==================== block 1
`src/rtl/rr_mux_sched.sv`:
```
// Four-channel round-robin scheduler feeding a registered 4:1 mux.
// A grant is held until the consumer takes it; the next grant loads on the same edge.
module rr_mux_sched #(
    parameter int width  = 4,
    parameter int swidth = 2
) (
    input  logic              clk,
    input  logic              reset,
    input  logic [3:0]        req,
    input  logic [width-1:0]  i0,
    input  logic [width-1:0]  i1,
    input  logic [width-1:0]  i2,
    input  logic [width-1:0]  i3,
    input  logic              o_ready,
    output logic [swidth-1:0] sel,
    output logic [width-1:0]  o,
    output logic              o_valid,
    output logic [3:0]        ack,
    output logic [7:0]        cnt
);

    localparam logic [0:0] IDLE = 1'b0;
    localparam logic [0:0] HOLD = 1'b1;

    logic [0:0]              state;
    logic [swidth-1:0]       ptr;
    logic [3:0][width-1:0]   ch;
    logic                    done;
    logic                    load;
    logic                    gnt_v;
    logic [swidth-1:0]       gnt;
    logic [swidth-1:0]       idx;

    assign ch      = {i3, i2, i1, i0};
    assign o_valid = (state == HOLD);
    assign done    = o_valid && o_ready;

    // Offsets 1..4 from ptr; offset 4 wraps back to ptr itself, so a
    // lone held request on the last-served channel is re-granted.
    always_comb begin
        gnt_v = 1'b0;
        gnt   = '0;
        idx   = ptr;
        for (int j = 1; j <= 4; j++) begin
            idx = ptr + swidth'(j);
            if (!gnt_v && req[idx]) begin
                gnt_v = 1'b1;
                gnt   = idx;
            end
        end
    end

    assign load = gnt_v && ((state == IDLE) || done);

    always_ff @(posedge clk) begin
        if (reset) begin
            state <= IDLE;
            sel   <= '0;
            o     <= '0;
            ptr   <= swidth'(3);
            cnt   <= '0;
        end else begin
            if (done)
                cnt <= cnt + 8'd1;
            if (load) begin
                state <= HOLD;
                sel   <= gnt;
                o     <= ch[gnt];
                ptr   <= gnt;
            end else if (done) begin
                state <= IDLE;
            end
        end
    end

    assign ack = (done && !reset) ? (4'b0001 << sel) : 4'b0000;

endmodule

```
`config.mk`:
```
export PLATFORM = sky130hd
export DESIGN_NAME = rr_mux_sched
export DESIGN_NICKNAME = d
export VERILOG_FILES = /design/src/rtl/rr_mux_sched.sv
export SDC_FILE = /design/constraint.sdc
export NUM_CORES = 1
export LEC_CHECK = 0
export CORE_UTILIZATION = 36
export CTS_CLUSTER_DIAMETER = 30
export DETAILED_ROUTE_END_ITERATION = 7
export HOLD_SLACK_MARGIN = 0.1
export PLACE_DENSITY = 0.77
export SLEW_MARGIN = 15
export SYNTH_ARGS = -nofsm -noshare
export SYNTH_HDL_FRONTEND = slang
export SYNTH_SLANG_ARGS = --single-unit
```
`constraint.sdc`:
```
create_clock -name clk -period 3.67 [get_ports clk]
set_clock_uncertainty 0.2 [all_clocks]
set_input_delay 0.734 -clock clk [delete_from_list [all_inputs] [get_ports clk]]
set_output_delay 0.734 -clock clk [all_outputs]
set_load 0.005 [all_outputs]
```
Figure 1. Layout detail (block 1).
Bar = 5 um. Window x 29 to 49, y 29 to 49 um. Cells in grey, sequential cells in the stronger grey; small squares are vias.
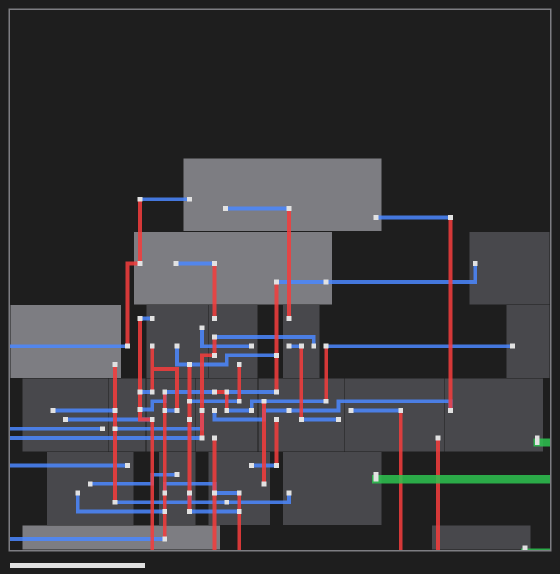
Red shows metal 2. Blue shows metal 1. Green shows metal 3.
Most frequent: clkdlybuf4s50_1 (4), xor2_1 (3), dfxtp_1 (3). Sequential cells in the window: 3. 18 logic cells have their middle in the window. Netlist names of flops here include cnt (3).

==> reports/results.ini <==
[min_path]
min_path_type = flip-flop to flip-flop
hold-path-endpoint = cnt[7]

[layout]
largest_reg_flops = 8
drive_above_1_share_pct = 7.91

[placed_design]
port_buffers = 41

[power]
power_sequential_w = 0.000210
p_switching_w = 0.000113

[critical_path]
startpoint = o_ready
r2r_cells = 5
crit_top_cell = clkdlybuf4s50_1

[final_timing]
rsz0062_at_grt = no

[global_routing]
gr-usage-met2_pct = 28.1

[run_status]
status = finished clean

[cts]
cts_tree = built
htree_levels = 1
clockBufferDepth = 2

[routing]
m1WireLength_um = 937

[floorplan]
std_cell_rows = 17
boundaryPins = 42

[logic_synthesis]
ys_chip_area_sq_um = 911

Figure 2. Signal wires by layer (block 1).
Bar = 20 um. Two of the layers only.
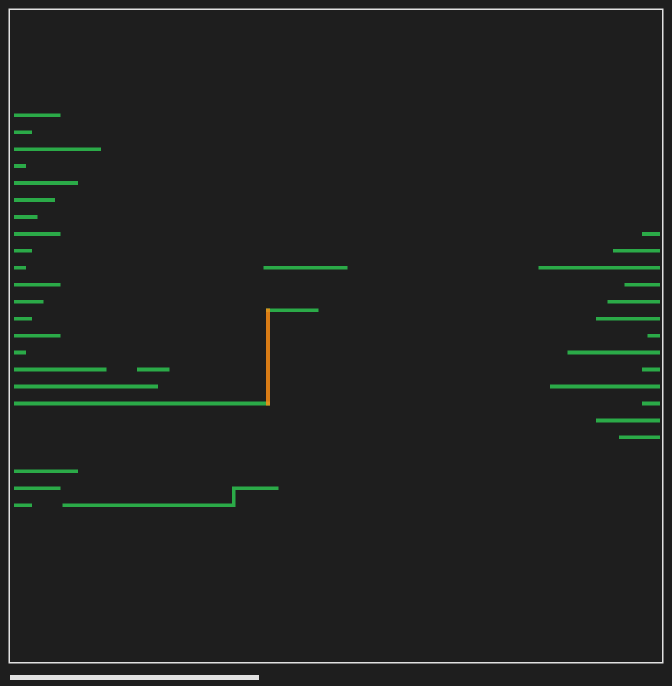
Orange shows metal 4, wire length 7.50 um. Green shows metal 3, wire length 168 um.


==================== block 2
Figure 3. Routing congestion map (block 2).
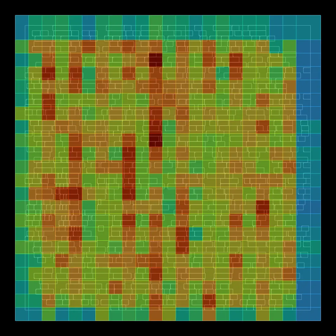
--- config.mk ---
export PLATFORM = sky130hd
export DESIGN_NAME = fetch_queue
export DESIGN_NICKNAME = d
export VERILOG_FILES = /design/src/rtl/brisc_pkg.sv /design/src/rtl/fetch_queue_entry.sv /design/src/rtl/fetch_queue.sv
export SDC_FILE = /design/constraint.sdc
export NUM_CORES = 1
export LEC_CHECK = 0
export CORE_MARGIN = 5
export CORE_UTILIZATION = 55
export CTS_CLUSTER_SIZE = 8
export DETAILED_ROUTE_END_ITERATION = 10
export MAX_ROUTING_LAYER = met4
export PLACE_DENSITY_LB_ADDON = 0.08
export SYNTH_ARGS = -nofsm -noshare
export SYNTH_HDL_FRONTEND = slang
export SYNTH_SLANG_ARGS = --single-unit
--- constraint.sdc ---
create_clock -name clk -period 24.5 [get_ports clk]
set_clock_uncertainty 0.2 [all_clocks]
set_input_delay 3.675 -clock clk [delete_from_list [all_inputs] [get_ports clk]]
set_output_delay 3.675 -clock clk [all_outputs]
set_load 0.01 [all_outputs]
--- src/rtl/brisc_pkg.sv ---
// Shared BRISC-V front-end types and constants used by the fetch/decode boundary.
package brisc_pkg;

  localparam int XLEN = 32;

  // Canonical RISC-V NOP (addi x0, x0, 0).
  localparam logic [XLEN-1:0] NOP_INSTR = 32'h0000_0013;

  typedef struct packed {
    logic [XLEN-1:0] pc;
    logic [XLEN-1:0] instr;
  } fetch_entry_t;

endpackage

--- src/rtl/fetch_queue_entry.sv ---
// One fetch-queue slot: a {pc, instr} register with write enable, cleared on reset.
module fetch_queue_entry #(
  parameter int W = 64
) (
  input  logic         clk,
  input  logic         rst,
  input  logic         i_we,
  input  logic [W-1:0] i_d,
  output logic [W-1:0] o_q
);

  logic [W-1:0] r_q;

  always_ff @(posedge clk or posedge rst) begin
    if (rst)
      r_q <= '0;
    else if (i_we)
      r_q <= i_d;
  end

  assign o_q = r_q;

endmodule

--- src/rtl/fetch_queue.sv ---
// Elastic fetch-to-decode instruction queue: DEPTH-entry circular FIFO of {pc, instr}
// with valid/ready on both sides and a synchronous flush for redirects.
module fetch_queue #(
  parameter int DEPTH = 4,
  parameter int PTR_W = 2,
  parameter int XLEN  = 32
) (
  input  logic             clk,
  input  logic             rst,
  input  logic             flush,
  input  logic             in_valid,
  output logic             in_ready,
  input  logic [XLEN-1:0]  in_pc,
  input  logic [XLEN-1:0]  in_instr,
  output logic             out_valid,
  input  logic             out_ready,
  output logic [XLEN-1:0]  out_pc,
  output logic [XLEN-1:0]  out_instr,
  output logic [PTR_W:0]   count,
  output logic             full,
  output logic             empty
);

  import brisc_pkg::*;

  localparam logic [PTR_W:0] CNT_FULL = (PTR_W+1)'(DEPTH);

  logic [PTR_W-1:0]    r_wr_ptr;
  logic [PTR_W-1:0]    r_rd_ptr;
  logic [PTR_W:0]      r_count;

  logic                w_full;
  logic                w_empty;
  logic                w_push;
  logic                w_pop;
  logic [DEPTH-1:0]    w_we;
  logic [2*XLEN-1:0]   w_slot [DEPTH];
  logic [2*XLEN-1:0]   w_head;

  // Status is decoded from registered count only, so neither handshake
  // output ever depends combinationally on the opposite side.
  assign w_full   = (r_count == CNT_FULL);
  assign w_empty  = (r_count == '0);
  assign in_ready = ~w_full;
  assign out_valid = ~w_empty;
  assign full     = w_full;
  assign empty    = w_empty;
  assign count    = r_count;

  assign w_push = in_valid & ~w_full & ~flush;
  assign w_pop  = ~w_empty & out_ready & ~flush;

  always_ff @(posedge clk or posedge rst) begin
    if (rst) begin
      r_wr_ptr <= '0;
      r_rd_ptr <= '0;
      r_count  <= '0;
    end else if (flush) begin
      r_wr_ptr <= '0;
      r_rd_ptr <= '0;
      r_count  <= '0;
    end else begin
      if (w_push)
        r_wr_ptr <= r_wr_ptr + 1'b1;
      if (w_pop)
        r_rd_ptr <= r_rd_ptr + 1'b1;
      case ({w_push, w_pop})
        2'b10:   r_count <= r_count + 1'b1;
        2'b01:   r_count <= r_count - 1'b1;
        default: r_count <= r_count;
      endcase
    end
  end

  for (genvar gi = 0; gi < DEPTH; gi++) begin : g_slot
    assign w_we[gi] = w_push & (r_wr_ptr == PTR_W'(gi));

    fetch_queue_entry #(
      .W (2*XLEN)
    ) u_entry (
      .clk  (clk),
      .rst  (rst),
      .i_we (w_we[gi]),
      .i_d  ({in_pc, in_instr}),
      .o_q  (w_slot[gi])
    );
  end

  // Head read is a plain mux of registered storage: stale but deterministic when empty.
  assign w_head    = w_slot[r_rd_ptr];
  assign out_pc    = w_head[2*XLEN-1:XLEN];
  assign out_instr = w_head[XLEN-1:0];

endmodule
==> reports/results.ini <==
[run_status]
status = finished clean

[critical_path]
cpPeakStageDelay_ns = 0.85
path_cells = buf_4 -> mux4_2 -> clkdlybuf4s50_1
r2r-start = count[0]
cpLargestDelayFamily = buffers and inverters
crit_path_start_kind = flip-flop
crit_end = out_pc[9]
cp_max_fo = 36

[logic_synthesis]
synth.cellmix.simpleShare_pct = 1.37
synthXorXnorAreaFrac_pct = 0.219

[power]
power_sequential_w = 0.000627

[routing]
wl_met3_um = 1290
met2_length_um = 13100
dr.pass1.iters = 5
totalWireLength_um = 25000

[cts]
cts_resized = 0
root_buffer = clkbuf_16

[layout]
fillCellCount = 1483
comb_share_pct = 34.2

[floorplan]
tap_cells = 280
boundaryPins = 140
core_sq_um = 21600

[global_routing]
gr-usage-met2_pct = 36.8

[run]
drv_cap = 0

## Picture notes: Figure 3
GRT busiest layer: met2
met1 GRT Util: 27.2%


==================== block 3
$ cat config.mk
export PLATFORM = sky130hd
export DESIGN_NAME = pipe_stall_ctrl
export DESIGN_NICKNAME = d
export VERILOG_FILES = /design/src/rtl/pipe_stall_ctrl_pkg.sv /design/src/rtl/pipe_stall_ctrl_sat_counter.sv /design/src/rtl/pipe_stall_ctrl.sv
export SDC_FILE = /design/constraint.sdc
export NUM_CORES = 1
export LEC_CHECK = 0
export CAP_MARGIN = 20
export CORE_UTILIZATION = 48
export DETAILED_ROUTE_END_ITERATION = 8
export PLACE_DENSITY = 0.83
export SYNTH_ARGS = -nofsm -noshare
export SYNTH_HDL_FRONTEND = slang
export SYNTH_SLANG_ARGS = --single-unit
$ cat constraint.sdc
create_clock -name clk -period 5.47 [get_ports clk]
set_input_delay 1.094 -clock clk [delete_from_list [all_inputs] [get_ports clk]]
set_output_delay 1.094 -clock clk [all_outputs]
set_load 0.02 [all_outputs]
$ cat src/rtl/pipe_stall_ctrl_pkg.sv
// ---------------------------------------------------------------------------
// pipe_stall_ctrl_pkg
//
// Purpose : shared definitions for the pipeline stall/flush sequencer.
//           Holds the sequencer state encoding, the default register-address
//           width and a bundle type for the per-stage control outputs, plus
//           helper functions that build the recurring control patterns.
//
// Contents:
//   stall_state_e  - RUN / LD_STALL / MEM_WAIT / HALT (2-bit encoding)
//   REG_AW_DEF     - default register-address width (rd / rs fields)
//   stage_ctrl_t   - packed bundle of enables, bubble and flush
//   ctrl_advance() - every stage moves forward
//   ctrl_stop()    - every stage holds, nothing injected
//   ctrl_hold()    - front end holds, a bubble enters D/X, back end drains
//   ctrl_flush()   - every stage moves, the wrong-path F/D and D/X are killed
// ---------------------------------------------------------------------------
package pipe_stall_ctrl_pkg;

  typedef enum logic [1:0] {
    RUN      = 2'd0,
    LD_STALL = 2'd1,
    MEM_WAIT = 2'd2,
    HALT     = 2'd3
  } stall_state_e;

  localparam int REG_AW_DEF = 5;

  typedef struct packed {
    logic pc_en;
    logic fd_en;
    logic dx_en;
    logic xm_en;
    logic mw_en;
    logic dx_bubble;
    logic fd_flush;
  } stage_ctrl_t;

  function automatic stage_ctrl_t ctrl_advance();
    stage_ctrl_t c;
    c = '{pc_en: 1'b1, fd_en: 1'b1, dx_en: 1'b1, xm_en: 1'b1, mw_en: 1'b1,
          dx_bubble: 1'b0, fd_flush: 1'b0};
    return c;
  endfunction

  function automatic stage_ctrl_t ctrl_stop();
    stage_ctrl_t c;
    c = '0;
    return c;
  endfunction

  // The D/X register must be enabled so that the bubble is actually loaded;
  // only PC and F/D freeze, which keeps the stalled instruction in decode.
  function automatic stage_ctrl_t ctrl_hold();
    stage_ctrl_t c;
    c = '{pc_en: 1'b0, fd_en: 1'b0, dx_en: 1'b1, xm_en: 1'b1, mw_en: 1'b1,
          dx_bubble: 1'b1, fd_flush: 1'b0};
    return c;
  endfunction

  function automatic stage_ctrl_t ctrl_flush();
    stage_ctrl_t c;
    c = '{pc_en: 1'b1, fd_en: 1'b1, dx_en: 1'b1, xm_en: 1'b1, mw_en: 1'b1,
          dx_bubble: 1'b1, fd_flush: 1'b1};
    return c;
  endfunction

endpackage

$ cat src/rtl/pipe_stall_ctrl_sat_counter.sv
// ---------------------------------------------------------------------------
// sat_counter
//
// Purpose : small up-counter with synchronous clear and count enable that
//           sticks at its all-ones value instead of wrapping. Used for the
//           memory-wait and load-stall cycle counters of the sequencer.
//           Asserting clr and en together loads 1, so a wait that starts in
//           the current cycle is already counted.
//
// Ports   :
//   clk    in   1      clock
//   reset  in   1      async reset, active-high, clears the count
//   clr    in   1      restart the count (0, or 1 when en is also high)
//   en     in   1      count one cycle
//   count  out  WIDTH  current count
// ---------------------------------------------------------------------------
module sat_counter #(
  parameter int WIDTH = 4
) (
  input  logic             clk,
  input  logic             reset,
  input  logic             clr,
  input  logic             en,
  output logic [WIDTH-1:0] count
);

  localparam logic [WIDTH-1:0] ONE = 1;

  // Count register: restart on clr, otherwise step up until all ones and
  // then hold there so a long wait can never alias to a short one.
  always_ff @(posedge clk or posedge reset) begin
    if (reset) begin
      count <= '0;
    end else if (clr) begin
      count <= en ? ONE : '0;
    end else if (en && (count != '1)) begin
      count <= count + ONE;
    end
  end

endmodule

$ cat src/rtl/pipe_stall_ctrl.sv
// ---------------------------------------------------------------------------
// pipe_stall_ctrl
//
// Purpose : central stall/flush sequencer for the 5-stage F/D/X/M/W pipeline.
//           It sits beside the forwarding logic and handles the cases that
//           forwarding cannot: load-use hazards, slow data memory, taken
//           branches and halt/resume requests. The state lives in a register;
//           every output is combinational from that state and the inputs.
//
// Parameters:
//   REG_AW       register-address width
//   LOAD_LAT     load-use stall cycles (1..7)
//   MEM_TIMEOUT  max memory-wait cycles before mem_err; 0 disables the timeout
//
// Ports   :
//   clk, reset        clock, async active-high reset
//   fd_rs_a, fd_rs_b  source registers of the instruction in F/D
//   dx_rd             destination register of the instruction in D/X
//   dx_is_load        D/X instruction is a load
//   br_taken_x        branch/jump taken, resolved in X this cycle
//   dmem_req          X/M stage issues a data-memory access
//   dmem_ack          data memory completes the access this cycle
//   halt_req          pulse: halt the pipeline
//   resume            pulse: leave HALT
//   pc_en, fd_en, dx_en, xm_en, mw_en   per-stage register enables
//   dx_bubble         D/X loads a NOP
//   fd_flush          F/D loads a NOP
//   mem_err           sticky memory-timeout flag, cleared only by reset
//   state_o           current sequencer state (debug)
//
// Build option:
//   PERF_CNT_EN  adds stall_cycles (cycles with pc_en low outside reset) and
//                flush_count (cycles with fd_flush high), both 32-bit wrapping.
// ---------------------------------------------------------------------------
module pipe_stall_ctrl
  import pipe_stall_ctrl_pkg::*;
#(
  parameter int REG_AW      = REG_AW_DEF,
  parameter int LOAD_LAT    = 1,
  parameter int MEM_TIMEOUT = 255
) (
  input  logic              clk,
  input  logic              reset,
  input  logic [REG_AW-1:0] fd_rs_a,
  input  logic [REG_AW-1:0] fd_rs_b,
  input  logic [REG_AW-1:0] dx_rd,
  input  logic              dx_is_load,
  input  logic              br_taken_x,
  input  logic              dmem_req,
  input  logic              dmem_ack,
  input  logic              halt_req,
  input  logic              resume,
  output logic              pc_en,
  output logic              fd_en,
  output logic              dx_en,
  output logic              xm_en,
  output logic              mw_en,
  output logic              dx_bubble,
  output logic              fd_flush,
  output logic              mem_err,
  output logic [1:0]        state_o
`ifdef PERF_CNT_EN
  ,
  output logic [31:0]       stall_cycles,
  output logic [31:0]       flush_count
`endif
);

  localparam int WCNT_W = $clog2(MEM_TIMEOUT) + 1;
  localparam int SCNT_W = $clog2(LOAD_LAT) + 1;

  localparam logic [WCNT_W-1:0] WCNT_LIMIT = WCNT_W'(MEM_TIMEOUT);
  localparam logic [SCNT_W-1:0] SCNT_LAST  = SCNT_W'(LOAD_LAT - 1);

  stall_state_e      state_q, state_d;
  logic              pending_q, pending_d;
  logic              err_q, err_d;
  logic [WCNT_W-1:0] wcnt;
  logic [SCNT_W-1:0] scnt;
  logic              w_clr, w_inc;
  logic              s_clr, s_inc;
  logic              load_use;
  logic              mem_stall;
  stage_ctrl_t       ctrl;
  stage_ctrl_t       ctrl_out;

  // Loads into r0 never produce a value anyone waits for, so they cannot
  // cause a load-use stall. A request acked in the same cycle is no wait.
  assign load_use  = dx_is_load && (dx_rd != '0) &&
                     ((dx_rd == fd_rs_a) || (dx_rd == fd_rs_b));
  assign mem_stall = dmem_req && !dmem_ack;

  sat_counter #(.WIDTH(WCNT_W)) u_wcnt (
    .clk   (clk),
    .reset (reset),
    .clr   (w_clr),
    .en    (w_inc),
    .count (wcnt)
  );

  sat_counter #(.WIDTH(SCNT_W)) u_scnt (
    .clk   (clk),
    .reset (reset),
    .clr   (s_clr),
    .en    (s_inc),
    .count (scnt)
  );

  // Next-state and output decode. In RUN the causes are ranked: a memory
  // stall freezes everything, a taken branch beats a load-use hazard because
  // the dependent instruction is on the wrong path anyway, and a halt request
  // only takes effect when nothing else is going on. A halt request arriving
  // while stalled is remembered and redirects the eventual return to RUN.
  always_comb begin
    state_d   = state_q;
    pending_d = pending_q;
    err_d     = err_q;
    ctrl      = ctrl_advance();
    w_clr     = 1'b0;
    w_inc     = 1'b0;
    s_clr     = 1'b0;
    s_inc     = 1'b0;

    case (state_q)
      RUN: begin
        if (mem_stall) begin
          ctrl    = ctrl_stop();
          state_d = MEM_WAIT;
          w_clr   = 1'b1;
          w_inc   = 1'b1;
        end else if (br_taken_x) begin
          ctrl = ctrl_flush();
        end else if (load_use) begin
          ctrl = ctrl_hold();
          if (LOAD_LAT > 1) begin
            state_d = LD_STALL;
            s_clr   = 1'b1;
            s_inc   = 1'b1;
          end
        end else if (halt_req) begin
          state_d = HALT;
        end
      end

      LD_STALL: begin
        ctrl  = ctrl_hold();
        s_inc = 1'b1;
        if (halt_req) begin
          pending_d = 1'b1;
        end
        if (scnt == SCNT_LAST) begin
          state_d = (pending_q || halt_req) ? HALT : RUN;
        end
      end

      MEM_WAIT: begin
        w_inc = 1'b1;
        if (halt_req) begin
          pending_d = 1'b1;
        end
        if (dmem_ack) begin
          ctrl    = ctrl_advance();
          state_d = (pending_q || halt_req) ? HALT : RUN;
        end else begin
          ctrl = ctrl_stop();
          if ((MEM_TIMEOUT != 0) && (wcnt == WCNT_LIMIT)) begin
            err_d   = 1'b1;
            state_d = HALT;
          end
        end
      end

      HALT: begin
        ctrl = ctrl_hold();
        if (resume) begin
          state_d   = RUN;
          pending_d = 1'b0;
        end
      end

      default: begin
        state_d = RUN;
      end
    endcase
  end

  // State, pending-halt and error registers. The error flag only ever sets;
  // it is cleared solely by reset.
  always_ff @(posedge clk or posedge reset) begin
    if (reset) begin
      state_q   <= RUN;
      pending_q <= 1'b0;
      err_q     <= 1'b0;
    end else begin
      state_q   <= state_d;
      pending_q <= pending_d;
      err_q     <= err_d;
    end
  end

  // While reset is held every enable is low so no pipeline register can
  // capture anything, independent of what the decode above produces.
  assign ctrl_out  = reset ? ctrl_stop() : ctrl;

  assign pc_en     = ctrl_out.pc_en;
  assign fd_en     = ctrl_out.fd_en;
  assign dx_en     = ctrl_out.dx_en;
  assign xm_en     = ctrl_out.xm_en;
  assign mw_en     = ctrl_out.mw_en;
  assign dx_bubble = ctrl_out.dx_bubble;
  assign fd_flush  = ctrl_out.fd_flush;
  assign mem_err   = err_q;
  assign state_o   = state_q;

`ifdef PERF_CNT_EN
  // Performance counters: free-running, wrap naturally at 2^32. pc_en is
  // already forced low during reset, but the counters are held in reset
  // then, so those cycles are not counted.
  always_ff @(posedge clk or posedge reset) begin
    if (reset) begin
      stall_cycles <= '0;
      flush_count  <= '0;
    end else begin
      if (!pc_en) begin
        stall_cycles <= stall_cycles + 32'd1;
      end
      if (fd_flush) begin
        flush_count <= flush_count + 32'd1;
      end
    end
  end
`endif

endmodule

Figure 4. Layout detail (block 3).
Bar = 5 um. Window x 26 to 46, y 26 to 46 um. Cells in grey, sequential cells in the stronger grey; small squares are vias.
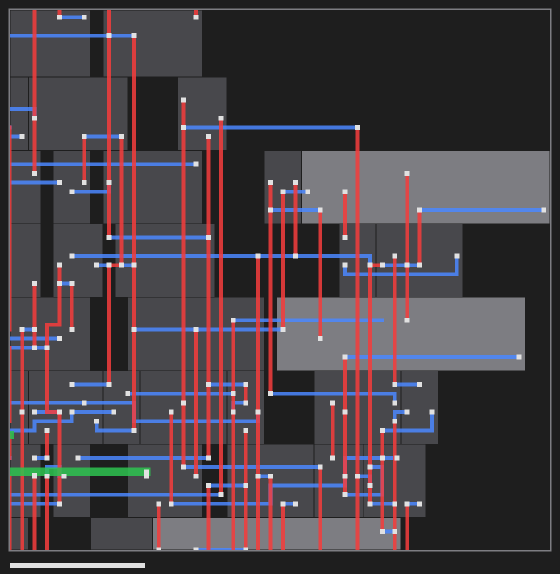
Red shows metal 2. Blue shows metal 1. Green shows metal 3.
27 logic cells have their middle in the window. Netlist names of flops here include u_wcnt.count (2). Most frequent: clkdlybuf4s50_1 (5), nor2_1 (4). Sequential cells in the window: 2.

==> reports/results.ini <==
[layout]
utilization_pct = 70.3
combGateArea_sq_um = 623
fillCellCount = 144

[placed_design]
dp.cells = 171

[min_path]
worstHoldStart = u_scnt.count

[floorplan]
fp-utilization_pct = 52.0
tap_cells = 27

[logic_synthesis]
ys.flop_type = dfrtp_1
synth_top_area_share_pct = 34.0
synth_nets = 146
yosys_warnings = 0

[routing]
vias_per_cell = 5.38
m1WireLength_um = 941

[critical_path]
cp.arrival_ns = 3.32
r2r_cells = 9

[power]
power_sequential_w = 0.000183
power_frac_clock_pct = 12.6
p_seq_share_pct = 30.3

[run_status]
status = finished clean

[cts]
clock_latency_ns = 0.29

[global_routing]
top_usage_layer = met2

[final_timing]
fin_skew_ns = 0.00501

Figure 5. Metal 1 (block 3).
Bar = 10 um. Cells faint in the background.
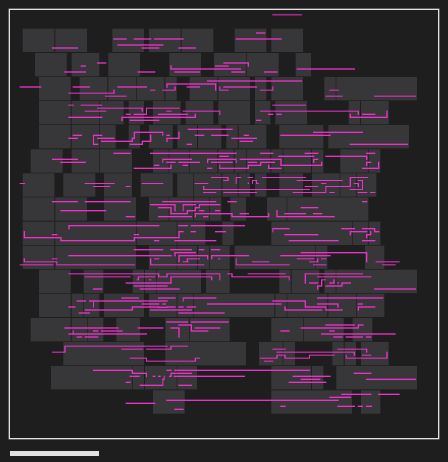
151 nets have wire on it. The layer carries 942 um of wire. The wires run mostly horizontal. The longest straight run is 19.3 um. The layer holds 41% of the routed length.


==================== block 4
Figure 6. Signal wires by layer (block 4).
Bar = 20 um. Two of the layers only.
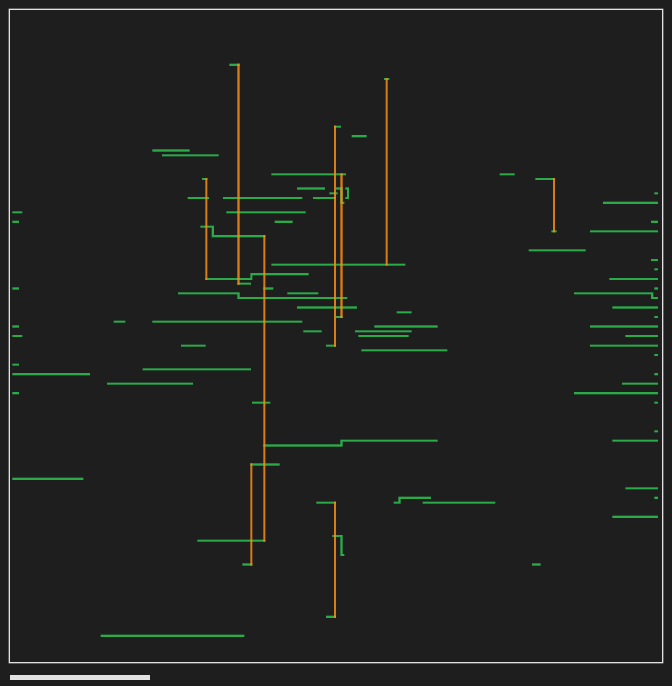
Figure 7. Wire density map (block 4).
19 x 19 tiles, from white (low) to dark blue (high), scaled to the fullest tile. Values are wire area over tile area, all layers added.
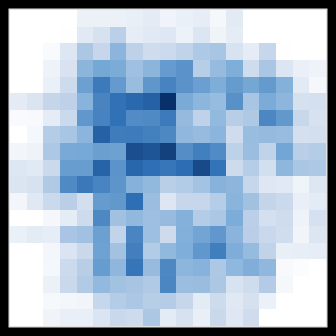
Figure 8. Routing congestion map (block 4).
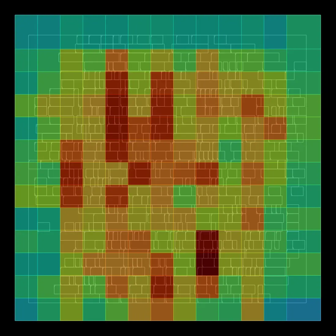
<file path="src/rtl/dem14_dispatch_ctrl.sv">
// dem14_dispatch_ctrl
// Single-producer to four-consumer dispatcher. Each accepted beat is steered
// into one registered output slot, chosen either round-robin (skipping busy
// slots) or by a fixed select. Each slot is a one-deep register with its own
// valid/ready handshake and a saturating count of beats it has accepted.
module dem14_dispatch_ctrl #(
  parameter int DW    = 8,
  parameter int CNT_W = 8
) (
  input  logic              clk,
  input  logic              rst_n,
  input  logic              in_valid,
  output logic              in_ready,
  input  logic [DW-1:0]     in_data,
  input  logic              mode,
  input  logic [1:0]        fix_sel,
  output logic [3:0]        out_valid,
  input  logic [3:0]        out_ready,
  output logic [4*DW-1:0]   out_data,
  output logic [1:0]        cur_sel,
  output logic [4*CNT_W-1:0] cnt_ch
);

  typedef enum logic {
    SLOT_EMPTY = 1'b0,
    SLOT_FULL  = 1'b1
  } slot_e;

  slot_e            slot_q [4];
  slot_e            slot_d [4];
  logic [DW-1:0]    data_q [4];
  logic [DW-1:0]    data_d [4];
  logic [CNT_W-1:0] cnt_q  [4];
  logic [CNT_W-1:0] cnt_d  [4];
  logic [1:0]       ptr_q, ptr_d;
  logic [1:0]       cur_q, cur_d;

  logic [3:0]       free;
  logic [1:0]       target;
  logic [1:0]       cand;
  logic             accept;

  // A slot can take a beat if it is empty or being drained this same cycle.
  always_comb begin
    for (int k = 0; k < 4; k++) begin
      free[k] = (slot_q[k] == SLOT_EMPTY) | out_ready[k];
    end
  end

  // Target selection and input-side ready; ready is forced low during reset.
  always_comb begin
    // NOTE: every combinational output gets a default first so no path leaves it unassigned (no latch).
    target   = fix_sel;
    in_ready = 1'b0;
    cand     = ptr_q;
    if (mode) begin
      in_ready = free[fix_sel];
    end else begin
      in_ready = |free;
      target   = ptr_q;
      // Walk from the farthest candidate back to ptr so the nearest free slot wins.
      for (int i = 3; i >= 0; i--) begin
        cand = ptr_q + 2'(i);
        if (free[cand]) target = cand;
      end
    end
    if (!rst_n) in_ready = 1'b0;
  end

  assign accept = in_valid & in_ready;

  // Next-state for slots, data, counters, RR pointer and last-target register.
  always_comb begin
    for (int k = 0; k < 4; k++) begin
      slot_d[k] = slot_q[k];
      data_d[k] = data_q[k];
      cnt_d[k]  = cnt_q[k];
      if (slot_q[k] == SLOT_FULL && out_ready[k]) slot_d[k] = SLOT_EMPTY;
    end
    ptr_d = ptr_q;
    cur_d = cur_q;
    if (accept) begin
      // A same-cycle drain and accept leaves the slot FULL with the new beat.
      slot_d[target] = SLOT_FULL;
      data_d[target] = in_data;
      if (cnt_q[target] != {CNT_W{1'b1}}) cnt_d[target] = cnt_q[target] + CNT_W'(1);
      cur_d = target;
      if (!mode) ptr_d = target + 2'd1;
    end
  end

  // State registers with synchronous active-low reset.
  always_ff @(posedge clk) begin
    if (!rst_n) begin
      for (int k = 0; k < 4; k++) begin
        slot_q[k] <= SLOT_EMPTY;
        // NOTE: slot data is reset too, because out_data must read zero after reset.
        data_q[k] <= '0;
        cnt_q[k]  <= '0;
      end
      ptr_q <= 2'd0;
      cur_q <= 2'd0;
    end else begin
      // NOTE: sequential state uses non-blocking assignment so all registers update together.
      for (int k = 0; k < 4; k++) begin
        slot_q[k] <= slot_d[k];
        data_q[k] <= data_d[k];
        cnt_q[k]  <= cnt_d[k];
      end
      ptr_q <= ptr_d;
      cur_q <= cur_d;
    end
  end

  // Flatten per-channel state onto the packed output buses.
  always_comb begin
    for (int k = 0; k < 4; k++) begin
      out_valid[k]                  = (slot_q[k] == SLOT_FULL);
      out_data[k*DW +: DW]          = data_q[k];
      cnt_ch[k*CNT_W +: CNT_W]      = cnt_q[k];
    end
  end

  assign cur_sel = cur_q;

endmodule
</file>
<file path="config.mk">
export PLATFORM = sky130hd
export DESIGN_NAME = dem14_dispatch_ctrl
export DESIGN_NICKNAME = d
export VERILOG_FILES = /design/src/rtl/dem14_dispatch_ctrl.sv
export SDC_FILE = /design/constraint.sdc
export NUM_CORES = 1
export LEC_CHECK = 0
export CORE_MARGIN = 4
export CORE_UTILIZATION = 50
export CTS_BUF_LIST = sky130_fd_sc_hd__clkbuf_8 sky130_fd_sc_hd__clkbuf_16
export CTS_CLUSTER_DIAMETER = 100
export DETAILED_ROUTE_END_ITERATION = 16
export HOLD_SLACK_MARGIN = 0.02
export PLACE_DENSITY = 0.84
export SYNTH_ARGS = -nofsm -noshare
export SYNTH_HDL_FRONTEND = slang
export SYNTH_SLANG_ARGS = --single-unit
export TNS_END_PERCENT = 30
</file>
<file path="constraint.sdc">
create_clock -name clk -period 3.7 [get_ports clk]
set_input_delay 0.37 -clock clk [delete_from_list [all_inputs] [get_ports clk]]
set_output_delay 0.37 -clock clk [all_outputs]
set_load 0.03 [all_outputs]
</file>
==> reports/results.ini <==
[cts]
clk_pin_slew_worst_paths_ns = 0.07
root_buffer = clkbuf_8

[power]
combinationalPowerShare_pct = 15.7

[layout]
fin_area_sq_um = 4780
antenna_cells = 0

[final_timing]
fin_setup_tns_ns = 0

[global_routing]
grt-ovfl-total = 0

[logic_synthesis]
compound_area_share_pct = 21.0
synth.avg_cell_area_sq_um = 9.09
synthTopLogicFamily = simple AND/OR/NAND/NOR gates

[critical_path]
path_class = primary input to flip-flop

[placed_design]
post-dp-hpwl_um = 7240

[floorplan]
die_h_um = 93.2
tap_cells = 96

[min_path]
worstHoldStart = data_q[0][7]

[run_status]
status = finished clean

[routing]
dr.max_layer_used = met4
wl_met3_um = 473

## Picture notes: Figure 6
Orange shows metal 4, wire length 205 um. Green shows metal 3, wire length 473 um.
GRT Total Usage: 23.2%
total number of vias: 3296
routed len/inst: 16.8 um

## Picture notes: Figure 7
20% of the tiles are over half the peak. The densest ninth of the die: middle. The mean over all tiles is 0.18. 14% of the tiles are nearly empty. The fullest tile reaches 0.61.
Routed WL: 9920 um

## Picture notes: Figure 8
Final Core Density: 69.1%
M2 GR Usage: 39.3%


==================== block 5
Figure 9. Routing congestion map (block 5).
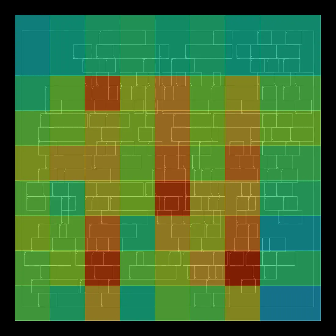
Figure 10. Signal wires by layer (block 5).
Bar = 20 um. Two of the layers only.
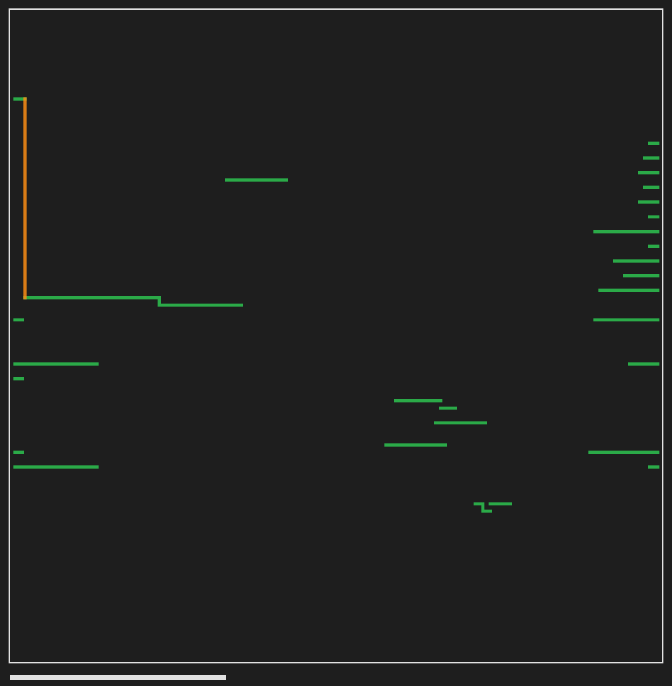
`src/rtl/controller_pkg.sv`:
```
// rtl/controller_pkg.sv - state encoding, opcodes and widths shared by the accumulator CPU controller
package controller_pkg;

    localparam int unsigned DATA_W = 8;
    localparam int unsigned ADDR_W = 6;
    localparam int unsigned CNT_W  = 8;

    localparam logic [1:0] OP_LDA = 2'b00;
    localparam logic [1:0] OP_STA = 2'b01;
    localparam logic [1:0] OP_ADD = 2'b10;
    localparam logic [1:0] OP_JMP = 2'b11;

    // Four bits leave spare encodings so a corrupted state register can be recovered.
    typedef enum logic [3:0] {
        S_IDLE   = 4'd0,
        S_FETCH  = 4'd1,
        S_DECODE = 4'd2,
        S_LDA    = 4'd3,
        S_STA    = 4'd4,
        S_ADD    = 4'd5,
        S_JMP    = 4'd6,
        S_ERROR  = 4'd7
    } state_e;

endpackage

```
`src/rtl/controller.sv`:
```
// rtl/controller.sv - fetch/decode/execute sequencer with memory wait timeout
module controller
    import controller_pkg::*;
#(
    parameter int unsigned WAIT_MAX = 15
) (
    input  logic             clk,
    input  logic             rst_n,
    input  logic             run,
    input  logic [1:0]       opcode,
    input  logic             memReady,
    output logic             pass,
    output logic             add,
    output logic             ldAc,
    output logic             ldIr,
    output logic             incPc,
    output logic             ldPc,
    output logic             irOnAdr,
    output logic             pcOnAdr,
    output logic             rdMem,
    output logic             wrMem,
    output logic             selAlu,
    output logic             busy,
    output logic             err,
    output logic [CNT_W-1:0] instrCnt
);

    localparam logic [CNT_W-1:0] WAIT_LIM = CNT_W'(WAIT_MAX);

    state_e             state_q, state_d;
    logic [CNT_W-1:0]   wait_q, wait_d;
    logic [CNT_W-1:0]   cnt_q, cnt_d;
    logic               rst_done_q;
    logic               timeout;
    state_e             after_exec;

    // rst_done_q holds off the first fetch until one full edge after reset release.
    always_ff @(posedge clk or negedge rst_n) begin
        if (!rst_n) begin
            state_q    <= S_IDLE;
            wait_q     <= '0;
            cnt_q      <= '0;
            rst_done_q <= 1'b0;
        end else begin
            state_q    <= state_d;
            wait_q     <= wait_d;
            cnt_q      <= cnt_d;
            rst_done_q <= 1'b1;
        end
    end

    assign timeout    = !memReady && (wait_q == WAIT_LIM);
    assign after_exec = run ? S_FETCH : S_IDLE;

    always_comb begin
        state_d = state_q;
        cnt_d   = cnt_q;
        pass    = 1'b0;
        add     = 1'b0;
        ldAc    = 1'b0;
        ldIr    = 1'b0;
        incPc   = 1'b0;
        ldPc    = 1'b0;
        irOnAdr = 1'b0;
        pcOnAdr = 1'b0;
        rdMem   = 1'b0;
        wrMem   = 1'b0;
        selAlu  = 1'b0;
        case (state_q)
            S_IDLE: begin
                if (run && rst_done_q) state_d = S_FETCH;
            end
            S_FETCH: begin
                pcOnAdr = 1'b1;
                rdMem   = 1'b1;
                if (memReady) begin
                    ldIr    = 1'b1;
                    incPc   = 1'b1;
                    state_d = S_DECODE;
                end else if (timeout) begin
                    state_d = S_ERROR;
                end
            end
            S_DECODE: begin
                cnt_d = cnt_q + 1'b1;
                case (opcode)
                    OP_LDA:  state_d = S_LDA;
                    OP_STA:  state_d = S_STA;
                    OP_ADD:  state_d = S_ADD;
                    default: state_d = S_JMP;
                endcase
            end
            S_LDA: begin
                irOnAdr = 1'b1;
                rdMem   = 1'b1;
                if (memReady) begin
                    ldAc    = 1'b1;
                    state_d = after_exec;
                end else if (timeout) begin
                    state_d = S_ERROR;
                end
            end
            S_STA: begin
                irOnAdr = 1'b1;
                pass    = 1'b1;
                wrMem   = 1'b1;
                if (memReady) state_d = after_exec;
                else if (timeout) state_d = S_ERROR;
            end
            S_ADD: begin
                add     = 1'b1;
                selAlu  = 1'b1;
                ldAc    = 1'b1;
                state_d = after_exec;
            end
            S_JMP: begin
                ldPc    = 1'b1;
                state_d = after_exec;
            end
            S_ERROR: state_d = S_ERROR;
            default: state_d = S_IDLE;
        endcase
    end

    // The counter restarts on every state change, so each access gets its own budget.
    always_comb begin
        wait_d = wait_q;
        if (state_d != state_q) begin
            wait_d = '0;
        end else if (!memReady &&
                     (state_q == S_FETCH || state_q == S_LDA || state_q == S_STA)) begin
            wait_d = wait_q + 1'b1;
        end
    end

    assign busy     = (state_q != S_IDLE) && (state_q != S_ERROR);
    assign err      = (state_q == S_ERROR);
    assign instrCnt = cnt_q;

endmodule

```
`config.mk`:
```
export PLATFORM = sky130hd
export DESIGN_NAME = controller
export DESIGN_NICKNAME = d
export VERILOG_FILES = /design/src/rtl/controller_pkg.sv /design/src/rtl/controller.sv
export SDC_FILE = /design/constraint.sdc
export NUM_CORES = 1
export LEC_CHECK = 0
export CORE_UTILIZATION = 40
export DETAILED_ROUTE_END_ITERATION = 10
export SLEW_MARGIN = 20
export SYNTH_ARGS = -nofsm -noshare
export SYNTH_HDL_FRONTEND = slang
export SYNTH_SLANG_ARGS = --single-unit
```
`constraint.sdc`:
```
create_clock -name clk -period 2.45 [get_ports clk]
set_input_delay 0.6125 -clock clk [delete_from_list [all_inputs] [get_ports clk]]
set_output_delay 0.6125 -clock clk [all_outputs]
set_load 0.02 [all_outputs]
```
==> reports/results.ini <==
[logic_synthesis]
top_area_cell = dfrtp_1
synth_cell_types = 44
synth.avg_cell_area_sq_um = 9.70
yosys.stat.seqShare_pct = 38.7
ys_chip_area_sq_um = 1360

[power]
p_leak_nw = 0.857
combinationalPowerShare_pct = 24.0
p_comb_w = 0.000177

[placed_design]
pre_cts_ws_ns = -0.450
gp_congestion = 0.804

[cts]
cts_tree = built
cts_hold_buf = 0
clockBufferDepth = 2
post_cts_buffers = 2

[layout]
fillCellCount = 301
comb_share_pct = 43.5
sh_seq_area_pct = 29.3
area_delta_synth_final_pct = 32.6
biggestCellCategory = multi-input combinational cells

[min_path]
hold-path-cell-count = 1

[run_status]
status = finished clean

[routing]
postRouteAntennaNets = 0
wl_met3_um = 105

[critical_path]
slowest_stage = dfrtp_1

[floorplan]
boundaryPins = 27

[final_timing]
fin_setup_tns_ns = 0
period_used_pct = 96.0
whs_ns = 0.493

[global_routing]
grt-ovfl-total = 0
top_usage_layer = met2

Notes on Figure 9 above:
GRT Total Usage: 18.0%
M2 GR Usage: 31.7%
Final Core Density: 57.6%
met1 GRT Util: 21.5%
GRT met3 Usage: 3.03%

Notes on Figure 10 above:
Green shows metal 3, wire length 106 um. Orange shows metal 4, wire length 18.4 um.
routed len/inst: 13.1 um
Routed WL: 2890 um
total number of vias: 1142


==================== block 6
Figure 11. Wire density map (block 6).
27 x 27 tiles, from white (low) to dark blue (high), scaled to the fullest tile. Values are wire area over tile area, all layers added.
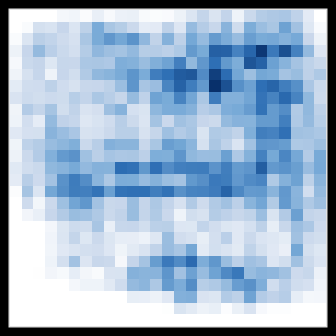
File: src/rtl/sprite_rom.sv
// Registered sprite colour lookup (apple or basket) for the catch-the-apple display.
// Optional macro APPLE_HIGHLIGHT_EN adds a white highlight disc to the apple.
module sprite_rom #(
   parameter int          SPRITE   = 0,
   parameter logic [11:0] BG_COLOR = 12'h251
) (
   input  logic        clk,
   input  logic        start,
   input  logic [9:0]  row,
   input  logic [9:0]  col,
   output logic [11:0] color_data
);

   localparam bit         IS_BASKET = (SPRITE == 1);
   localparam logic [9:0] WIDTH     = IS_BASKET ? 10'd65 : 10'd33;
   localparam logic [9:0] HEIGHT    = 10'd33;

   localparam logic [11:0] APPLE_STEM   = 12'h840;
   localparam logic [11:0] APPLE_LEAF   = 12'h0A0;
   localparam logic [11:0] APPLE_BODY   = 12'hF00;
   localparam logic [11:0] BASKET_RIM   = 12'h520;
   localparam logic [11:0] BASKET_DARK  = 12'h840;
   localparam logic [11:0] BASKET_LIGHT = 12'hC80;

   logic               in_range;
   logic signed [11:0] row_s;
   logic signed [11:0] col_s;
   logic signed [11:0] body_dc;
   logic signed [11:0] body_dr;
   logic signed [23:0] body_d2;
   logic               is_stem;
   logic               is_leaf;
   logic               is_apple_body;
   logic [11:0]        apple_color;
   logic [9:0]         basket_k;
   logic               is_rim;
   logic               is_basket_body;
   logic [11:0]        basket_color;
   logic [11:0]        next_color;

   // Full 10-bit compare: wrapped negative offsets land far outside the box.
   assign in_range = (row < HEIGHT) && (col < WIDTH);

   assign row_s = signed'({2'b00, row});
   assign col_s = signed'({2'b00, col});

   assign body_dc = col_s - 12'sd16;
   assign body_dr = row_s - 12'sd18;
   assign body_d2 = body_dc * body_dc + body_dr * body_dr;

   assign is_stem       = ((col == 10'd16) || (col == 10'd17)) && (row <= 10'd4);
   assign is_leaf       = ((row == 10'd3) || (row == 10'd4)) &&
                          (col >= 10'd18) && (col <= 10'd22);
   assign is_apple_body = (body_d2 <= 24'sd196);

`ifdef APPLE_HIGHLIGHT_EN
   logic signed [11:0] hl_dc;
   logic signed [11:0] hl_dr;
   logic signed [23:0] hl_d2;
   logic               is_highlight;

   assign hl_dc        = col_s - 12'sd11;
   assign hl_dr        = row_s - 12'sd13;
   assign hl_d2        = hl_dc * hl_dc + hl_dr * hl_dr;
   assign is_highlight = (hl_d2 <= 24'sd4);
`else
   logic is_highlight;
   assign is_highlight = 1'b0;
`endif

   always_comb begin
      apple_color = BG_COLOR;
      if (is_stem)
         apple_color = APPLE_STEM;
      else if (is_leaf)
         apple_color = APPLE_LEAF;
      else if (is_highlight)
         apple_color = 12'hFFF;
      else if (is_apple_body)
         apple_color = APPLE_BODY;
   end

   // Basket narrows by one column per side every four rows below the rim.
   assign basket_k       = (row - 10'd4) >> 2;
   assign is_rim         = (row <= 10'd3);
   assign is_basket_body = (row >= 10'd4) && (row <= 10'd32) &&
                           (col >= basket_k) && (col <= (10'd64 - basket_k));

   always_comb begin
      basket_color = BG_COLOR;
      if (is_rim)
         basket_color = BASKET_RIM;
      else if (is_basket_body)
         basket_color = (row[2] ^ col[2]) ? BASKET_LIGHT : BASKET_DARK;
   end

   always_comb begin
      next_color = BG_COLOR;
      if (in_range)
         next_color = IS_BASKET ? basket_color : apple_color;
   end

   always_ff @(posedge clk or posedge start) begin
      if (start)
         color_data <= 12'h000;
      else
         color_data <= next_color;
   end

endmodule

File: config.mk
export PLATFORM = sky130hd
export DESIGN_NAME = sprite_rom
export DESIGN_NICKNAME = d
export VERILOG_FILES = /design/src/rtl/sprite_rom.sv
export SDC_FILE = /design/constraint.sdc
export NUM_CORES = 1
export LEC_CHECK = 0
export ABC_CLOCK_PERIOD_IN_PS = 800
export CORE_UTILIZATION = 55
export DETAILED_ROUTE_END_ITERATION = 16
export PLACE_DENSITY = 0.73
export SLEW_MARGIN = 20
export SYNTH_ARGS = -nofsm -noshare
export SYNTH_HDL_FRONTEND = slang
export SYNTH_SLANG_ARGS = --single-unit
File: constraint.sdc
create_clock -name clk -period 0.8 [get_ports clk]
set_input_delay 0.12 -clock clk [delete_from_list [all_inputs] [get_ports clk]]
set_output_delay 0.12 -clock clk [all_outputs]
set_load 0.005 [all_outputs]
==> reports/results.ini <==
[routing]
post-route-drc-count = 0

[critical_path]
cpPeakStageDelay_ns = 0.55
path_class = primary input to flip-flop
crit_end = color_data[6]
crit_buf_inv = 7

[final_timing]
finalSetupViolations = 15
fin_crit_ns = 7.48
fmax_mhz = 134
worst_slack_ns = -6.68

[logic_synthesis]
yosys_cells = 997
ys_chip_area_sq_um = 9410
syn_inst = 997
synthXorXnorAreaFrac_pct = 3.26
synth_flops = 6

[layout]
layout.nets = 1623
seqCellArea_sq_um = 150
area_share_clock_buf_inv_pct = 0.601
reg.largest.list = color_data x6
regMostFlops = color_data

[cts]
clk_pin_slew_worst_paths_ns = 0.04

[floorplan]
tap_cells = 220

[run_status]
violations = negative setup slack
status = finished with violations

[global_routing]
gr-usage-met3_pct = 5.17

[placed_design]
port_buffers = 30

## Picture notes: Figure 11
21% of the tiles are over half the peak. The fullest tile reaches 0.73. The mean over all tiles is 0.23.
GRT Total Usage: 28.8%
routed len/inst: 17.1 um
Routed WL: 25300 um
total number of vias: 7641


==================== block 7
===== config.mk =====
export PLATFORM = sky130hd
export DESIGN_NAME = piso_serializer
export DESIGN_NICKNAME = d
export VERILOG_FILES = /design/src/rtl/serializer_pkg.sv /design/src/rtl/mod_counter.sv /design/src/rtl/piso_serializer.sv
export SDC_FILE = /design/constraint.sdc
export NUM_CORES = 1
export LEC_CHECK = 0
export CAP_MARGIN = 10
export CORE_AREA = 5 5 42 44
export CTS_CLUSTER_SIZE = 25
export DETAILED_ROUTE_END_ITERATION = 8
export DIE_AREA = 0 0 47 49
export GPL_TIMING_DRIVEN = 1
export PLACE_DENSITY_LB_ADDON = 0.1
export SYNTH_ARGS = -nofsm -noshare
export SYNTH_HDL_FRONTEND = slang
export SYNTH_HIERARCHICAL = 1
export SYNTH_SLANG_ARGS = --single-unit

===== constraint.sdc =====
create_clock -name CLK -period 1.73 [get_ports CLK]
set_clock_uncertainty 0.2 [all_clocks]
set_input_delay 0.173 -clock CLK [delete_from_list [all_inputs] [get_ports CLK]]
set_output_delay 0.173 -clock CLK [all_outputs]
set_load 0.02 [all_outputs]

===== src/rtl/serializer_pkg.sv =====
// Shared definitions for the parallel-in/serial-out loader: FSM encoding and
// the counter-width helper used by the serializer and its bit counter.
package serializer_pkg;

  typedef enum logic {
    ST_IDLE  = 1'b0,
    ST_SHIFT = 1'b1
  } state_t;

  // Bits needed to hold an index 0..n-1; never less than one bit.
  function automatic int cnt_width(input int n);
    return (n > 1) ? $clog2(n) : 1;
  endfunction

endpackage


===== src/rtl/mod_counter.sv =====
// Mod-N up-counter with synchronous clear, increment enable and a
// terminal-count flag that is high while the count sits at N-1.
module mod_counter
  import serializer_pkg::*;
#(
  parameter int N = 4,
  parameter int W = cnt_width(N)
) (
  input  logic         clk,
  input  logic         rst,
  input  logic         clr,
  input  logic         inc,
  output logic [W-1:0] count,
  output logic         tc
);

  localparam logic [W-1:0] TC_VAL = W'(N - 1);

  always_ff @(posedge clk) begin
    if (rst || clr) begin
      count <= '0;
    end else if (inc) begin
      count <= tc ? '0 : count + 1'b1;
    end
  end

  assign tc = (count == TC_VAL);

endmodule


===== src/rtl/piso_serializer.sv =====
// Parallel-in/serial-out loader: takes a WIDTH-bit word over valid/ready and
// streams it one bit per clock, back-to-back words with no idle bubble.
module piso_serializer
  import serializer_pkg::*;
#(
  parameter int WIDTH     = 4,
  parameter int MSB_FIRST = 0
) (
  input  logic             CLK,
  input  logic             RESET,
  input  logic [WIDTH-1:0] I_DATA,
  input  logic             I_VALID,
  output logic             I_READY,
  output logic             O,
  output logic             O_VALID,
  output logic             O_LAST,
  output logic             DBG_STATE
);

  // Handshake: a word transfers on a rising edge where I_VALID and I_READY are
  // both 1; I_DATA must be held stable by the source until that edge, and
  // I_READY never depends on I_VALID.

  localparam int CW = cnt_width(WIDTH);
  localparam logic [CW-1:0] PRE_LAST = CW'(WIDTH - 2);

  state_t           state;
  logic [WIDTH-1:0] shreg;
  logic [WIDTH-1:0] shifted;
  logic [CW-1:0]    count;
  logic             tc;
  logic             xfer;
  logic             shifting;
  logic             last_q;

  assign shifting = (state == ST_SHIFT);
  assign I_READY  = !RESET && (state == ST_IDLE || (shifting && tc));
  assign xfer     = I_VALID && I_READY;

  // Vacated positions fill with zero, so the register drains to all-zero by
  // the time the last bit leaves; O is then 0 for free while idle.
  assign shifted = (MSB_FIRST != 0) ? {shreg[WIDTH-2:0], 1'b0}
                                    : {1'b0, shreg[WIDTH-1:1]};

  mod_counter #(
    .N (WIDTH),
    .W (CW)
  ) u_count (
    .clk   (CLK),
    .rst   (RESET),
    .clr   (xfer),
    .inc   (shifting),
    .count (count),
    .tc    (tc)
  );

  always_ff @(posedge CLK) begin
    if (RESET) begin
      state  <= ST_IDLE;
      shreg  <= '0;
      last_q <= 1'b0;
    end else if (xfer) begin
      state  <= ST_SHIFT;
      shreg  <= I_DATA;
      last_q <= 1'b0;
    end else if (shifting) begin
      shreg  <= shifted;
      last_q <= (count == PRE_LAST);
      if (tc) state <= ST_IDLE;
    end
  end

  assign O         = (MSB_FIRST != 0) ? shreg[WIDTH-1] : shreg[0];
  assign O_VALID   = shifting;
  assign O_LAST    = last_q;
  assign DBG_STATE = state;

endmodule


Figure 12. Metal 1 (block 7).
Bar = 10 um. Cells faint in the background.
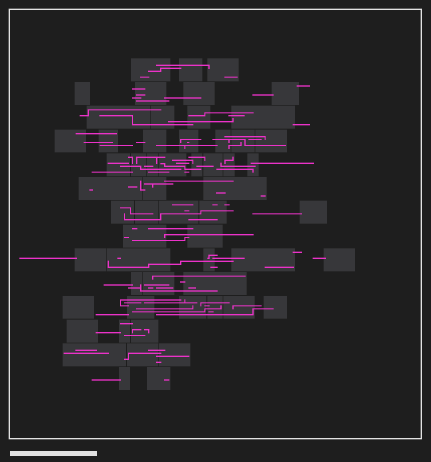
57 nets have wire on it. The layer holds 40% of the routed length. The layer carries 387 um of wire. The wires run mostly horizontal. The longest straight run is 11.0 um.

==> reports/results.ini <==
[run_status]
status = finished clean

[critical_path]
cp.arrival_ns = 1.22
r2r_slack_ns = 0.20
crit_path_end_kind = output pin

[floorplan]
fp-utilization_pct = 28.1

[logic_synthesis]
adder_share_pct = 3.17
ys.flop_type = dfxtp_1
synthXorXnorAreaFrac_pct = 0
yosys_cells = 39
synthArstFlopShare_pct = 0

[routing]
drt_iter0_drc = 8
totalWireLength_um = 978

[run]
drv_cap = 0

[final_timing]
relSlewSlack_pct = 80.7

[layout]
comb_share_pct = 36.2
fin_area_sq_um = 573
nonClockInverterCount = 2
n_all_buffers = 18

[placed_design]
post-dp-hpwl_um = 775

[global_routing]
antenna_found_initial = 0

[power]
combinationalPowerShare_pct = 21.3

Figure 13. Routing congestion map (block 7).
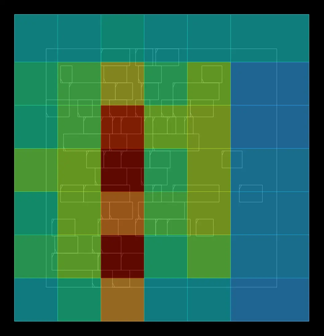
GRT Total Usage: 9.73%
routed len/inst: 13.2 um
met1 GRT Util: 10.6%


==================== block 8
Figure 14. Metal 1 (block 8).
Bar = 20 um. Cells faint in the background.
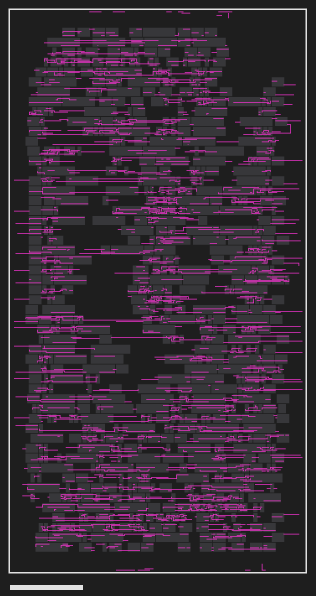
Figure 15. Signal wires by layer (block 8).
Bar = 20 um. Two of the layers only.
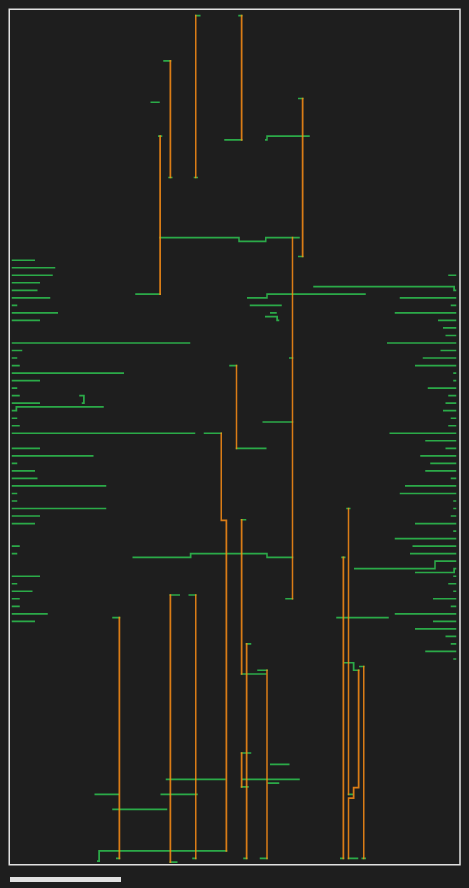
$ cat src/rtl/alu_op_sequencer.sv
// Control sequencer for the 32-bit ALU result mux: latches operands, drives sel, runs the modulo handshake.
// Optional flags outputs (flag_zero, flag_neg) are enabled by defining ALU_SEQ_FLAGS_EN.
module alu_op_sequencer #(
  parameter int WIDTH       = 32,
  parameter int MOD_TIMEOUT = 64
) (
  input  logic             clk,
  input  logic             rst_n,
  input  logic             start,
  input  logic [2:0]       opcode,
  input  logic [WIDTH-1:0] a,
  input  logic [WIDTH-1:0] b,
  output logic [WIDTH-1:0] op_a,
  output logic [WIDTH-1:0] op_b,
  output logic [2:0]       sel,
  output logic             mod_start,
  input  logic             mod_done,
  input  logic [WIDTH-1:0] result_in,
  output logic [WIDTH-1:0] result_out,
  output logic             done,
  output logic             busy,
`ifdef ALU_SEQ_FLAGS_EN
  output logic             flag_zero,
  output logic             flag_neg,
`endif
  output logic             error
);

  localparam int              CW       = $clog2(MOD_TIMEOUT);
  localparam logic [CW-1:0]   CNT_LAST = CW'(MOD_TIMEOUT - 1);
  localparam logic [2:0]      OP_MOD   = 3'b111;

  typedef enum logic [1:0] {IDLE, EXEC, MOD_WAIT, DONE} state_t;

  state_t          state_reg, state_next;
  logic [CW-1:0]   cnt_reg;
  logic            accept, mod_zero, mod_last, timeout;
  logic            load_result;
  logic [WIDTH-1:0] result_value;

  assign accept   = (state_reg == IDLE) && start;
  assign mod_zero = (opcode == OP_MOD) && (b == '0);
  assign mod_last = (cnt_reg == CNT_LAST);
  // mod_done in the final wait cycle takes priority over the timeout
  assign timeout  = (state_reg == MOD_WAIT) && !mod_done && mod_last;

  assign load_result  = (state_reg == EXEC) ||
                        ((state_reg == MOD_WAIT) && (mod_done || mod_last)) ||
                        (accept && mod_zero);
  assign result_value = ((state_reg == EXEC) || ((state_reg == MOD_WAIT) && mod_done))
                        ? result_in : '0;

  always_ff @(posedge clk or negedge rst_n) begin
    if (!rst_n) state_reg <= IDLE;
    else        state_reg <= state_next;
  end

  always_comb begin
    state_next = state_reg;
    case (state_reg)
      IDLE: begin
        if (start) begin
          if (opcode != OP_MOD) state_next = EXEC;
          else if (mod_zero)    state_next = DONE;
          else                  state_next = MOD_WAIT;
        end
      end
      EXEC:     state_next = DONE;
      MOD_WAIT: if (mod_done || mod_last) state_next = DONE;
      DONE:     state_next = IDLE;
      default:  state_next = IDLE;
    endcase
  end

  always_comb begin
    done      = (state_reg == DONE);
    busy      = (state_reg == EXEC) || (state_reg == MOD_WAIT);
    mod_start = (state_reg == MOD_WAIT) && (cnt_reg == '0);
  end

  always_ff @(posedge clk or negedge rst_n) begin
    if (!rst_n) begin
      op_a       <= '0;
      op_b       <= '0;
      sel        <= '0;
      result_out <= '0;
      error      <= 1'b0;
      cnt_reg    <= '0;
`ifdef ALU_SEQ_FLAGS_EN
      flag_zero  <= 1'b0;
      flag_neg   <= 1'b0;
`endif
    end else begin
      if (accept) begin
        op_a    <= a;
        op_b    <= b;
        sel     <= opcode;
        error   <= mod_zero;
        cnt_reg <= '0;
      end else begin
        if (timeout) error <= 1'b1;
        if (state_reg == MOD_WAIT) cnt_reg <= cnt_reg + CW'(1);
      end
      if (load_result) begin
        result_out <= result_value;
`ifdef ALU_SEQ_FLAGS_EN
        flag_zero  <= (result_value == '0);
        flag_neg   <= result_value[WIDTH-1];
`endif
      end
    end
  end

endmodule

$ cat config.mk
export PLATFORM = sky130hd
export DESIGN_NAME = alu_op_sequencer
export DESIGN_NICKNAME = d
export VERILOG_FILES = /design/src/rtl/alu_op_sequencer.sv
export SDC_FILE = /design/constraint.sdc
export NUM_CORES = 1
export LEC_CHECK = 0
export CORE_ASPECT_RATIO = 2
export CORE_MARGIN = 4
export CORE_UTILIZATION = 42
export CTS_CLUSTER_DIAMETER = 40
export DETAILED_ROUTE_END_ITERATION = 12
export PLACE_DENSITY = 0.81
export SYNTH_ARGS = -nofsm -noshare
export SYNTH_HDL_FRONTEND = slang
export SYNTH_SLANG_ARGS = --single-unit
$ cat constraint.sdc
create_clock -name clk -period 2.2 [get_ports clk]
set_input_delay 0.44 -clock clk [delete_from_list [all_inputs] [get_ports clk]]
set_output_delay 0.44 -clock clk [all_outputs]
set_load 0.05 [all_outputs]
==> reports/results.ini <==
[final_timing]
period_used_pct = 95.3
fin_setup_tns_ns = 0
slew_violations = 0
final_hold_viol_count = 0
finalSetupViolations = 0
relSlewSlack_pct = 60.6

[floorplan]
die_w_um = 81.2
fp-utilization_pct = 42.9
die_h_um = 154

[cts]
cts_inserted_buffers = 9
clock_latency_ns = 0.34
clk_pin_slew_worst_paths_ns = 0.07
htree_levels = 3

[logic_synthesis]
compound_area_share_pct = 7.17
synthTopLogicFamily = simple AND/OR/NAND/NOR gates

[layout]
fin_cells = 837
layout.nets = 804
flop-count = 108
nonClockInverterCount = 5
nClkBuffers = 12

[critical_path]
path_class = flip-flop to flip-flop
path_depth = 7

[power]
power.density_nw_per_um2 = 1770
combinationalPowerShare_pct = 59.1

[placed_design]
port_buffers = 205

[run_status]
status = finished clean

[global_routing]
gr-usage-met2_pct = 41.1

[routing]
wl_per_cell_um = 16.6

About Figure 14:
The wires run mostly horizontal. The longest straight run is 29.4 um. 696 nets have wire on it. The layer holds 35% of the routed length. The layer carries 4820 um of wire.

About Figure 15:
Green shows metal 3, wire length 742 um. Orange shows metal 4, wire length 709 um.


==================== block 9
Figure 16. Signal wires by layer (block 9).
Bar = 100 um. Two of the layers only.
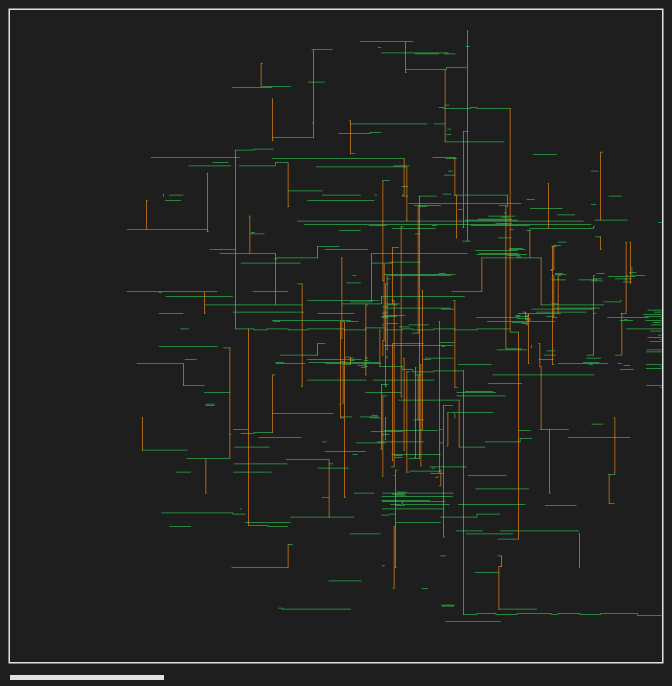
Figure 17. Routing congestion map (block 9).
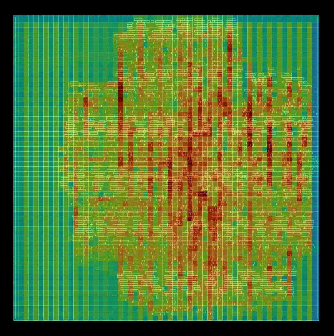
Figure 18. Wire density map (block 9).
21 x 21 tiles, from white (low) to dark blue (high), scaled to the fullest tile. Values are wire area over tile area, all layers added.
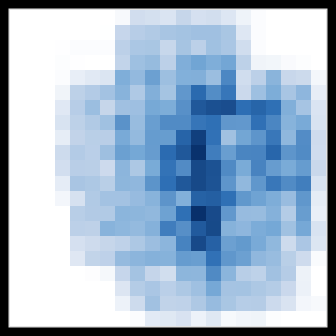
### config.mk
export PLATFORM = sky130hd
export DESIGN_NAME = tag_arbiter_sa
export DESIGN_NICKNAME = d
export VERILOG_FILES = /design/src/rtl/tag_arbiter_sa.sv
export SDC_FILE = /design/constraint.sdc
export NUM_CORES = 1
export LEC_CHECK = 0
export ABC_CLOCK_PERIOD_IN_PS = 12310
export CAP_MARGIN = 20
export CORE_MARGIN = 2
export CORE_UTILIZATION = 25
export DETAILED_ROUTE_END_ITERATION = 10
export PLACE_DENSITY = 0.39
export SETUP_SLACK_MARGIN = 0.02
export SLEW_MARGIN = 10
export SYNTH_ARGS = -nofsm -noshare
export SYNTH_HDL_FRONTEND = slang
export SYNTH_SLANG_ARGS = --single-unit
export TNS_END_PERCENT = 30
### constraint.sdc
create_clock -name clk -period 12.31 [get_ports clk]
set_clock_uncertainty 0.2 [all_clocks]
set_input_delay 2.462 -clock clk [delete_from_list [all_inputs] [get_ports clk]]
set_output_delay 2.462 -clock clk [all_outputs]
set_load 0.005 [all_outputs]
### src/rtl/tag_arbiter_sa.sv
// rtl/tag_arbiter_sa.sv - set-associative tag store and miss controller
//
// Tracks valid/tag (and optionally dirty) bits for WAY_NUM ways per set,
// resolves hits combinationally and sequences write-back and refill with the BIU.
//
// Ports:
//   clk, rst                           clock; synchronous active-low reset
//   entry_read/entry_wthru/entry_wback core access strobes
//   address_tag, address_set           access address
//   valid_clear, flush_all             line / cache invalidation (IDLE only)
//   line_refill, writeback_ok          BIU completion strobes
//   line_hit, line_miss, replace_dirty core/BIU status
//   busy                               controller not IDLE, core stalls
//   entry_way_sel                      hit way in IDLE, captured victim way otherwise
//   victim_tag                         old tag of the captured victim
module tag_arbiter_sa #(
    parameter int SET_NUM      = 16,
    parameter int SETSEL_WID   = (SET_NUM > 1) ? $clog2(SET_NUM) : 1,
    parameter int WAY_NUM      = 4,
    parameter int WAYSEL_WID   = (WAY_NUM > 1) ? $clog2(WAY_NUM) : 1,
    parameter int TAG_WID      = 14,
    parameter bit WBACK_ENABLE = 1'b0
) (
    input  logic                  clk,
    input  logic                  rst,
    input  logic                  entry_read,
    input  logic                  entry_wthru,
    input  logic                  entry_wback,
    input  logic [TAG_WID-1:0]    address_tag,
    input  logic [SETSEL_WID-1:0] address_set,
    input  logic                  valid_clear,
    input  logic                  flush_all,
    input  logic                  line_refill,
    input  logic                  writeback_ok,
    output logic                  line_hit,
    output logic                  line_miss,
    output logic                  replace_dirty,
    output logic                  busy,
    output logic [WAYSEL_WID-1:0] entry_way_sel,
    output logic [TAG_WID-1:0]    victim_tag
);

    typedef enum logic [1:0] {
        S_IDLE   = 2'd0,
        S_WBACK  = 2'd1,
        S_REFILL = 2'd2
    } state_t;

    state_t state_q, state_d;

    logic [WAY_NUM-1:0]    valid_q [SET_NUM];
    logic [WAY_NUM-1:0]    valid_d [SET_NUM];
    logic [WAY_NUM-1:0]    dirty_q [SET_NUM];
    logic [WAY_NUM-1:0]    dirty_d [SET_NUM];
    logic [WAYSEL_WID-1:0] rr_q    [SET_NUM];
    logic [WAYSEL_WID-1:0] rr_d    [SET_NUM];

    // Tag RAM: not reset, written only when a refill completes.
    logic [TAG_WID-1:0]    tag_q   [SET_NUM][WAY_NUM];
    logic                  tag_we;

    // Miss context captured on the IDLE -> WBACK/REFILL transition.
    logic [SETSEL_WID-1:0] set_q, set_d;
    logic [TAG_WID-1:0]    ctag_q, ctag_d;
    logic [TAG_WID-1:0]    vtag_q, vtag_d;
    logic [WAYSEL_WID-1:0] way_q, way_d;
    logic                  from_rr_q, from_rr_d;

    logic                  access;
    logic                  hit;
    logic [WAYSEL_WID-1:0] hit_way;
    logic                  inv_found;
    logic [WAYSEL_WID-1:0] inv_way;
    logic [WAYSEL_WID-1:0] victim_way;
    logic                  victim_dirty;
    logic [WAYSEL_WID-1:0] rr_next;

    assign access = entry_read | entry_wthru | entry_wback;

    // Descending scan so the lowest-index match / invalid way wins.
    always_comb begin
        hit       = 1'b0;
        hit_way   = '0;
        inv_found = 1'b0;
        inv_way   = '0;
        for (int w = WAY_NUM - 1; w >= 0; w--) begin
            if (valid_q[address_set][w] && (tag_q[address_set][w] == address_tag)) begin
                hit     = 1'b1;
                hit_way = WAYSEL_WID'(w);
            end
            if (!valid_q[address_set][w]) begin
                inv_found = 1'b1;
                inv_way   = WAYSEL_WID'(w);
            end
        end
    end

    assign victim_way   = inv_found ? inv_way : rr_q[address_set];
    assign victim_dirty = WBACK_ENABLE && valid_q[address_set][victim_way]
                          && dirty_q[address_set][victim_way];

    // Round-robin pointer wraps at WAY_NUM-1 so non-power-of-2 way counts work.
    assign rr_next = (rr_q[set_q] == WAYSEL_WID'(WAY_NUM - 1)) ? '0 : rr_q[set_q] + 1'b1;

    always_comb begin
        state_d   = state_q;
        valid_d   = valid_q;
        dirty_d   = dirty_q;
        rr_d      = rr_q;
        set_d     = set_q;
        ctag_d    = ctag_q;
        vtag_d    = vtag_q;
        way_d     = way_q;
        from_rr_d = from_rr_q;
        tag_we    = 1'b0;

        case (state_q)
            S_IDLE: begin
                if (flush_all) begin
                    for (int s = 0; s < SET_NUM; s++) begin
                        valid_d[s] = '0;
                        dirty_d[s] = '0;
                    end
                end else if (valid_clear) begin
                    if (hit) begin
                        valid_d[address_set][hit_way] = 1'b0;
                        dirty_d[address_set][hit_way] = 1'b0;
                    end
                end else if (access) begin
                    if (hit) begin
                        if (entry_wback) begin
                            dirty_d[address_set][hit_way] = 1'b1;
                        end
                    end else begin
                        set_d     = address_set;
                        ctag_d    = address_tag;
                        way_d     = victim_way;
                        vtag_d    = tag_q[address_set][victim_way];
                        from_rr_d = !inv_found;
                        state_d   = victim_dirty ? S_WBACK : S_REFILL;
                    end
                end
            end
            S_WBACK: begin
                // writeback_ok wins over a simultaneous line_refill.
                if (writeback_ok) begin
                    dirty_d[set_q][way_q] = 1'b0;
                    state_d               = S_REFILL;
                end
            end
            S_REFILL: begin
                if (line_refill) begin
                    tag_we                = 1'b1;
                    valid_d[set_q][way_q] = 1'b1;
                    dirty_d[set_q][way_q] = 1'b0;
                    if (from_rr_q) begin
                        rr_d[set_q] = rr_next;
                    end
                    state_d = S_IDLE;
                end
            end
            default: state_d = S_IDLE;
        endcase

        if (!WBACK_ENABLE) begin
            for (int s = 0; s < SET_NUM; s++) begin
                dirty_d[s] = '0;
            end
        end
    end

    always_ff @(posedge clk) begin
        if (!rst) begin
            state_q   <= S_IDLE;
            set_q     <= '0;
            ctag_q    <= '0;
            vtag_q    <= '0;
            way_q     <= '0;
            from_rr_q <= 1'b0;
            for (int s = 0; s < SET_NUM; s++) begin
                valid_q[s] <= '0;
                dirty_q[s] <= '0;
                rr_q[s]    <= '0;
            end
        end else begin
            state_q   <= state_d;
            set_q     <= set_d;
            ctag_q    <= ctag_d;
            vtag_q    <= vtag_d;
            way_q     <= way_d;
            from_rr_q <= from_rr_d;
            for (int s = 0; s < SET_NUM; s++) begin
                valid_q[s] <= valid_d[s];
                dirty_q[s] <= dirty_d[s];
                rr_q[s]    <= rr_d[s];
            end
        end
    end

    always_ff @(posedge clk) begin
        if (rst && tag_we) begin
            tag_q[set_q][way_q] <= ctag_q;
        end
    end

    assign line_hit      = access & hit & (state_q == S_IDLE);
    assign line_miss     = (state_q != S_IDLE);
    assign busy          = (state_q != S_IDLE);
    assign replace_dirty = WBACK_ENABLE && (state_q == S_WBACK);
    assign entry_way_sel = (state_q == S_IDLE) ? hit_way : way_q;
    assign victim_tag    = vtag_q;

endmodule
==> reports/results.ini <==
[run_status]
status = finished clean

[floorplan]
boundaryPins = 47
tap_cells = 2340

[layout]
area_share_clock_buf_inv_pct = 7.09
regMostFlops = tag_q
biggestCellCategory = registers

[logic_synthesis]
synthArstFlopShare_pct = 0
synthXorXnorAreaFrac_pct = 1.17
ys.flop_type = edfxtp_1
synth.avg_cell_area_sq_um = 15.9

[final_timing]
final_hold_viol_count = 0
period_used_pct = 83.8

[power]
internal_power_w = 0.00585
p_leak_nw = 16.0
ir_drop_uv = 136

[critical_path]
cp_max_fo = 62
path_class = primary input to output pin
crit_end = entry_way_sel[1]

[placed_design]
port_buffers = 44
dp.cells = 5093

About Figure 16:
Orange shows metal 4, wire length 4520 um. Green shows metal 3, wire length 6690 um.
total number of vias: 26000
GRT Total Usage: 16.3%
Routed WL: 148000 um

About Figure 17:
M2 GR Usage: 27.1%
routed len/inst: 27.9 um

About Figure 18:
22% of the tiles are over half the peak. 28% of the tiles are nearly empty. The mean over all tiles is 0.13. The fullest tile reaches 0.43. The densest ninth of the die: middle.


==================== block 10
Figure 19. Metal 1 (block 10).
Bar = 20 um. Cells faint in the background.
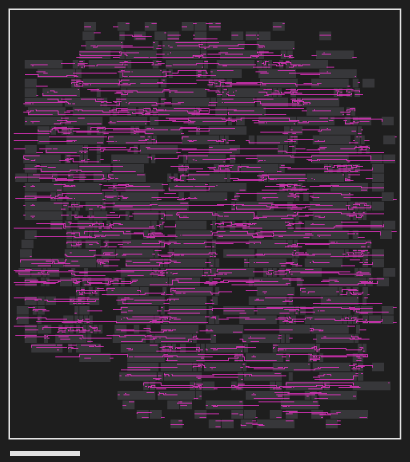
Figure 20. Layout detail (block 10).
Bar = 5 um. Window x 74 to 94, y 82 to 102 um. Cells in grey, sequential cells in the stronger grey; small squares are vias.
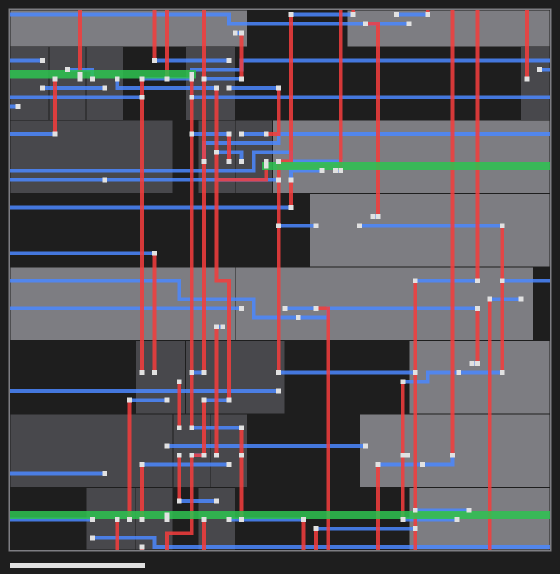
`src/rtl/cdb_result_queue.sv`:
```
// rtl/cdb_result_queue.sv - FU result buffer feeding the CDB arbiter over a valid/yumi handshake
module cdb_result_queue #(
    parameter int DEPTH = 4,
    parameter int PKT_W = 37,
    parameter int CNT_W = $clog2(DEPTH) + 1
) (
    input  logic             clk,
    input  logic             reset,
    input  logic             flush,
    input  logic             valid_in,
    input  logic [PKT_W-1:0] din,
    output logic             ready,
    output logic             valid_out,
    output logic [PKT_W-1:0] out,
    input  logic             yumi_in,
    output logic [CNT_W-1:0] count,
    output logic             err
);
    localparam int PTR_W = $clog2(DEPTH);

    logic [PKT_W-1:0] mem [DEPTH];
    logic [PTR_W-1:0] wptr;
    logic [PTR_W-1:0] rptr;
    logic             push;
    logic             pop;
    logic             violation;

    // ready depends only on registered occupancy, so a full queue rejects
    // din even when the head is consumed in the same cycle.
    assign ready     = (count != CNT_W'(DEPTH));
    assign valid_out = (count != '0);
    assign out       = valid_out ? mem[rptr] : '0;

    assign push      = valid_in & ready & ~flush;
    assign pop       = yumi_in & valid_out & ~flush;
    assign violation = (valid_in & ~ready) | (yumi_in & ~valid_out);

    always_ff @(posedge clk) begin
        if (push) begin
            mem[wptr] <= din;
        end
    end

    always_ff @(posedge clk or negedge reset) begin
        if (!reset) begin
            wptr  <= '0;
            rptr  <= '0;
            count <= '0;
        end else if (flush) begin
            wptr  <= '0;
            rptr  <= '0;
            count <= '0;
        end else begin
            if (push) begin
                wptr <= wptr + PTR_W'(1);
            end
            if (pop) begin
                rptr <= rptr + PTR_W'(1);
            end
            if (push && !pop) begin
                count <= count + CNT_W'(1);
            end else if (pop && !push) begin
                count <= count - CNT_W'(1);
            end
        end
    end

    // Sticky until reset; flush deliberately leaves it alone.
    always_ff @(posedge clk or negedge reset) begin
        if (!reset) begin
            err <= 1'b0;
        end else if (violation) begin
            err <= 1'b1;
        end
    end

endmodule

```
`config.mk`:
```
export PLATFORM = sky130hd
export DESIGN_NAME = cdb_result_queue
export DESIGN_NICKNAME = d
export VERILOG_FILES = /design/src/rtl/cdb_result_queue.sv
export SDC_FILE = /design/constraint.sdc
export NUM_CORES = 1
export LEC_CHECK = 0
export ABC_AREA = 1
export CAP_MARGIN = 20
export CELL_PAD_IN_SITES_DETAIL_PLACEMENT = 0
export CELL_PAD_IN_SITES_GLOBAL_PLACEMENT = 1
export CORE_ASPECT_RATIO = 1.1
export CORE_UTILIZATION = 47
export DETAILED_ROUTE_END_ITERATION = 6
export MAX_ROUTING_LAYER = met4
export PLACE_DENSITY = 0.85
export SETUP_SLACK_MARGIN = 0.2
export SLEW_MARGIN = 20
export SYNTH_ARGS = -nofsm -noshare
export SYNTH_HDL_FRONTEND = slang
export SYNTH_SLANG_ARGS = --single-unit
export TNS_END_PERCENT = 1
```
`constraint.sdc`:
```
create_clock -name clk -period 8.7 [get_ports clk]
set_input_delay 1.74 -clock clk [delete_from_list [all_inputs] [get_ports clk]]
set_output_delay 1.74 -clock clk [all_outputs]
set_load 0.02 [all_outputs]
```
==> reports/results.ini <==
[floorplan]
std_cell_rows = 43
die_w_um = 112
tap_cells = 157

[critical_path]
path_class = flip-flop to output pin
cpPeakStageDelay_ns = 0.87
r2r_cells = 4
path_depth = 6

[cts]
clk_pin_slew_worst_paths_ns = 0.06
cts_hold_buf = 0

[global_routing]
grt_max_degree = 77
gr-usage-met3_pct = 5.15

[final_timing]
slew_violations = 0
whs_ns = 0.478

[layout]
n_all_buffers = 91
layout_top_cells = nor2_1 (150), edfxtp_1 (148), clkdlybuf4s50_1 (84), o21ai_1 (50), a21oi_1 (39)

[routing]
post-route-drc-count = 8
postRouteAntennaNets = 0

[run_status]
violations = design-rule violations
status = finished with violations

[logic_synthesis]
compound_area_share_pct = 9.90

[min_path]
hold-path-endpoint = err

About Figure 19:
The layer holds 44% of the routed length. The longest straight run is 28.1 um. The wires run mostly horizontal.
total number of vias: 3989
met1 GRT Util: 25.1%
Routed WL: 12700 um

About Figure 20:
Blue shows metal 1. Green shows metal 3. Red shows metal 2.
Most frequent: nor2_1 (9), edfxtp_1 (5). Netlist names of flops here include mem (5). Sequential cells in the window: 5. 21 logic cells have their middle in the window.


==================== block 11
Figure 21. Wire density map (block 11).
22 x 22 tiles, from white (low) to dark blue (high), scaled to the fullest tile. Values are wire area over tile area, all layers added.
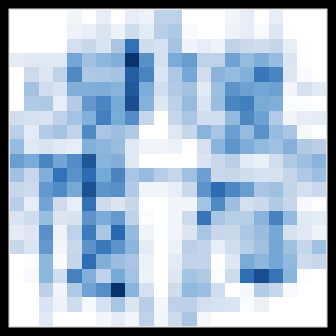
===== config.mk =====
export PLATFORM = sky130hd
export DESIGN_NAME = multi_channel_counter_fsm_flat
export DESIGN_NICKNAME = d
export VERILOG_FILES = /design/src/rtl/multi_channel_counter_fsm_if.sv /design/src/rtl/multi_channel_counter_fsm.sv /design/src/flat_wrapper.sv
export SDC_FILE = /design/constraint.sdc
export NUM_CORES = 1
export LEC_CHECK = 0
export CORE_MARGIN = 5
export CORE_UTILIZATION = 42
export CTS_BUF_LIST = sky130_fd_sc_hd__clkbuf_4 sky130_fd_sc_hd__clkbuf_8
export CTS_CLUSTER_DIAMETER = 120
export CTS_CLUSTER_SIZE = 28
export DETAILED_ROUTE_END_ITERATION = 8
export PLACE_DENSITY = 0.71
export SYNTH_ARGS = -nofsm -noshare
export SYNTH_HDL_FRONTEND = slang
export SYNTH_SLANG_ARGS = --single-unit

===== constraint.sdc =====
create_clock -name clk -period 2.43 [get_ports clk]
set_input_delay 0.3645 -clock clk [delete_from_list [all_inputs] [get_ports clk]]
set_output_delay 0.3645 -clock clk [all_outputs]
set_load 0.005 [all_outputs]

===== src/rtl/multi_channel_counter_fsm_if.sv =====
// Control/status bundle for multi_channel_counter_fsm: per-channel start/abort/pause
// requests and terminal counts in, per-channel state decodes and counters out.
interface multi_channel_counter_fsm_if #(
  parameter int CNT_WIDTH = 7,
  parameter int NUM_CH    = 4
);
  logic [NUM_CH-1:0]           start_i;
  logic [NUM_CH-1:0]           abort_i;
  logic [NUM_CH-1:0]           pause_i;
  logic [NUM_CH-1:0]           mode_i;
  logic [NUM_CH*CNT_WIDTH-1:0] cnt_val_i;
  logic [NUM_CH-1:0]           idle_o;
  logic [NUM_CH-1:0]           run_o;
  logic [NUM_CH-1:0]           done_o;
  logic [NUM_CH*CNT_WIDTH-1:0] cnt_o;
  logic                        done_any_o;

  modport master (
    output start_i, abort_i, pause_i, mode_i, cnt_val_i,
    input  idle_o, run_o, done_o, cnt_o, done_any_o
  );

  modport slave (
    input  start_i, abort_i, pause_i, mode_i, cnt_val_i,
    output idle_o, run_o, done_o, cnt_o, done_any_o
  );
endinterface


===== src/rtl/multi_channel_counter_fsm.sv =====
// NUM_CH independent "run for N cycles, then pulse done" sequencers with
// one-shot/periodic modes, pause and abort.
//
// state | meaning
// IDLE  | waiting for start; counter cleared
// RUN   | counting 0..N-1, held while paused
// DONE  | single-cycle completion pulse; reloads to RUN in periodic mode
module multi_channel_counter_fsm #(
  parameter int CNT_WIDTH = 7,
  parameter int NUM_CH    = 4
) (
  input  logic                       clk,
  input  logic                       rst_n,
  multi_channel_counter_fsm_if.slave bus
);

  typedef enum logic [1:0] {
    IDLE = 2'd0,
    RUN  = 2'd1,
    DONE = 2'd2
  } state_t;

  localparam logic [CNT_WIDTH-1:0] CNT_ONE = CNT_WIDTH'(1);

  state_t               state [NUM_CH];
  logic [CNT_WIDTH-1:0] cnt_r [NUM_CH];
  logic [CNT_WIDTH-1:0] n_r   [NUM_CH];
  logic [NUM_CH-1:0]    m_r;
  logic [NUM_CH-1:0]    done_v;

  always_ff @(posedge clk) begin
    for (int k = 0; k < NUM_CH; k++) begin
      if (!rst_n) begin
        state[k] <= IDLE;
        cnt_r[k] <= '0;
        n_r[k]   <= '0;
        m_r[k]   <= 1'b0;
      end else begin
        unique case (state[k])
          IDLE: begin
            if (bus.start_i[k] && !bus.abort_i[k]) begin
              n_r[k]   <= bus.cnt_val_i[k*CNT_WIDTH +: CNT_WIDTH];
              m_r[k]   <= bus.mode_i[k];
              cnt_r[k] <= '0;
              // A zero terminal count skips RUN entirely.
              state[k] <= (bus.cnt_val_i[k*CNT_WIDTH +: CNT_WIDTH] != '0) ? RUN : DONE;
            end
          end
          RUN: begin
            if (bus.abort_i[k]) begin
              state[k] <= IDLE;
              cnt_r[k] <= '0;
            end else if (!bus.pause_i[k]) begin
              if (cnt_r[k] == n_r[k] - CNT_ONE) state[k] <= DONE;
              else                              cnt_r[k] <= cnt_r[k] + CNT_ONE;
            end
          end
          DONE: begin
            cnt_r[k] <= '0;
            // Periodic reload is suppressed for N=0 so done cannot stick high.
            if (!bus.abort_i[k] && m_r[k] && n_r[k] != '0) state[k] <= RUN;
            else                                           state[k] <= IDLE;
          end
          default: begin
            state[k] <= IDLE;
            cnt_r[k] <= '0;
          end
        endcase
      end
    end
  end

  for (genvar g = 0; g < NUM_CH; g++) begin : g_out
    assign bus.idle_o[g]                      = (state[g] == IDLE);
    assign bus.run_o[g]                       = (state[g] == RUN);
    assign done_v[g]                          = (state[g] == DONE);
    assign bus.cnt_o[g*CNT_WIDTH +: CNT_WIDTH] = cnt_r[g];
  end

  assign bus.done_o     = done_v;
  assign bus.done_any_o = |done_v;

endmodule

===== src/flat_wrapper.sv =====
// flat-port wrapper written by rule: the top's interface ports become plain ports
module multi_channel_counter_fsm_flat 
#(
  parameter int CNT_WIDTH = 7,
  parameter int NUM_CH    = 4
)
  (clk, rst_n, bus_start_i, bus_abort_i, bus_pause_i, bus_mode_i, bus_cnt_val_i, bus_idle_o, bus_run_o, bus_done_o, bus_cnt_o, bus_done_any_o);
  multi_channel_counter_fsm_if #(.CNT_WIDTH(CNT_WIDTH), .NUM_CH(NUM_CH)) bus_i ();
  input  logic clk;
  input  logic rst_n;
  input wire logic [$bits(bus_i.start_i)-1:0] bus_start_i;
  input wire logic [$bits(bus_i.abort_i)-1:0] bus_abort_i;
  input wire logic [$bits(bus_i.pause_i)-1:0] bus_pause_i;
  input wire logic [$bits(bus_i.mode_i)-1:0] bus_mode_i;
  input wire logic [$bits(bus_i.cnt_val_i)-1:0] bus_cnt_val_i;
  output wire logic [$bits(bus_i.idle_o)-1:0] bus_idle_o;
  output wire logic [$bits(bus_i.run_o)-1:0] bus_run_o;
  output wire logic [$bits(bus_i.done_o)-1:0] bus_done_o;
  output wire logic [$bits(bus_i.cnt_o)-1:0] bus_cnt_o;
  output wire logic [$bits(bus_i.done_any_o)-1:0] bus_done_any_o;
  assign bus_i.start_i = bus_start_i;
  assign bus_i.abort_i = bus_abort_i;
  assign bus_i.pause_i = bus_pause_i;
  assign bus_i.mode_i = bus_mode_i;
  assign bus_i.cnt_val_i = bus_cnt_val_i;
  assign bus_idle_o = bus_i.idle_o;
  assign bus_run_o = bus_i.run_o;
  assign bus_done_o = bus_i.done_o;
  assign bus_cnt_o = bus_i.cnt_o;
  assign bus_done_any_o = bus_i.done_any_o;
  multi_channel_counter_fsm #(.CNT_WIDTH(CNT_WIDTH), .NUM_CH(NUM_CH)) u_core (.clk(clk), .rst_n(rst_n), .bus(bus_i));
endmodule

==> reports/results.ini <==
[run_status]
status = finished with violations
violations = negative setup slack

[layout]
sh_seq_area_pct = 36.4

[final_timing]
rsz0062_at_grt = yes
worst_slack_ns = -0.0260
fin_skew_ns = 0.00814
finalSetupViolations = 13

[power]
internal_power_w = 0.00236
power_w = 0.00319
pg_clk_w = 0.00102
p_seq_share_pct = 47.1

[placed_design]
gp_congestion = 0.830

[critical_path]
cpPeakStageDelay_ns = 0.50

[floorplan]
std_cell_rows = 35

[logic_synthesis]
mux_area_share_pct = 0.741
synth.avg_cell_area_sq_um = 10.6

[cts]
htree_levels = 3

[run]
warnings = 30

About Figure 21:
The densest ninth of the die: left middle. The mean over all tiles is 0.12. The fullest tile reaches 0.46. 17% of the tiles are nearly empty. 16% of the tiles are over half the peak.
GRT Total Usage: 16.3%
routed len/inst: 14.5 um


==================== block 12
## src/rtl/axi_slave_decerr_pkg.sv

```systemverilog
// Shared types and constants for the AXI DECERR terminator (package axi_pkg).
// Optional error counters are enabled by defining AXI_DECERR_CNT_EN.
package axi_pkg;

   // AXI response encodings
   localparam logic [1:0] RESP_OKAY   = 2'b00;
   localparam logic [1:0] RESP_EXOKAY = 2'b01;
   localparam logic [1:0] RESP_SLVERR = 2'b10;
   localparam logic [1:0] RESP_DECERR = 2'b11;

   // Error counter geometry
   localparam int unsigned CNT_WIDTH = 16;
   localparam logic [CNT_WIDTH-1:0] CNT_MAX = '1;

   typedef enum logic [1:0] {
      W_IDLE,
      W_DATA,
      W_RESP
   } wr_state_t;

   typedef enum logic {
      R_IDLE,
      R_DATA
   } rd_state_t;

   // Increment that sticks at all-ones instead of wrapping
   function automatic logic [CNT_WIDTH-1:0] sat_inc(input logic [CNT_WIDTH-1:0] v);
      return (v == CNT_MAX) ? v : v + 1'b1;
   endfunction

endpackage

```

## src/rtl/axi_slave_decerr_if.sv

```systemverilog
// AXI4 write/read channel bundle seen by the DECERR terminator.
// master drives requests and response-ready; slave drives ready and responses.
interface axi_slave_decerr_if #(
   parameter int unsigned ID_WIDTH   = 4,
   parameter int unsigned ADDR_WIDTH = 32,
   parameter int unsigned DATA_WIDTH = 32
);

   // Write address channel
   logic [ID_WIDTH-1:0]     WR_ADDR_ID;
   logic [ADDR_WIDTH-1:0]   WR_ADDR;
   logic [7:0]              WR_ADDR_LEN;
   logic                    WR_ADDR_VALID;
   logic                    WR_ADDR_READY;

   // Write data channel
   logic [DATA_WIDTH-1:0]   WR_DATA;
   logic [DATA_WIDTH/8-1:0] WR_DATA_STRB;
   logic                    WR_DATA_LAST;
   logic                    WR_DATA_VALID;
   logic                    WR_DATA_READY;

   // Write response channel
   logic [ID_WIDTH-1:0]     WR_BACK_ID;
   logic [1:0]              WR_BACK_RESP;
   logic                    WR_BACK_VALID;
   logic                    WR_BACK_READY;

   // Read address channel
   logic [ID_WIDTH-1:0]     RD_ADDR_ID;
   logic [ADDR_WIDTH-1:0]   RD_ADDR;
   logic [7:0]              RD_ADDR_LEN;
   logic                    RD_ADDR_VALID;
   logic                    RD_ADDR_READY;

   // Read data channel
   logic [ID_WIDTH-1:0]     RD_BACK_ID;
   logic [DATA_WIDTH-1:0]   RD_DATA;
   logic [1:0]              RD_DATA_RESP;
   logic                    RD_DATA_LAST;
   logic                    RD_DATA_VALID;
   logic                    RD_DATA_READY;

   modport master (
      output WR_ADDR_ID, WR_ADDR, WR_ADDR_LEN, WR_ADDR_VALID,
      input  WR_ADDR_READY,
      output WR_DATA, WR_DATA_STRB, WR_DATA_LAST, WR_DATA_VALID,
      input  WR_DATA_READY,
      input  WR_BACK_ID, WR_BACK_RESP, WR_BACK_VALID,
      output WR_BACK_READY,
      output RD_ADDR_ID, RD_ADDR, RD_ADDR_LEN, RD_ADDR_VALID,
      input  RD_ADDR_READY,
      input  RD_BACK_ID, RD_DATA, RD_DATA_RESP, RD_DATA_LAST, RD_DATA_VALID,
      output RD_DATA_READY
   );

   modport slave (
      input  WR_ADDR_ID, WR_ADDR, WR_ADDR_LEN, WR_ADDR_VALID,
      output WR_ADDR_READY,
      input  WR_DATA, WR_DATA_STRB, WR_DATA_LAST, WR_DATA_VALID,
      output WR_DATA_READY,
      output WR_BACK_ID, WR_BACK_RESP, WR_BACK_VALID,
      input  WR_BACK_READY,
      input  RD_ADDR_ID, RD_ADDR, RD_ADDR_LEN, RD_ADDR_VALID,
      output RD_ADDR_READY,
      output RD_BACK_ID, RD_DATA, RD_DATA_RESP, RD_DATA_LAST, RD_DATA_VALID,
      input  RD_DATA_READY
   );

endinterface

```

## src/rtl/axi_slave_decerr.sv

```systemverilog
// AXI4 terminator for an unpopulated interconnect slot: accepts every burst and
// completes it with DECERR. Independent write and read FSMs, one outstanding
// transaction per channel. Define AXI_DECERR_CNT_EN to add saturating 16-bit
// WR_ERR_CNT / RD_ERR_CNT outputs.
module axi_slave_decerr
   import axi_pkg::*;
#(
   parameter int unsigned ID_WIDTH   = 4,
   parameter int unsigned ADDR_WIDTH = 32,
   parameter int unsigned DATA_WIDTH = 32,
   parameter logic [31:0] RD_FILL    = 32'hDEAD_BEEF
) (
   input  logic              CLK,
   input  logic              RSTN,
   axi_slave_decerr_if.slave bus
`ifdef AXI_DECERR_CNT_EN
   ,
   output logic [CNT_WIDTH-1:0] WR_ERR_CNT,
   output logic [CNT_WIDTH-1:0] RD_ERR_CNT
`endif
);

   // Fill pattern replicated up to DATA_WIDTH, then truncated
   localparam int unsigned FILL_REPS = (DATA_WIDTH + 31) / 32;
   localparam logic [FILL_REPS*32-1:0] FILL_REP  = {FILL_REPS{RD_FILL}};
   localparam logic [DATA_WIDTH-1:0]   FILL_WORD = FILL_REP[DATA_WIDTH-1:0];

   // Payload fields that are accepted but never looked at
   logic [ADDR_WIDTH-1:0] unused_wr_addr;
   logic [ADDR_WIDTH-1:0] unused_rd_addr;
   logic                  unused_payload;
   assign unused_wr_addr = bus.WR_ADDR;
   assign unused_rd_addr = bus.RD_ADDR;
   assign unused_payload = ^{bus.WR_ADDR_LEN, bus.WR_DATA, bus.WR_DATA_STRB};

   // ------------------------------------------------------------------
   // Output enable: keeps IDLE-state READYs low while reset is asserted,
   // so every output is 0 in reset yet still decodes from flops only.
   // ------------------------------------------------------------------
   logic out_en_q;

   // Rises on the first clock after reset release
   always_ff @(posedge CLK or negedge RSTN) begin
      if (!RSTN) out_en_q <= 1'b0;
      else       out_en_q <= 1'b1;
   end

   // ------------------------------------------------------------------
   // Write channel
   // ------------------------------------------------------------------
   wr_state_t           wr_state_q, wr_state_d;
   logic [ID_WIDTH-1:0] wr_id_q;

   logic                wr_addr_ready;
   logic                wr_data_ready;
   logic                wr_back_valid;
   logic [1:0]          wr_back_resp;
   logic [ID_WIDTH-1:0] wr_back_id;

   logic aw_hs, w_hs, b_hs;
   assign aw_hs = bus.WR_ADDR_VALID & wr_addr_ready;
   assign w_hs  = bus.WR_DATA_VALID & wr_data_ready;
   assign b_hs  = wr_back_valid & bus.WR_BACK_READY;

   // Write state register and AW id capture
   always_ff @(posedge CLK or negedge RSTN) begin
      if (!RSTN) begin
         wr_state_q <= W_IDLE;
         wr_id_q    <= '0;
      end else begin
         wr_state_q <= wr_state_d;
         if (aw_hs) wr_id_q <= bus.WR_ADDR_ID;
      end
   end

   // Write next state: WLAST, not AWLEN, ends the data phase
   always_comb begin
      wr_state_d = wr_state_q;
      unique case (wr_state_q)
         W_IDLE:  if (aw_hs) wr_state_d = W_DATA;
         W_DATA:  if (w_hs && bus.WR_DATA_LAST) wr_state_d = W_RESP;
         W_RESP:  if (b_hs) wr_state_d = W_IDLE;
         default: wr_state_d = W_IDLE;
      endcase
   end

   // Write outputs, decoded from registered state only
   always_comb begin
      wr_addr_ready = 1'b0;
      wr_data_ready = 1'b0;
      wr_back_valid = 1'b0;
      wr_back_resp  = RESP_OKAY;
      wr_back_id    = '0;
      unique case (wr_state_q)
         W_IDLE: wr_addr_ready = out_en_q;
         W_DATA: wr_data_ready = 1'b1;
         W_RESP: begin
            wr_back_valid = 1'b1;
            wr_back_resp  = RESP_DECERR;
            wr_back_id    = wr_id_q;
         end
         default: ;
      endcase
   end

   assign bus.WR_ADDR_READY = wr_addr_ready;
   assign bus.WR_DATA_READY = wr_data_ready;
   assign bus.WR_BACK_VALID = wr_back_valid;
   assign bus.WR_BACK_RESP  = wr_back_resp;
   assign bus.WR_BACK_ID    = wr_back_id;

   // ------------------------------------------------------------------
   // Read channel
   // ------------------------------------------------------------------
   rd_state_t           rd_state_q, rd_state_d;
   logic [ID_WIDTH-1:0] rd_id_q;
   logic [7:0]          rd_len_q;
   logic [7:0]          rd_cnt_q;
   logic                rd_last;

   logic                rd_addr_ready;
   logic                rd_data_valid;
   logic [DATA_WIDTH-1:0] rd_data;
   logic [1:0]          rd_data_resp;
   logic                rd_data_last;
   logic [ID_WIDTH-1:0] rd_back_id;

   logic ar_hs, r_hs;
   assign ar_hs   = bus.RD_ADDR_VALID & rd_addr_ready;
   assign r_hs    = rd_data_valid & bus.RD_DATA_READY;
   assign rd_last = (rd_cnt_q == rd_len_q);

   // Read state register plus burst id/len/beat-count tracking
   always_ff @(posedge CLK or negedge RSTN) begin
      if (!RSTN) begin
         rd_state_q <= R_IDLE;
         rd_id_q    <= '0;
         rd_len_q   <= '0;
         rd_cnt_q   <= '0;
      end else begin
         rd_state_q <= rd_state_d;
         if (ar_hs) begin
            rd_id_q  <= bus.RD_ADDR_ID;
            rd_len_q <= bus.RD_ADDR_LEN;
            rd_cnt_q <= '0;
         end else if (r_hs && !rd_last) begin
            // Never advances past len, so len=255 cannot wrap
            rd_cnt_q <= rd_cnt_q + 8'd1;
         end
      end
   end

   // Read next state: the beat carrying LAST closes the burst
   always_comb begin
      rd_state_d = rd_state_q;
      unique case (rd_state_q)
         R_IDLE:  if (ar_hs) rd_state_d = R_DATA;
         R_DATA:  if (r_hs && rd_last) rd_state_d = R_IDLE;
         default: rd_state_d = R_IDLE;
      endcase
   end

   // Read outputs, decoded from registered state only
   always_comb begin
      rd_addr_ready = 1'b0;
      rd_data_valid = 1'b0;
      rd_data       = '0;
      rd_data_resp  = RESP_OKAY;
      rd_data_last  = 1'b0;
      rd_back_id    = '0;
      unique case (rd_state_q)
         R_IDLE: rd_addr_ready = out_en_q;
         R_DATA: begin
            rd_data_valid = 1'b1;
            rd_data       = FILL_WORD;
            rd_data_resp  = RESP_DECERR;
            rd_data_last  = rd_last;
            rd_back_id    = rd_id_q;
         end
         default: ;
      endcase
   end

   assign bus.RD_ADDR_READY = rd_addr_ready;
   assign bus.RD_DATA_VALID = rd_data_valid;
   assign bus.RD_DATA       = rd_data;
   assign bus.RD_DATA_RESP  = rd_data_resp;
   assign bus.RD_DATA_LAST  = rd_data_last;
   assign bus.RD_BACK_ID    = rd_back_id;

`ifdef AXI_DECERR_CNT_EN
   // ------------------------------------------------------------------
   // Completed-transaction error counters
   // ------------------------------------------------------------------
   logic [CNT_WIDTH-1:0] wr_err_cnt_q;
   logic [CNT_WIDTH-1:0] rd_err_cnt_q;

   // Count B handshakes and final R beats, saturating at all-ones
   always_ff @(posedge CLK or negedge RSTN) begin
      if (!RSTN) begin
         wr_err_cnt_q <= '0;
         rd_err_cnt_q <= '0;
      end else begin
         if (b_hs)            wr_err_cnt_q <= sat_inc(wr_err_cnt_q);
         if (r_hs && rd_last) rd_err_cnt_q <= sat_inc(rd_err_cnt_q);
      end
   end

   assign WR_ERR_CNT = wr_err_cnt_q;
   assign RD_ERR_CNT = rd_err_cnt_q;
`endif

endmodule

```

## src/flat_wrapper.sv

```systemverilog
// flat-port wrapper written by rule: the top's interface ports become plain ports
module axi_slave_decerr_flat import axi_pkg::*;
#(
   parameter int unsigned ID_WIDTH   = 4,
   parameter int unsigned ADDR_WIDTH = 32,
   parameter int unsigned DATA_WIDTH = 32,
   parameter logic [31:0] RD_FILL    = 32'hDEAD_BEEF
)
  (CLK, RSTN, bus_WR_ADDR_ID, bus_WR_ADDR, bus_WR_ADDR_LEN, bus_WR_ADDR_VALID, bus_WR_ADDR_READY, bus_WR_DATA, bus_WR_DATA_STRB, bus_WR_DATA_LAST, bus_WR_DATA_VALID, bus_WR_DATA_READY, bus_WR_BACK_ID, bus_WR_BACK_RESP, bus_WR_BACK_VALID, bus_WR_BACK_READY, bus_RD_ADDR_ID, bus_RD_ADDR, bus_RD_ADDR_LEN, bus_RD_ADDR_VALID, bus_RD_ADDR_READY, bus_RD_BACK_ID, bus_RD_DATA, bus_RD_DATA_RESP, bus_RD_DATA_LAST, bus_RD_DATA_VALID, bus_RD_DATA_READY);
  axi_slave_decerr_if #(.ID_WIDTH(ID_WIDTH), .ADDR_WIDTH(ADDR_WIDTH), .DATA_WIDTH(DATA_WIDTH)) bus_i ();
  input  logic CLK;
  input  logic RSTN;
  input wire logic [$bits(bus_i.WR_ADDR_ID)-1:0] bus_WR_ADDR_ID;
  input wire logic [$bits(bus_i.WR_ADDR)-1:0] bus_WR_ADDR;
  input wire logic [$bits(bus_i.WR_ADDR_LEN)-1:0] bus_WR_ADDR_LEN;
  input wire logic [$bits(bus_i.WR_ADDR_VALID)-1:0] bus_WR_ADDR_VALID;
  output wire logic [$bits(bus_i.WR_ADDR_READY)-1:0] bus_WR_ADDR_READY;
  input wire logic [$bits(bus_i.WR_DATA)-1:0] bus_WR_DATA;
  input wire logic [$bits(bus_i.WR_DATA_STRB)-1:0] bus_WR_DATA_STRB;
  input wire logic [$bits(bus_i.WR_DATA_LAST)-1:0] bus_WR_DATA_LAST;
  input wire logic [$bits(bus_i.WR_DATA_VALID)-1:0] bus_WR_DATA_VALID;
  output wire logic [$bits(bus_i.WR_DATA_READY)-1:0] bus_WR_DATA_READY;
  output wire logic [$bits(bus_i.WR_BACK_ID)-1:0] bus_WR_BACK_ID;
  output wire logic [$bits(bus_i.WR_BACK_RESP)-1:0] bus_WR_BACK_RESP;
  output wire logic [$bits(bus_i.WR_BACK_VALID)-1:0] bus_WR_BACK_VALID;
  input wire logic [$bits(bus_i.WR_BACK_READY)-1:0] bus_WR_BACK_READY;
  input wire logic [$bits(bus_i.RD_ADDR_ID)-1:0] bus_RD_ADDR_ID;
  input wire logic [$bits(bus_i.RD_ADDR)-1:0] bus_RD_ADDR;
  input wire logic [$bits(bus_i.RD_ADDR_LEN)-1:0] bus_RD_ADDR_LEN;
  input wire logic [$bits(bus_i.RD_ADDR_VALID)-1:0] bus_RD_ADDR_VALID;
  output wire logic [$bits(bus_i.RD_ADDR_READY)-1:0] bus_RD_ADDR_READY;
  output wire logic [$bits(bus_i.RD_BACK_ID)-1:0] bus_RD_BACK_ID;
  output wire logic [$bits(bus_i.RD_DATA)-1:0] bus_RD_DATA;
  output wire logic [$bits(bus_i.RD_DATA_RESP)-1:0] bus_RD_DATA_RESP;
  output wire logic [$bits(bus_i.RD_DATA_LAST)-1:0] bus_RD_DATA_LAST;
  output wire logic [$bits(bus_i.RD_DATA_VALID)-1:0] bus_RD_DATA_VALID;
  input wire logic [$bits(bus_i.RD_DATA_READY)-1:0] bus_RD_DATA_READY;
  assign bus_i.WR_ADDR_ID = bus_WR_ADDR_ID;
  assign bus_i.WR_ADDR = bus_WR_ADDR;
  assign bus_i.WR_ADDR_LEN = bus_WR_ADDR_LEN;
  assign bus_i.WR_ADDR_VALID = bus_WR_ADDR_VALID;
  assign bus_WR_ADDR_READY = bus_i.WR_ADDR_READY;
  assign bus_i.WR_DATA = bus_WR_DATA;
  assign bus_i.WR_DATA_STRB = bus_WR_DATA_STRB;
  assign bus_i.WR_DATA_LAST = bus_WR_DATA_LAST;
  assign bus_i.WR_DATA_VALID = bus_WR_DATA_VALID;
  assign bus_WR_DATA_READY = bus_i.WR_DATA_READY;
  assign bus_WR_BACK_ID = bus_i.WR_BACK_ID;
  assign bus_WR_BACK_RESP = bus_i.WR_BACK_RESP;
  assign bus_WR_BACK_VALID = bus_i.WR_BACK_VALID;
  assign bus_i.WR_BACK_READY = bus_WR_BACK_READY;
  assign bus_i.RD_ADDR_ID = bus_RD_ADDR_ID;
  assign bus_i.RD_ADDR = bus_RD_ADDR;
  assign bus_i.RD_ADDR_LEN = bus_RD_ADDR_LEN;
  assign bus_i.RD_ADDR_VALID = bus_RD_ADDR_VALID;
  assign bus_RD_ADDR_READY = bus_i.RD_ADDR_READY;
  assign bus_RD_BACK_ID = bus_i.RD_BACK_ID;
  assign bus_RD_DATA = bus_i.RD_DATA;
  assign bus_RD_DATA_RESP = bus_i.RD_DATA_RESP;
  assign bus_RD_DATA_LAST = bus_i.RD_DATA_LAST;
  assign bus_RD_DATA_VALID = bus_i.RD_DATA_VALID;
  assign bus_i.RD_DATA_READY = bus_RD_DATA_READY;
  axi_slave_decerr #(.ID_WIDTH(ID_WIDTH), .ADDR_WIDTH(ADDR_WIDTH), .DATA_WIDTH(DATA_WIDTH), .RD_FILL(RD_FILL)) u_core (.CLK(CLK), .RSTN(RSTN), .bus(bus_i));
endmodule
```

## config.mk

```make
export PLATFORM = sky130hd
export DESIGN_NAME = axi_slave_decerr_flat
export DESIGN_NICKNAME = d
export VERILOG_FILES = /design/src/rtl/axi_slave_decerr_pkg.sv /design/src/rtl/axi_slave_decerr_if.sv /design/src/rtl/axi_slave_decerr.sv /design/src/flat_wrapper.sv
export SDC_FILE = /design/constraint.sdc
export NUM_CORES = 1
export LEC_CHECK = 0
export ABC_CLOCK_PERIOD_IN_PS = 1910
export CAP_MARGIN = 20
export CORE_MARGIN = 4
export CORE_UTILIZATION = 25
export DETAILED_ROUTE_END_ITERATION = 16
export PLACE_DENSITY_LB_ADDON = 0.2
export SLEW_MARGIN = 40
export SYNTH_ARGS = -nofsm -noshare
export SYNTH_HDL_FRONTEND = slang
export SYNTH_SLANG_ARGS = --single-unit
```

## constraint.sdc

```tcl
create_clock -name CLK -period 1.91 [get_ports CLK]
set_input_delay 0.382 -clock CLK [delete_from_list [all_inputs] [get_ports CLK]]
set_output_delay 0.382 -clock CLK [all_outputs]
set_load 0.01 [all_outputs]
```

Figure 22. Metal 1 (block 12).
Bar = 20 um. Cells faint in the background.
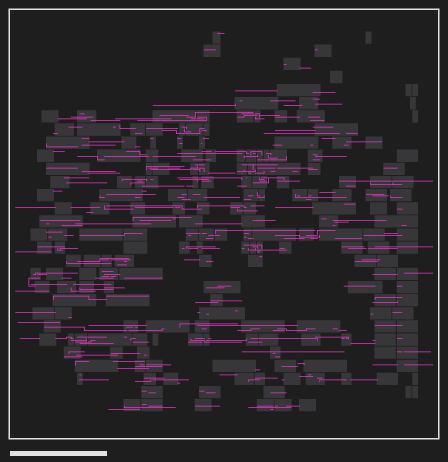
The wires run mostly horizontal. The layer holds 42% of the routed length. The longest straight run is 21.2 um.

==> reports/results.ini <==
[global_routing]
gr-usage-met2_pct = 14.6
grt_max_degree = 29

[logic_synthesis]
mux_area_share_pct = 15.5
synthXorXnorAreaFrac_pct = 4.84
synth_flops = 28
synth.cellmix.simpleShare_pct = 13.7
ys.flop_type = dfrtp_1

[floorplan]
fp-utilization_pct = 25.6

[run_status]
status = finished clean

[run]
warnings = 135

[power]
switching_share_pct = 32.4

[placed_design]
gp_congestion = 0.639

[routing]
m1WireLength_um = 1490
dr.pass1.iters = 2

[layout]
flop-count = 28
drive_above_1_share_pct = 25.6

Figure 23. Layout detail (block 12).
Bar = 5 um. Window x 57 to 77, y 57 to 77 um. Cells in grey, sequential cells in the stronger grey; small squares are vias.
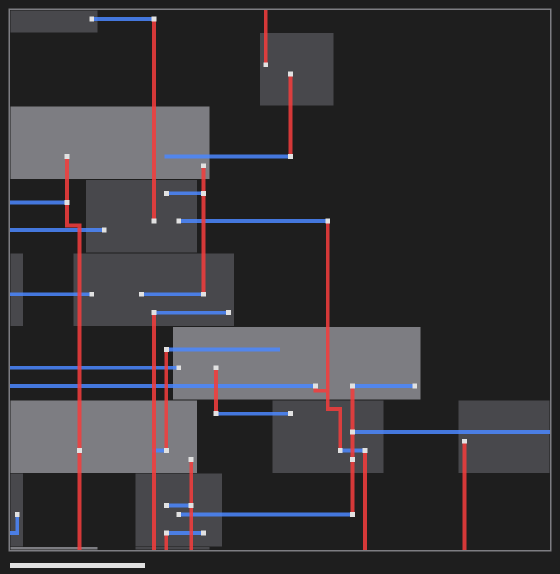
Blue shows metal 1. Red shows metal 2.
Most frequent: dfrtp_1 (3), mux2_2 (2). Netlist names of flops here include u_core.rd_len_q (2), u_core.rd_cnt_q (1). Sequential cells in the window: 3. 9 logic cells have their middle in the window.


==================== block 13
## config.mk

```make
export PLATFORM = sky130hd
export DESIGN_NAME = regfile_scoreboard
export DESIGN_NICKNAME = d
export VERILOG_FILES = /design/src/rtl/core_pkg.sv /design/src/rtl/scoreboard_hazard_check.sv /design/src/rtl/regfile_scoreboard.sv
export SDC_FILE = /design/constraint.sdc
export NUM_CORES = 1
export LEC_CHECK = 0
export CORE_MARGIN = 2
export CORE_UTILIZATION = 45
export DETAILED_ROUTE_END_ITERATION = 10
export HOLD_SLACK_MARGIN = 0.06
export PLACE_DENSITY = 0.85
export SKIP_LAST_GASP = 1
export SYNTH_ARGS = -nofsm -noshare
export SYNTH_HDL_FRONTEND = slang
export SYNTH_SLANG_ARGS = --single-unit
```

## constraint.sdc

```tcl
create_clock -name clk -period 4.88 [get_ports clk]
set_input_delay 1.464 -clock clk [delete_from_list [all_inputs] [get_ports clk]]
set_output_delay 1.464 -clock clk [all_outputs]
set_load 0.1 [all_outputs]
```

## src/rtl/core_pkg.sv

```systemverilog
// Shared register-file types and constants for the integer core.
package core_pkg;

   typedef logic [4:0] reg_idx_t;

   localparam int       REG_COUNT = 32;
   localparam reg_idx_t REG_ZERO  = 5'd0;

endpackage

```

## src/rtl/scoreboard_hazard_check.sv

```systemverilog
// Combinational issue gate: RAW/WAW hazards against the effective busy set,
// plus capacity and flush blocking.
module scoreboard_hazard_check
   import core_pkg::*;
(
   input  logic [REG_COUNT-1:0] eff_busy,
   input  reg_idx_t             rs1_index,
   input  reg_idx_t             rs2_index,
   input  reg_idx_t             rd_index,
   input  logic                 uses_rs1,
   input  logic                 uses_rs2,
   input  logic                 writes_rd,
   input  logic                 flush,
   input  logic                 at_capacity,
   output logic                 issue_ready
);

   logic raw1, raw2, waw, cap, rd_live;

   // eff_busy[0] is never set, so x0 sources fall out without a special case
   assign rd_live     = writes_rd && (rd_index != REG_ZERO);
   assign raw1        = uses_rs1 && eff_busy[rs1_index];
   assign raw2        = uses_rs2 && eff_busy[rs2_index];
   assign waw         = rd_live && eff_busy[rd_index];
   assign cap         = rd_live && at_capacity;
   assign issue_ready = !flush && !raw1 && !raw2 && !waw && !cap;

endmodule

```

## src/rtl/regfile_scoreboard.sv

```systemverilog
// Issue-gating scoreboard: tracks in-flight rd writes, stalls decode on
// RAW/WAW/capacity hazards, clears on writeback and flush.
module regfile_scoreboard
   import core_pkg::*;
#(
   parameter int MAX_INFLIGHT = 4,
   parameter int WB_BYPASS    = 1,
   localparam int CW          = $clog2(MAX_INFLIGHT + 1)
) (
   input  logic                 clk,
   input  logic                 rst_n,
   input  logic                 issue_valid,
   output logic                 issue_ready,
   input  reg_idx_t             rs1_index,
   input  reg_idx_t             rs2_index,
   input  reg_idx_t             rd_index,
   input  logic                 uses_rs1,
   input  logic                 uses_rs2,
   input  logic                 writes_rd,
   input  logic                 wb_valid,
   input  reg_idx_t             wb_rd_index,
   input  logic                 flush,
   output logic [REG_COUNT-1:0] busy_mask,
   output logic [CW-1:0]        inflight_count,
   output logic [31:0]          stall_cycles
);

   logic [REG_COUNT-1:0] eff_busy, nxt_mask;
   logic [CW-1:0]        nxt_cnt;
   logic                 at_capacity, fire, wb_clr, set_rd, stall_inc;

   // a same-cycle writeback hides its index from the hazard check
   always_comb begin
      eff_busy = busy_mask;
      if (wb_valid && (WB_BYPASS != 0)) eff_busy[wb_rd_index] = 1'b0;
   end

   assign at_capacity = (inflight_count == CW'(MAX_INFLIGHT)) && !wb_valid;

   scoreboard_hazard_check u_hazard (
      .eff_busy    (eff_busy),
      .rs1_index   (rs1_index),
      .rs2_index   (rs2_index),
      .rd_index    (rd_index),
      .uses_rs1    (uses_rs1),
      .uses_rs2    (uses_rs2),
      .writes_rd   (writes_rd),
      .flush       (flush),
      .at_capacity (at_capacity),
      .issue_ready (issue_ready)
   );

   assign fire      = issue_valid && issue_ready;
   assign wb_clr    = wb_valid && (wb_rd_index != REG_ZERO) && busy_mask[wb_rd_index];
   assign set_rd    = fire && writes_rd && (rd_index != REG_ZERO);
   assign stall_inc = issue_valid && !issue_ready && !flush && (stall_cycles != 32'hFFFF_FFFF);

   // clear before set so a same-index wb+issue leaves the bit set, count unchanged
   always_comb begin
      nxt_mask = busy_mask;
      nxt_cnt  = inflight_count;
      if (flush) begin
         nxt_mask = '0;
         nxt_cnt  = '0;
      end else begin
         if (wb_clr) begin
            nxt_mask[wb_rd_index] = 1'b0;
            nxt_cnt               = nxt_cnt - CW'(1);
         end
         if (set_rd) begin
            nxt_mask[rd_index] = 1'b1;
            nxt_cnt            = nxt_cnt + CW'(1);
         end
      end
   end

   always_ff @(posedge clk or negedge rst_n) begin
      if (!rst_n) begin
         busy_mask      <= '0;
         inflight_count <= '0;
         stall_cycles   <= '0;
      end else begin
         busy_mask      <= nxt_mask;
         inflight_count <= nxt_cnt;
         if (stall_inc) stall_cycles <= stall_cycles + 32'd1;
      end
   end

endmodule

```

==> reports/results.ini <==
[power]
power_sequential_w = 0.000607
combinationalPowerShare_pct = 31.7

[critical_path]
cpPeakStageDelay_ns = 0.34
required_ns = 3.42
cpLargestDelayFamily = buffers and inverters
crit_top_cell = buf_4
crit_path_start_kind = primary input

[floorplan]
std_cell_rows = 38

[routing]
dr.pass1.iters = 5

[logic_synthesis]
compound_area_share_pct = 19.9
syn_inst = 511
synthTopLogicFamily = simple AND/OR/NAND/NOR gates

[cts]
clock_latency_ns = 0.36
root_buffer = clkbuf_8

[final_timing]
finalSetupViolations = 1
fmax_mhz = 191
worst_slack_ns = -0.346

[layout]
fillCellCount = 857
biggestCellCategory = multi-input combinational cells

[min_path]
hold-path-endpoint = stall_cycles[30]
worstHoldStart = stall_cycles[30]

[run_status]
violations = negative setup slack
status = finished with violations

[global_routing]
met1_usage_pct = 45.6

Figure 24. Layout detail (block 13).
Bar = 5 um. Window x 71 to 91, y 71 to 91 um. Cells in grey, sequential cells in the stronger grey; small squares are vias.
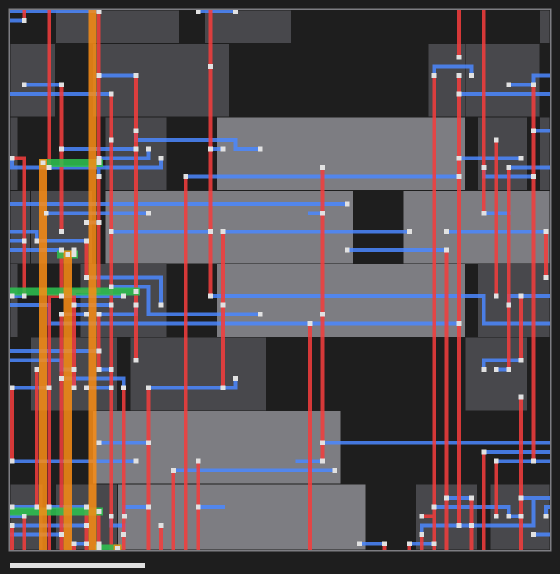
Orange shows metal 4. Green shows metal 3. Red shows metal 2. Blue shows metal 1.
20 logic cells have their middle in the window. Most frequent: dfrtp_1 (6), o22ai_1 (3). Netlist names of flops here include busy_mask (5), stall_cycles (1). Sequential cells in the window: 6.

Figure 25. Signal wires by layer (block 13).
Bar = 20 um. Two of the layers only.
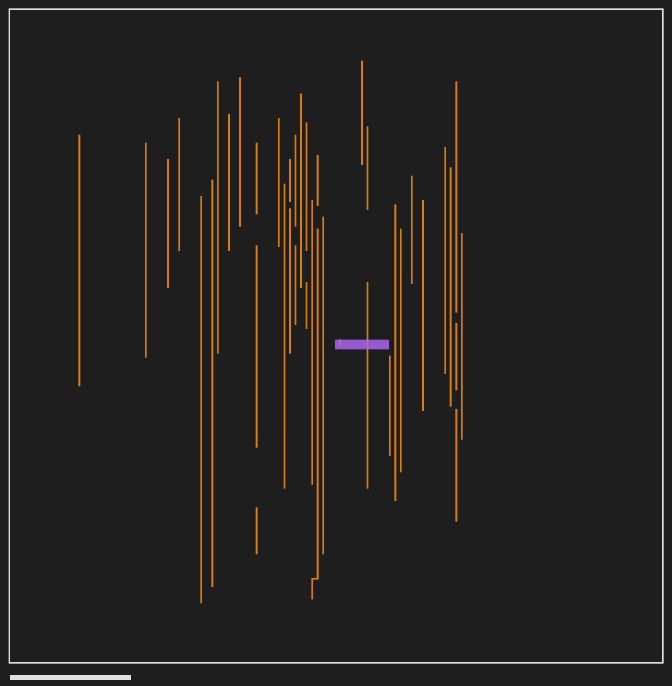
Orange shows metal 4, wire length 1160 um. Purple shows metal 5, wire length 7.40 um.
routed len/inst: 23.3 um
total number of vias: 5523
GRT Total Usage: 36.1%
Routed WL: 20700 um

Figure 26. Wire density map (block 13).
22 x 22 tiles, from white (low) to dark blue (high), scaled to the fullest tile. Values are wire area over tile area, all layers added.
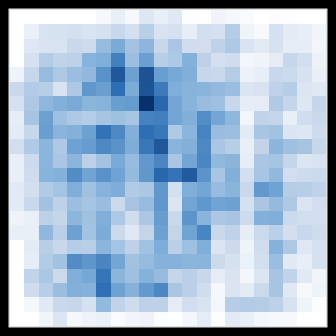
16% of the tiles are over half the peak. The mean over all tiles is 0.30. The emptiest ninth of the die: top right. The densest ninth of the die: middle. 6.0% of the tiles are nearly empty.



## Gallery

Signal wires by layer.
Plate I
Bar = 20 um. Two of the layers only.
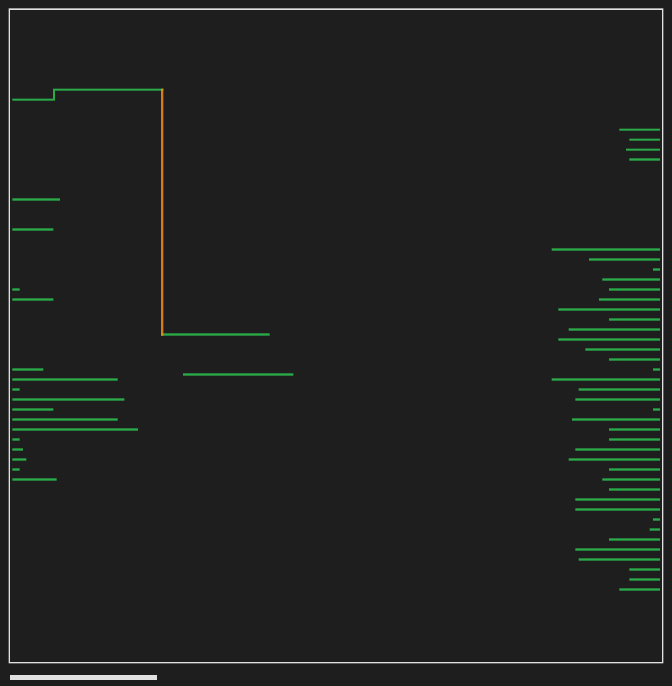
Plate II
Bar = 20 um. Two of the layers only.
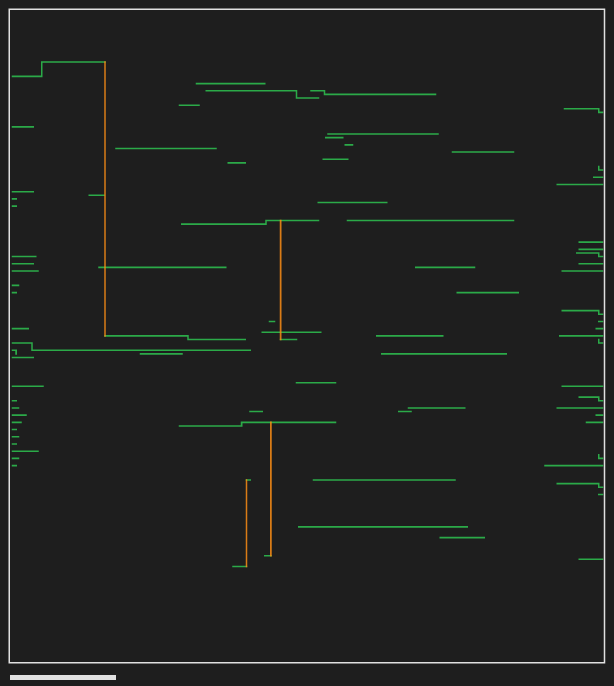
Plate III
Bar = 10 um. Two of the layers only.
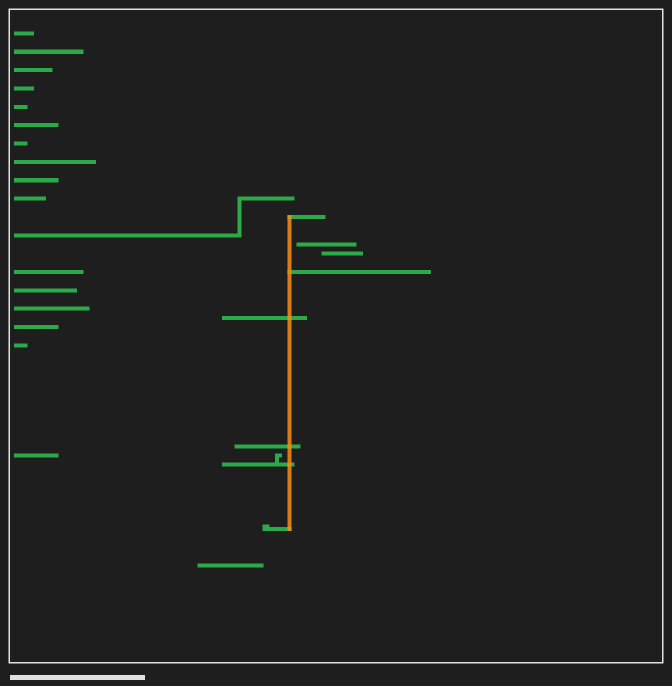
Plate IV
Bar = 20 um. Two of the layers only.
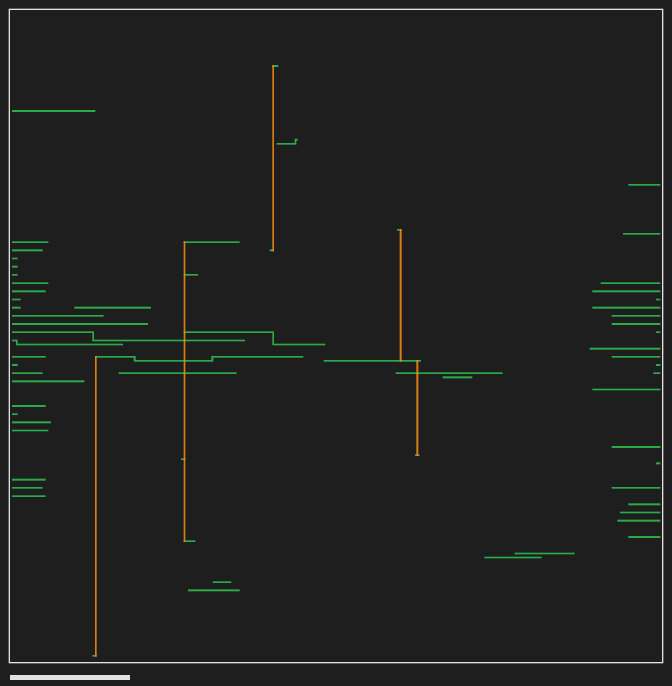
Plate V
Bar = 10 um. Two of the layers only.
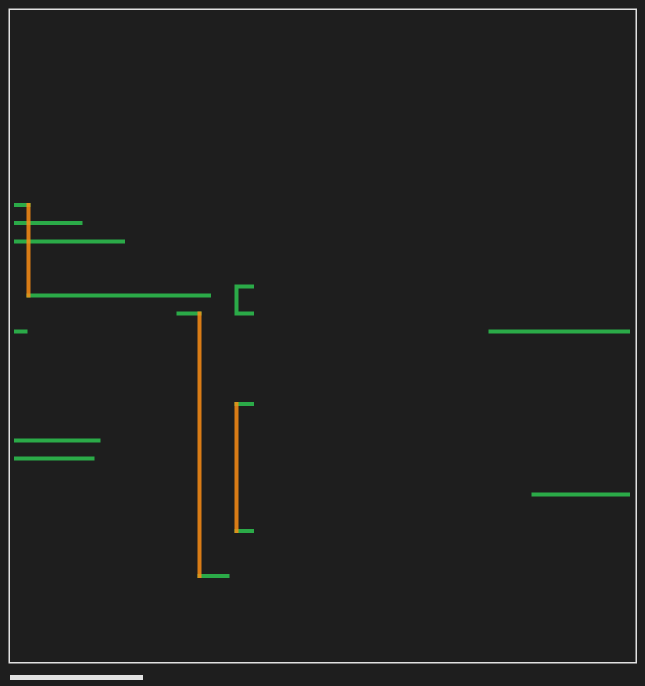
Plate VI
Bar = 50 um. Two of the layers only.
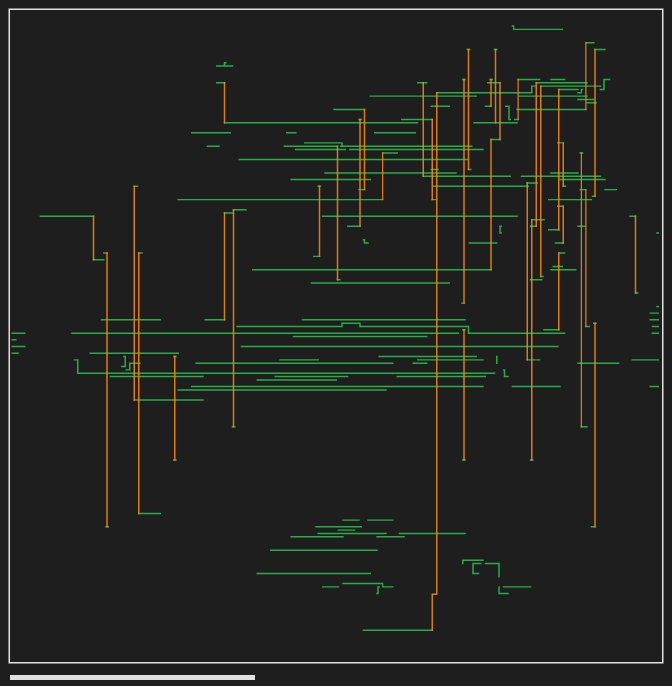
block 6: Plate VI
block 10: Plate II
block 7: Plate V
block 3: Plate III
block 11: Plate IV
block 12: Plate I
Of these, largest die: Plate VI
Of these, most wire: Plate VI

Key to Plate VI:
Orange shows metal 4, wire length 1050 um. Green shows metal 3, wire length 1590 um.


==> layout pictures side by side <==
Wire density map.
panel A
16 x 31 tiles, from white (low) to dark blue (high), scaled to the fullest tile. Values are wire area over tile area, all layers added.
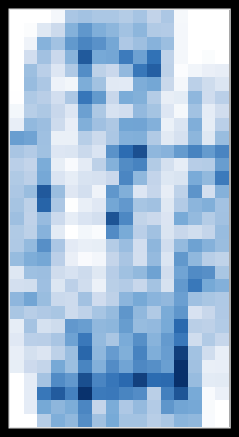
panel B
22 x 25 tiles, from white (low) to dark blue (high), scaled to the fullest tile. Values are wire area over tile area, all layers added.
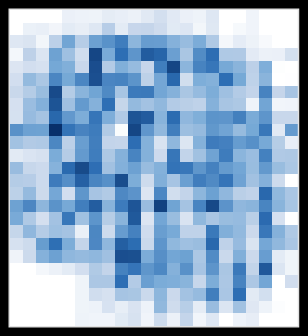
panel C
10 x 10 tiles, from white (low) to dark blue (high), scaled to the fullest tile. Values are wire area over tile area, all layers added.
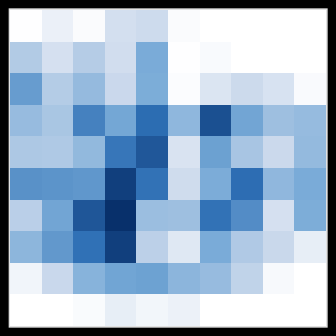
panel D
10 x 10 tiles, from white (low) to dark blue (high), scaled to the fullest tile. Values are wire area over tile area, all layers added.
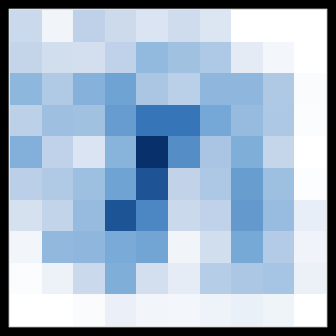
panel E
12 x 12 tiles, from white (low) to dark blue (high), scaled to the fullest tile. Values are wire area over tile area, all layers added.
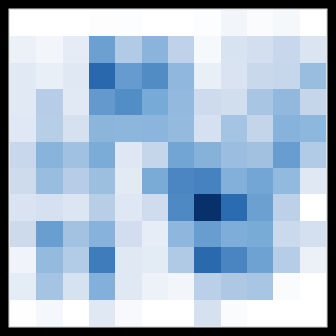
panel F
18 x 18 tiles, from white (low) to dark blue (high), scaled to the fullest tile. Values are wire area over tile area, all layers added.
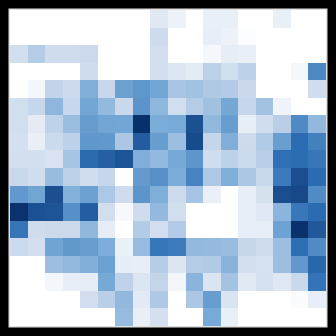
Panel A is block 8.
Panel F is block 12.
Panel D is block 3.
Panel B is block 10.
Panel C is block 1.
Panel E is block 5.

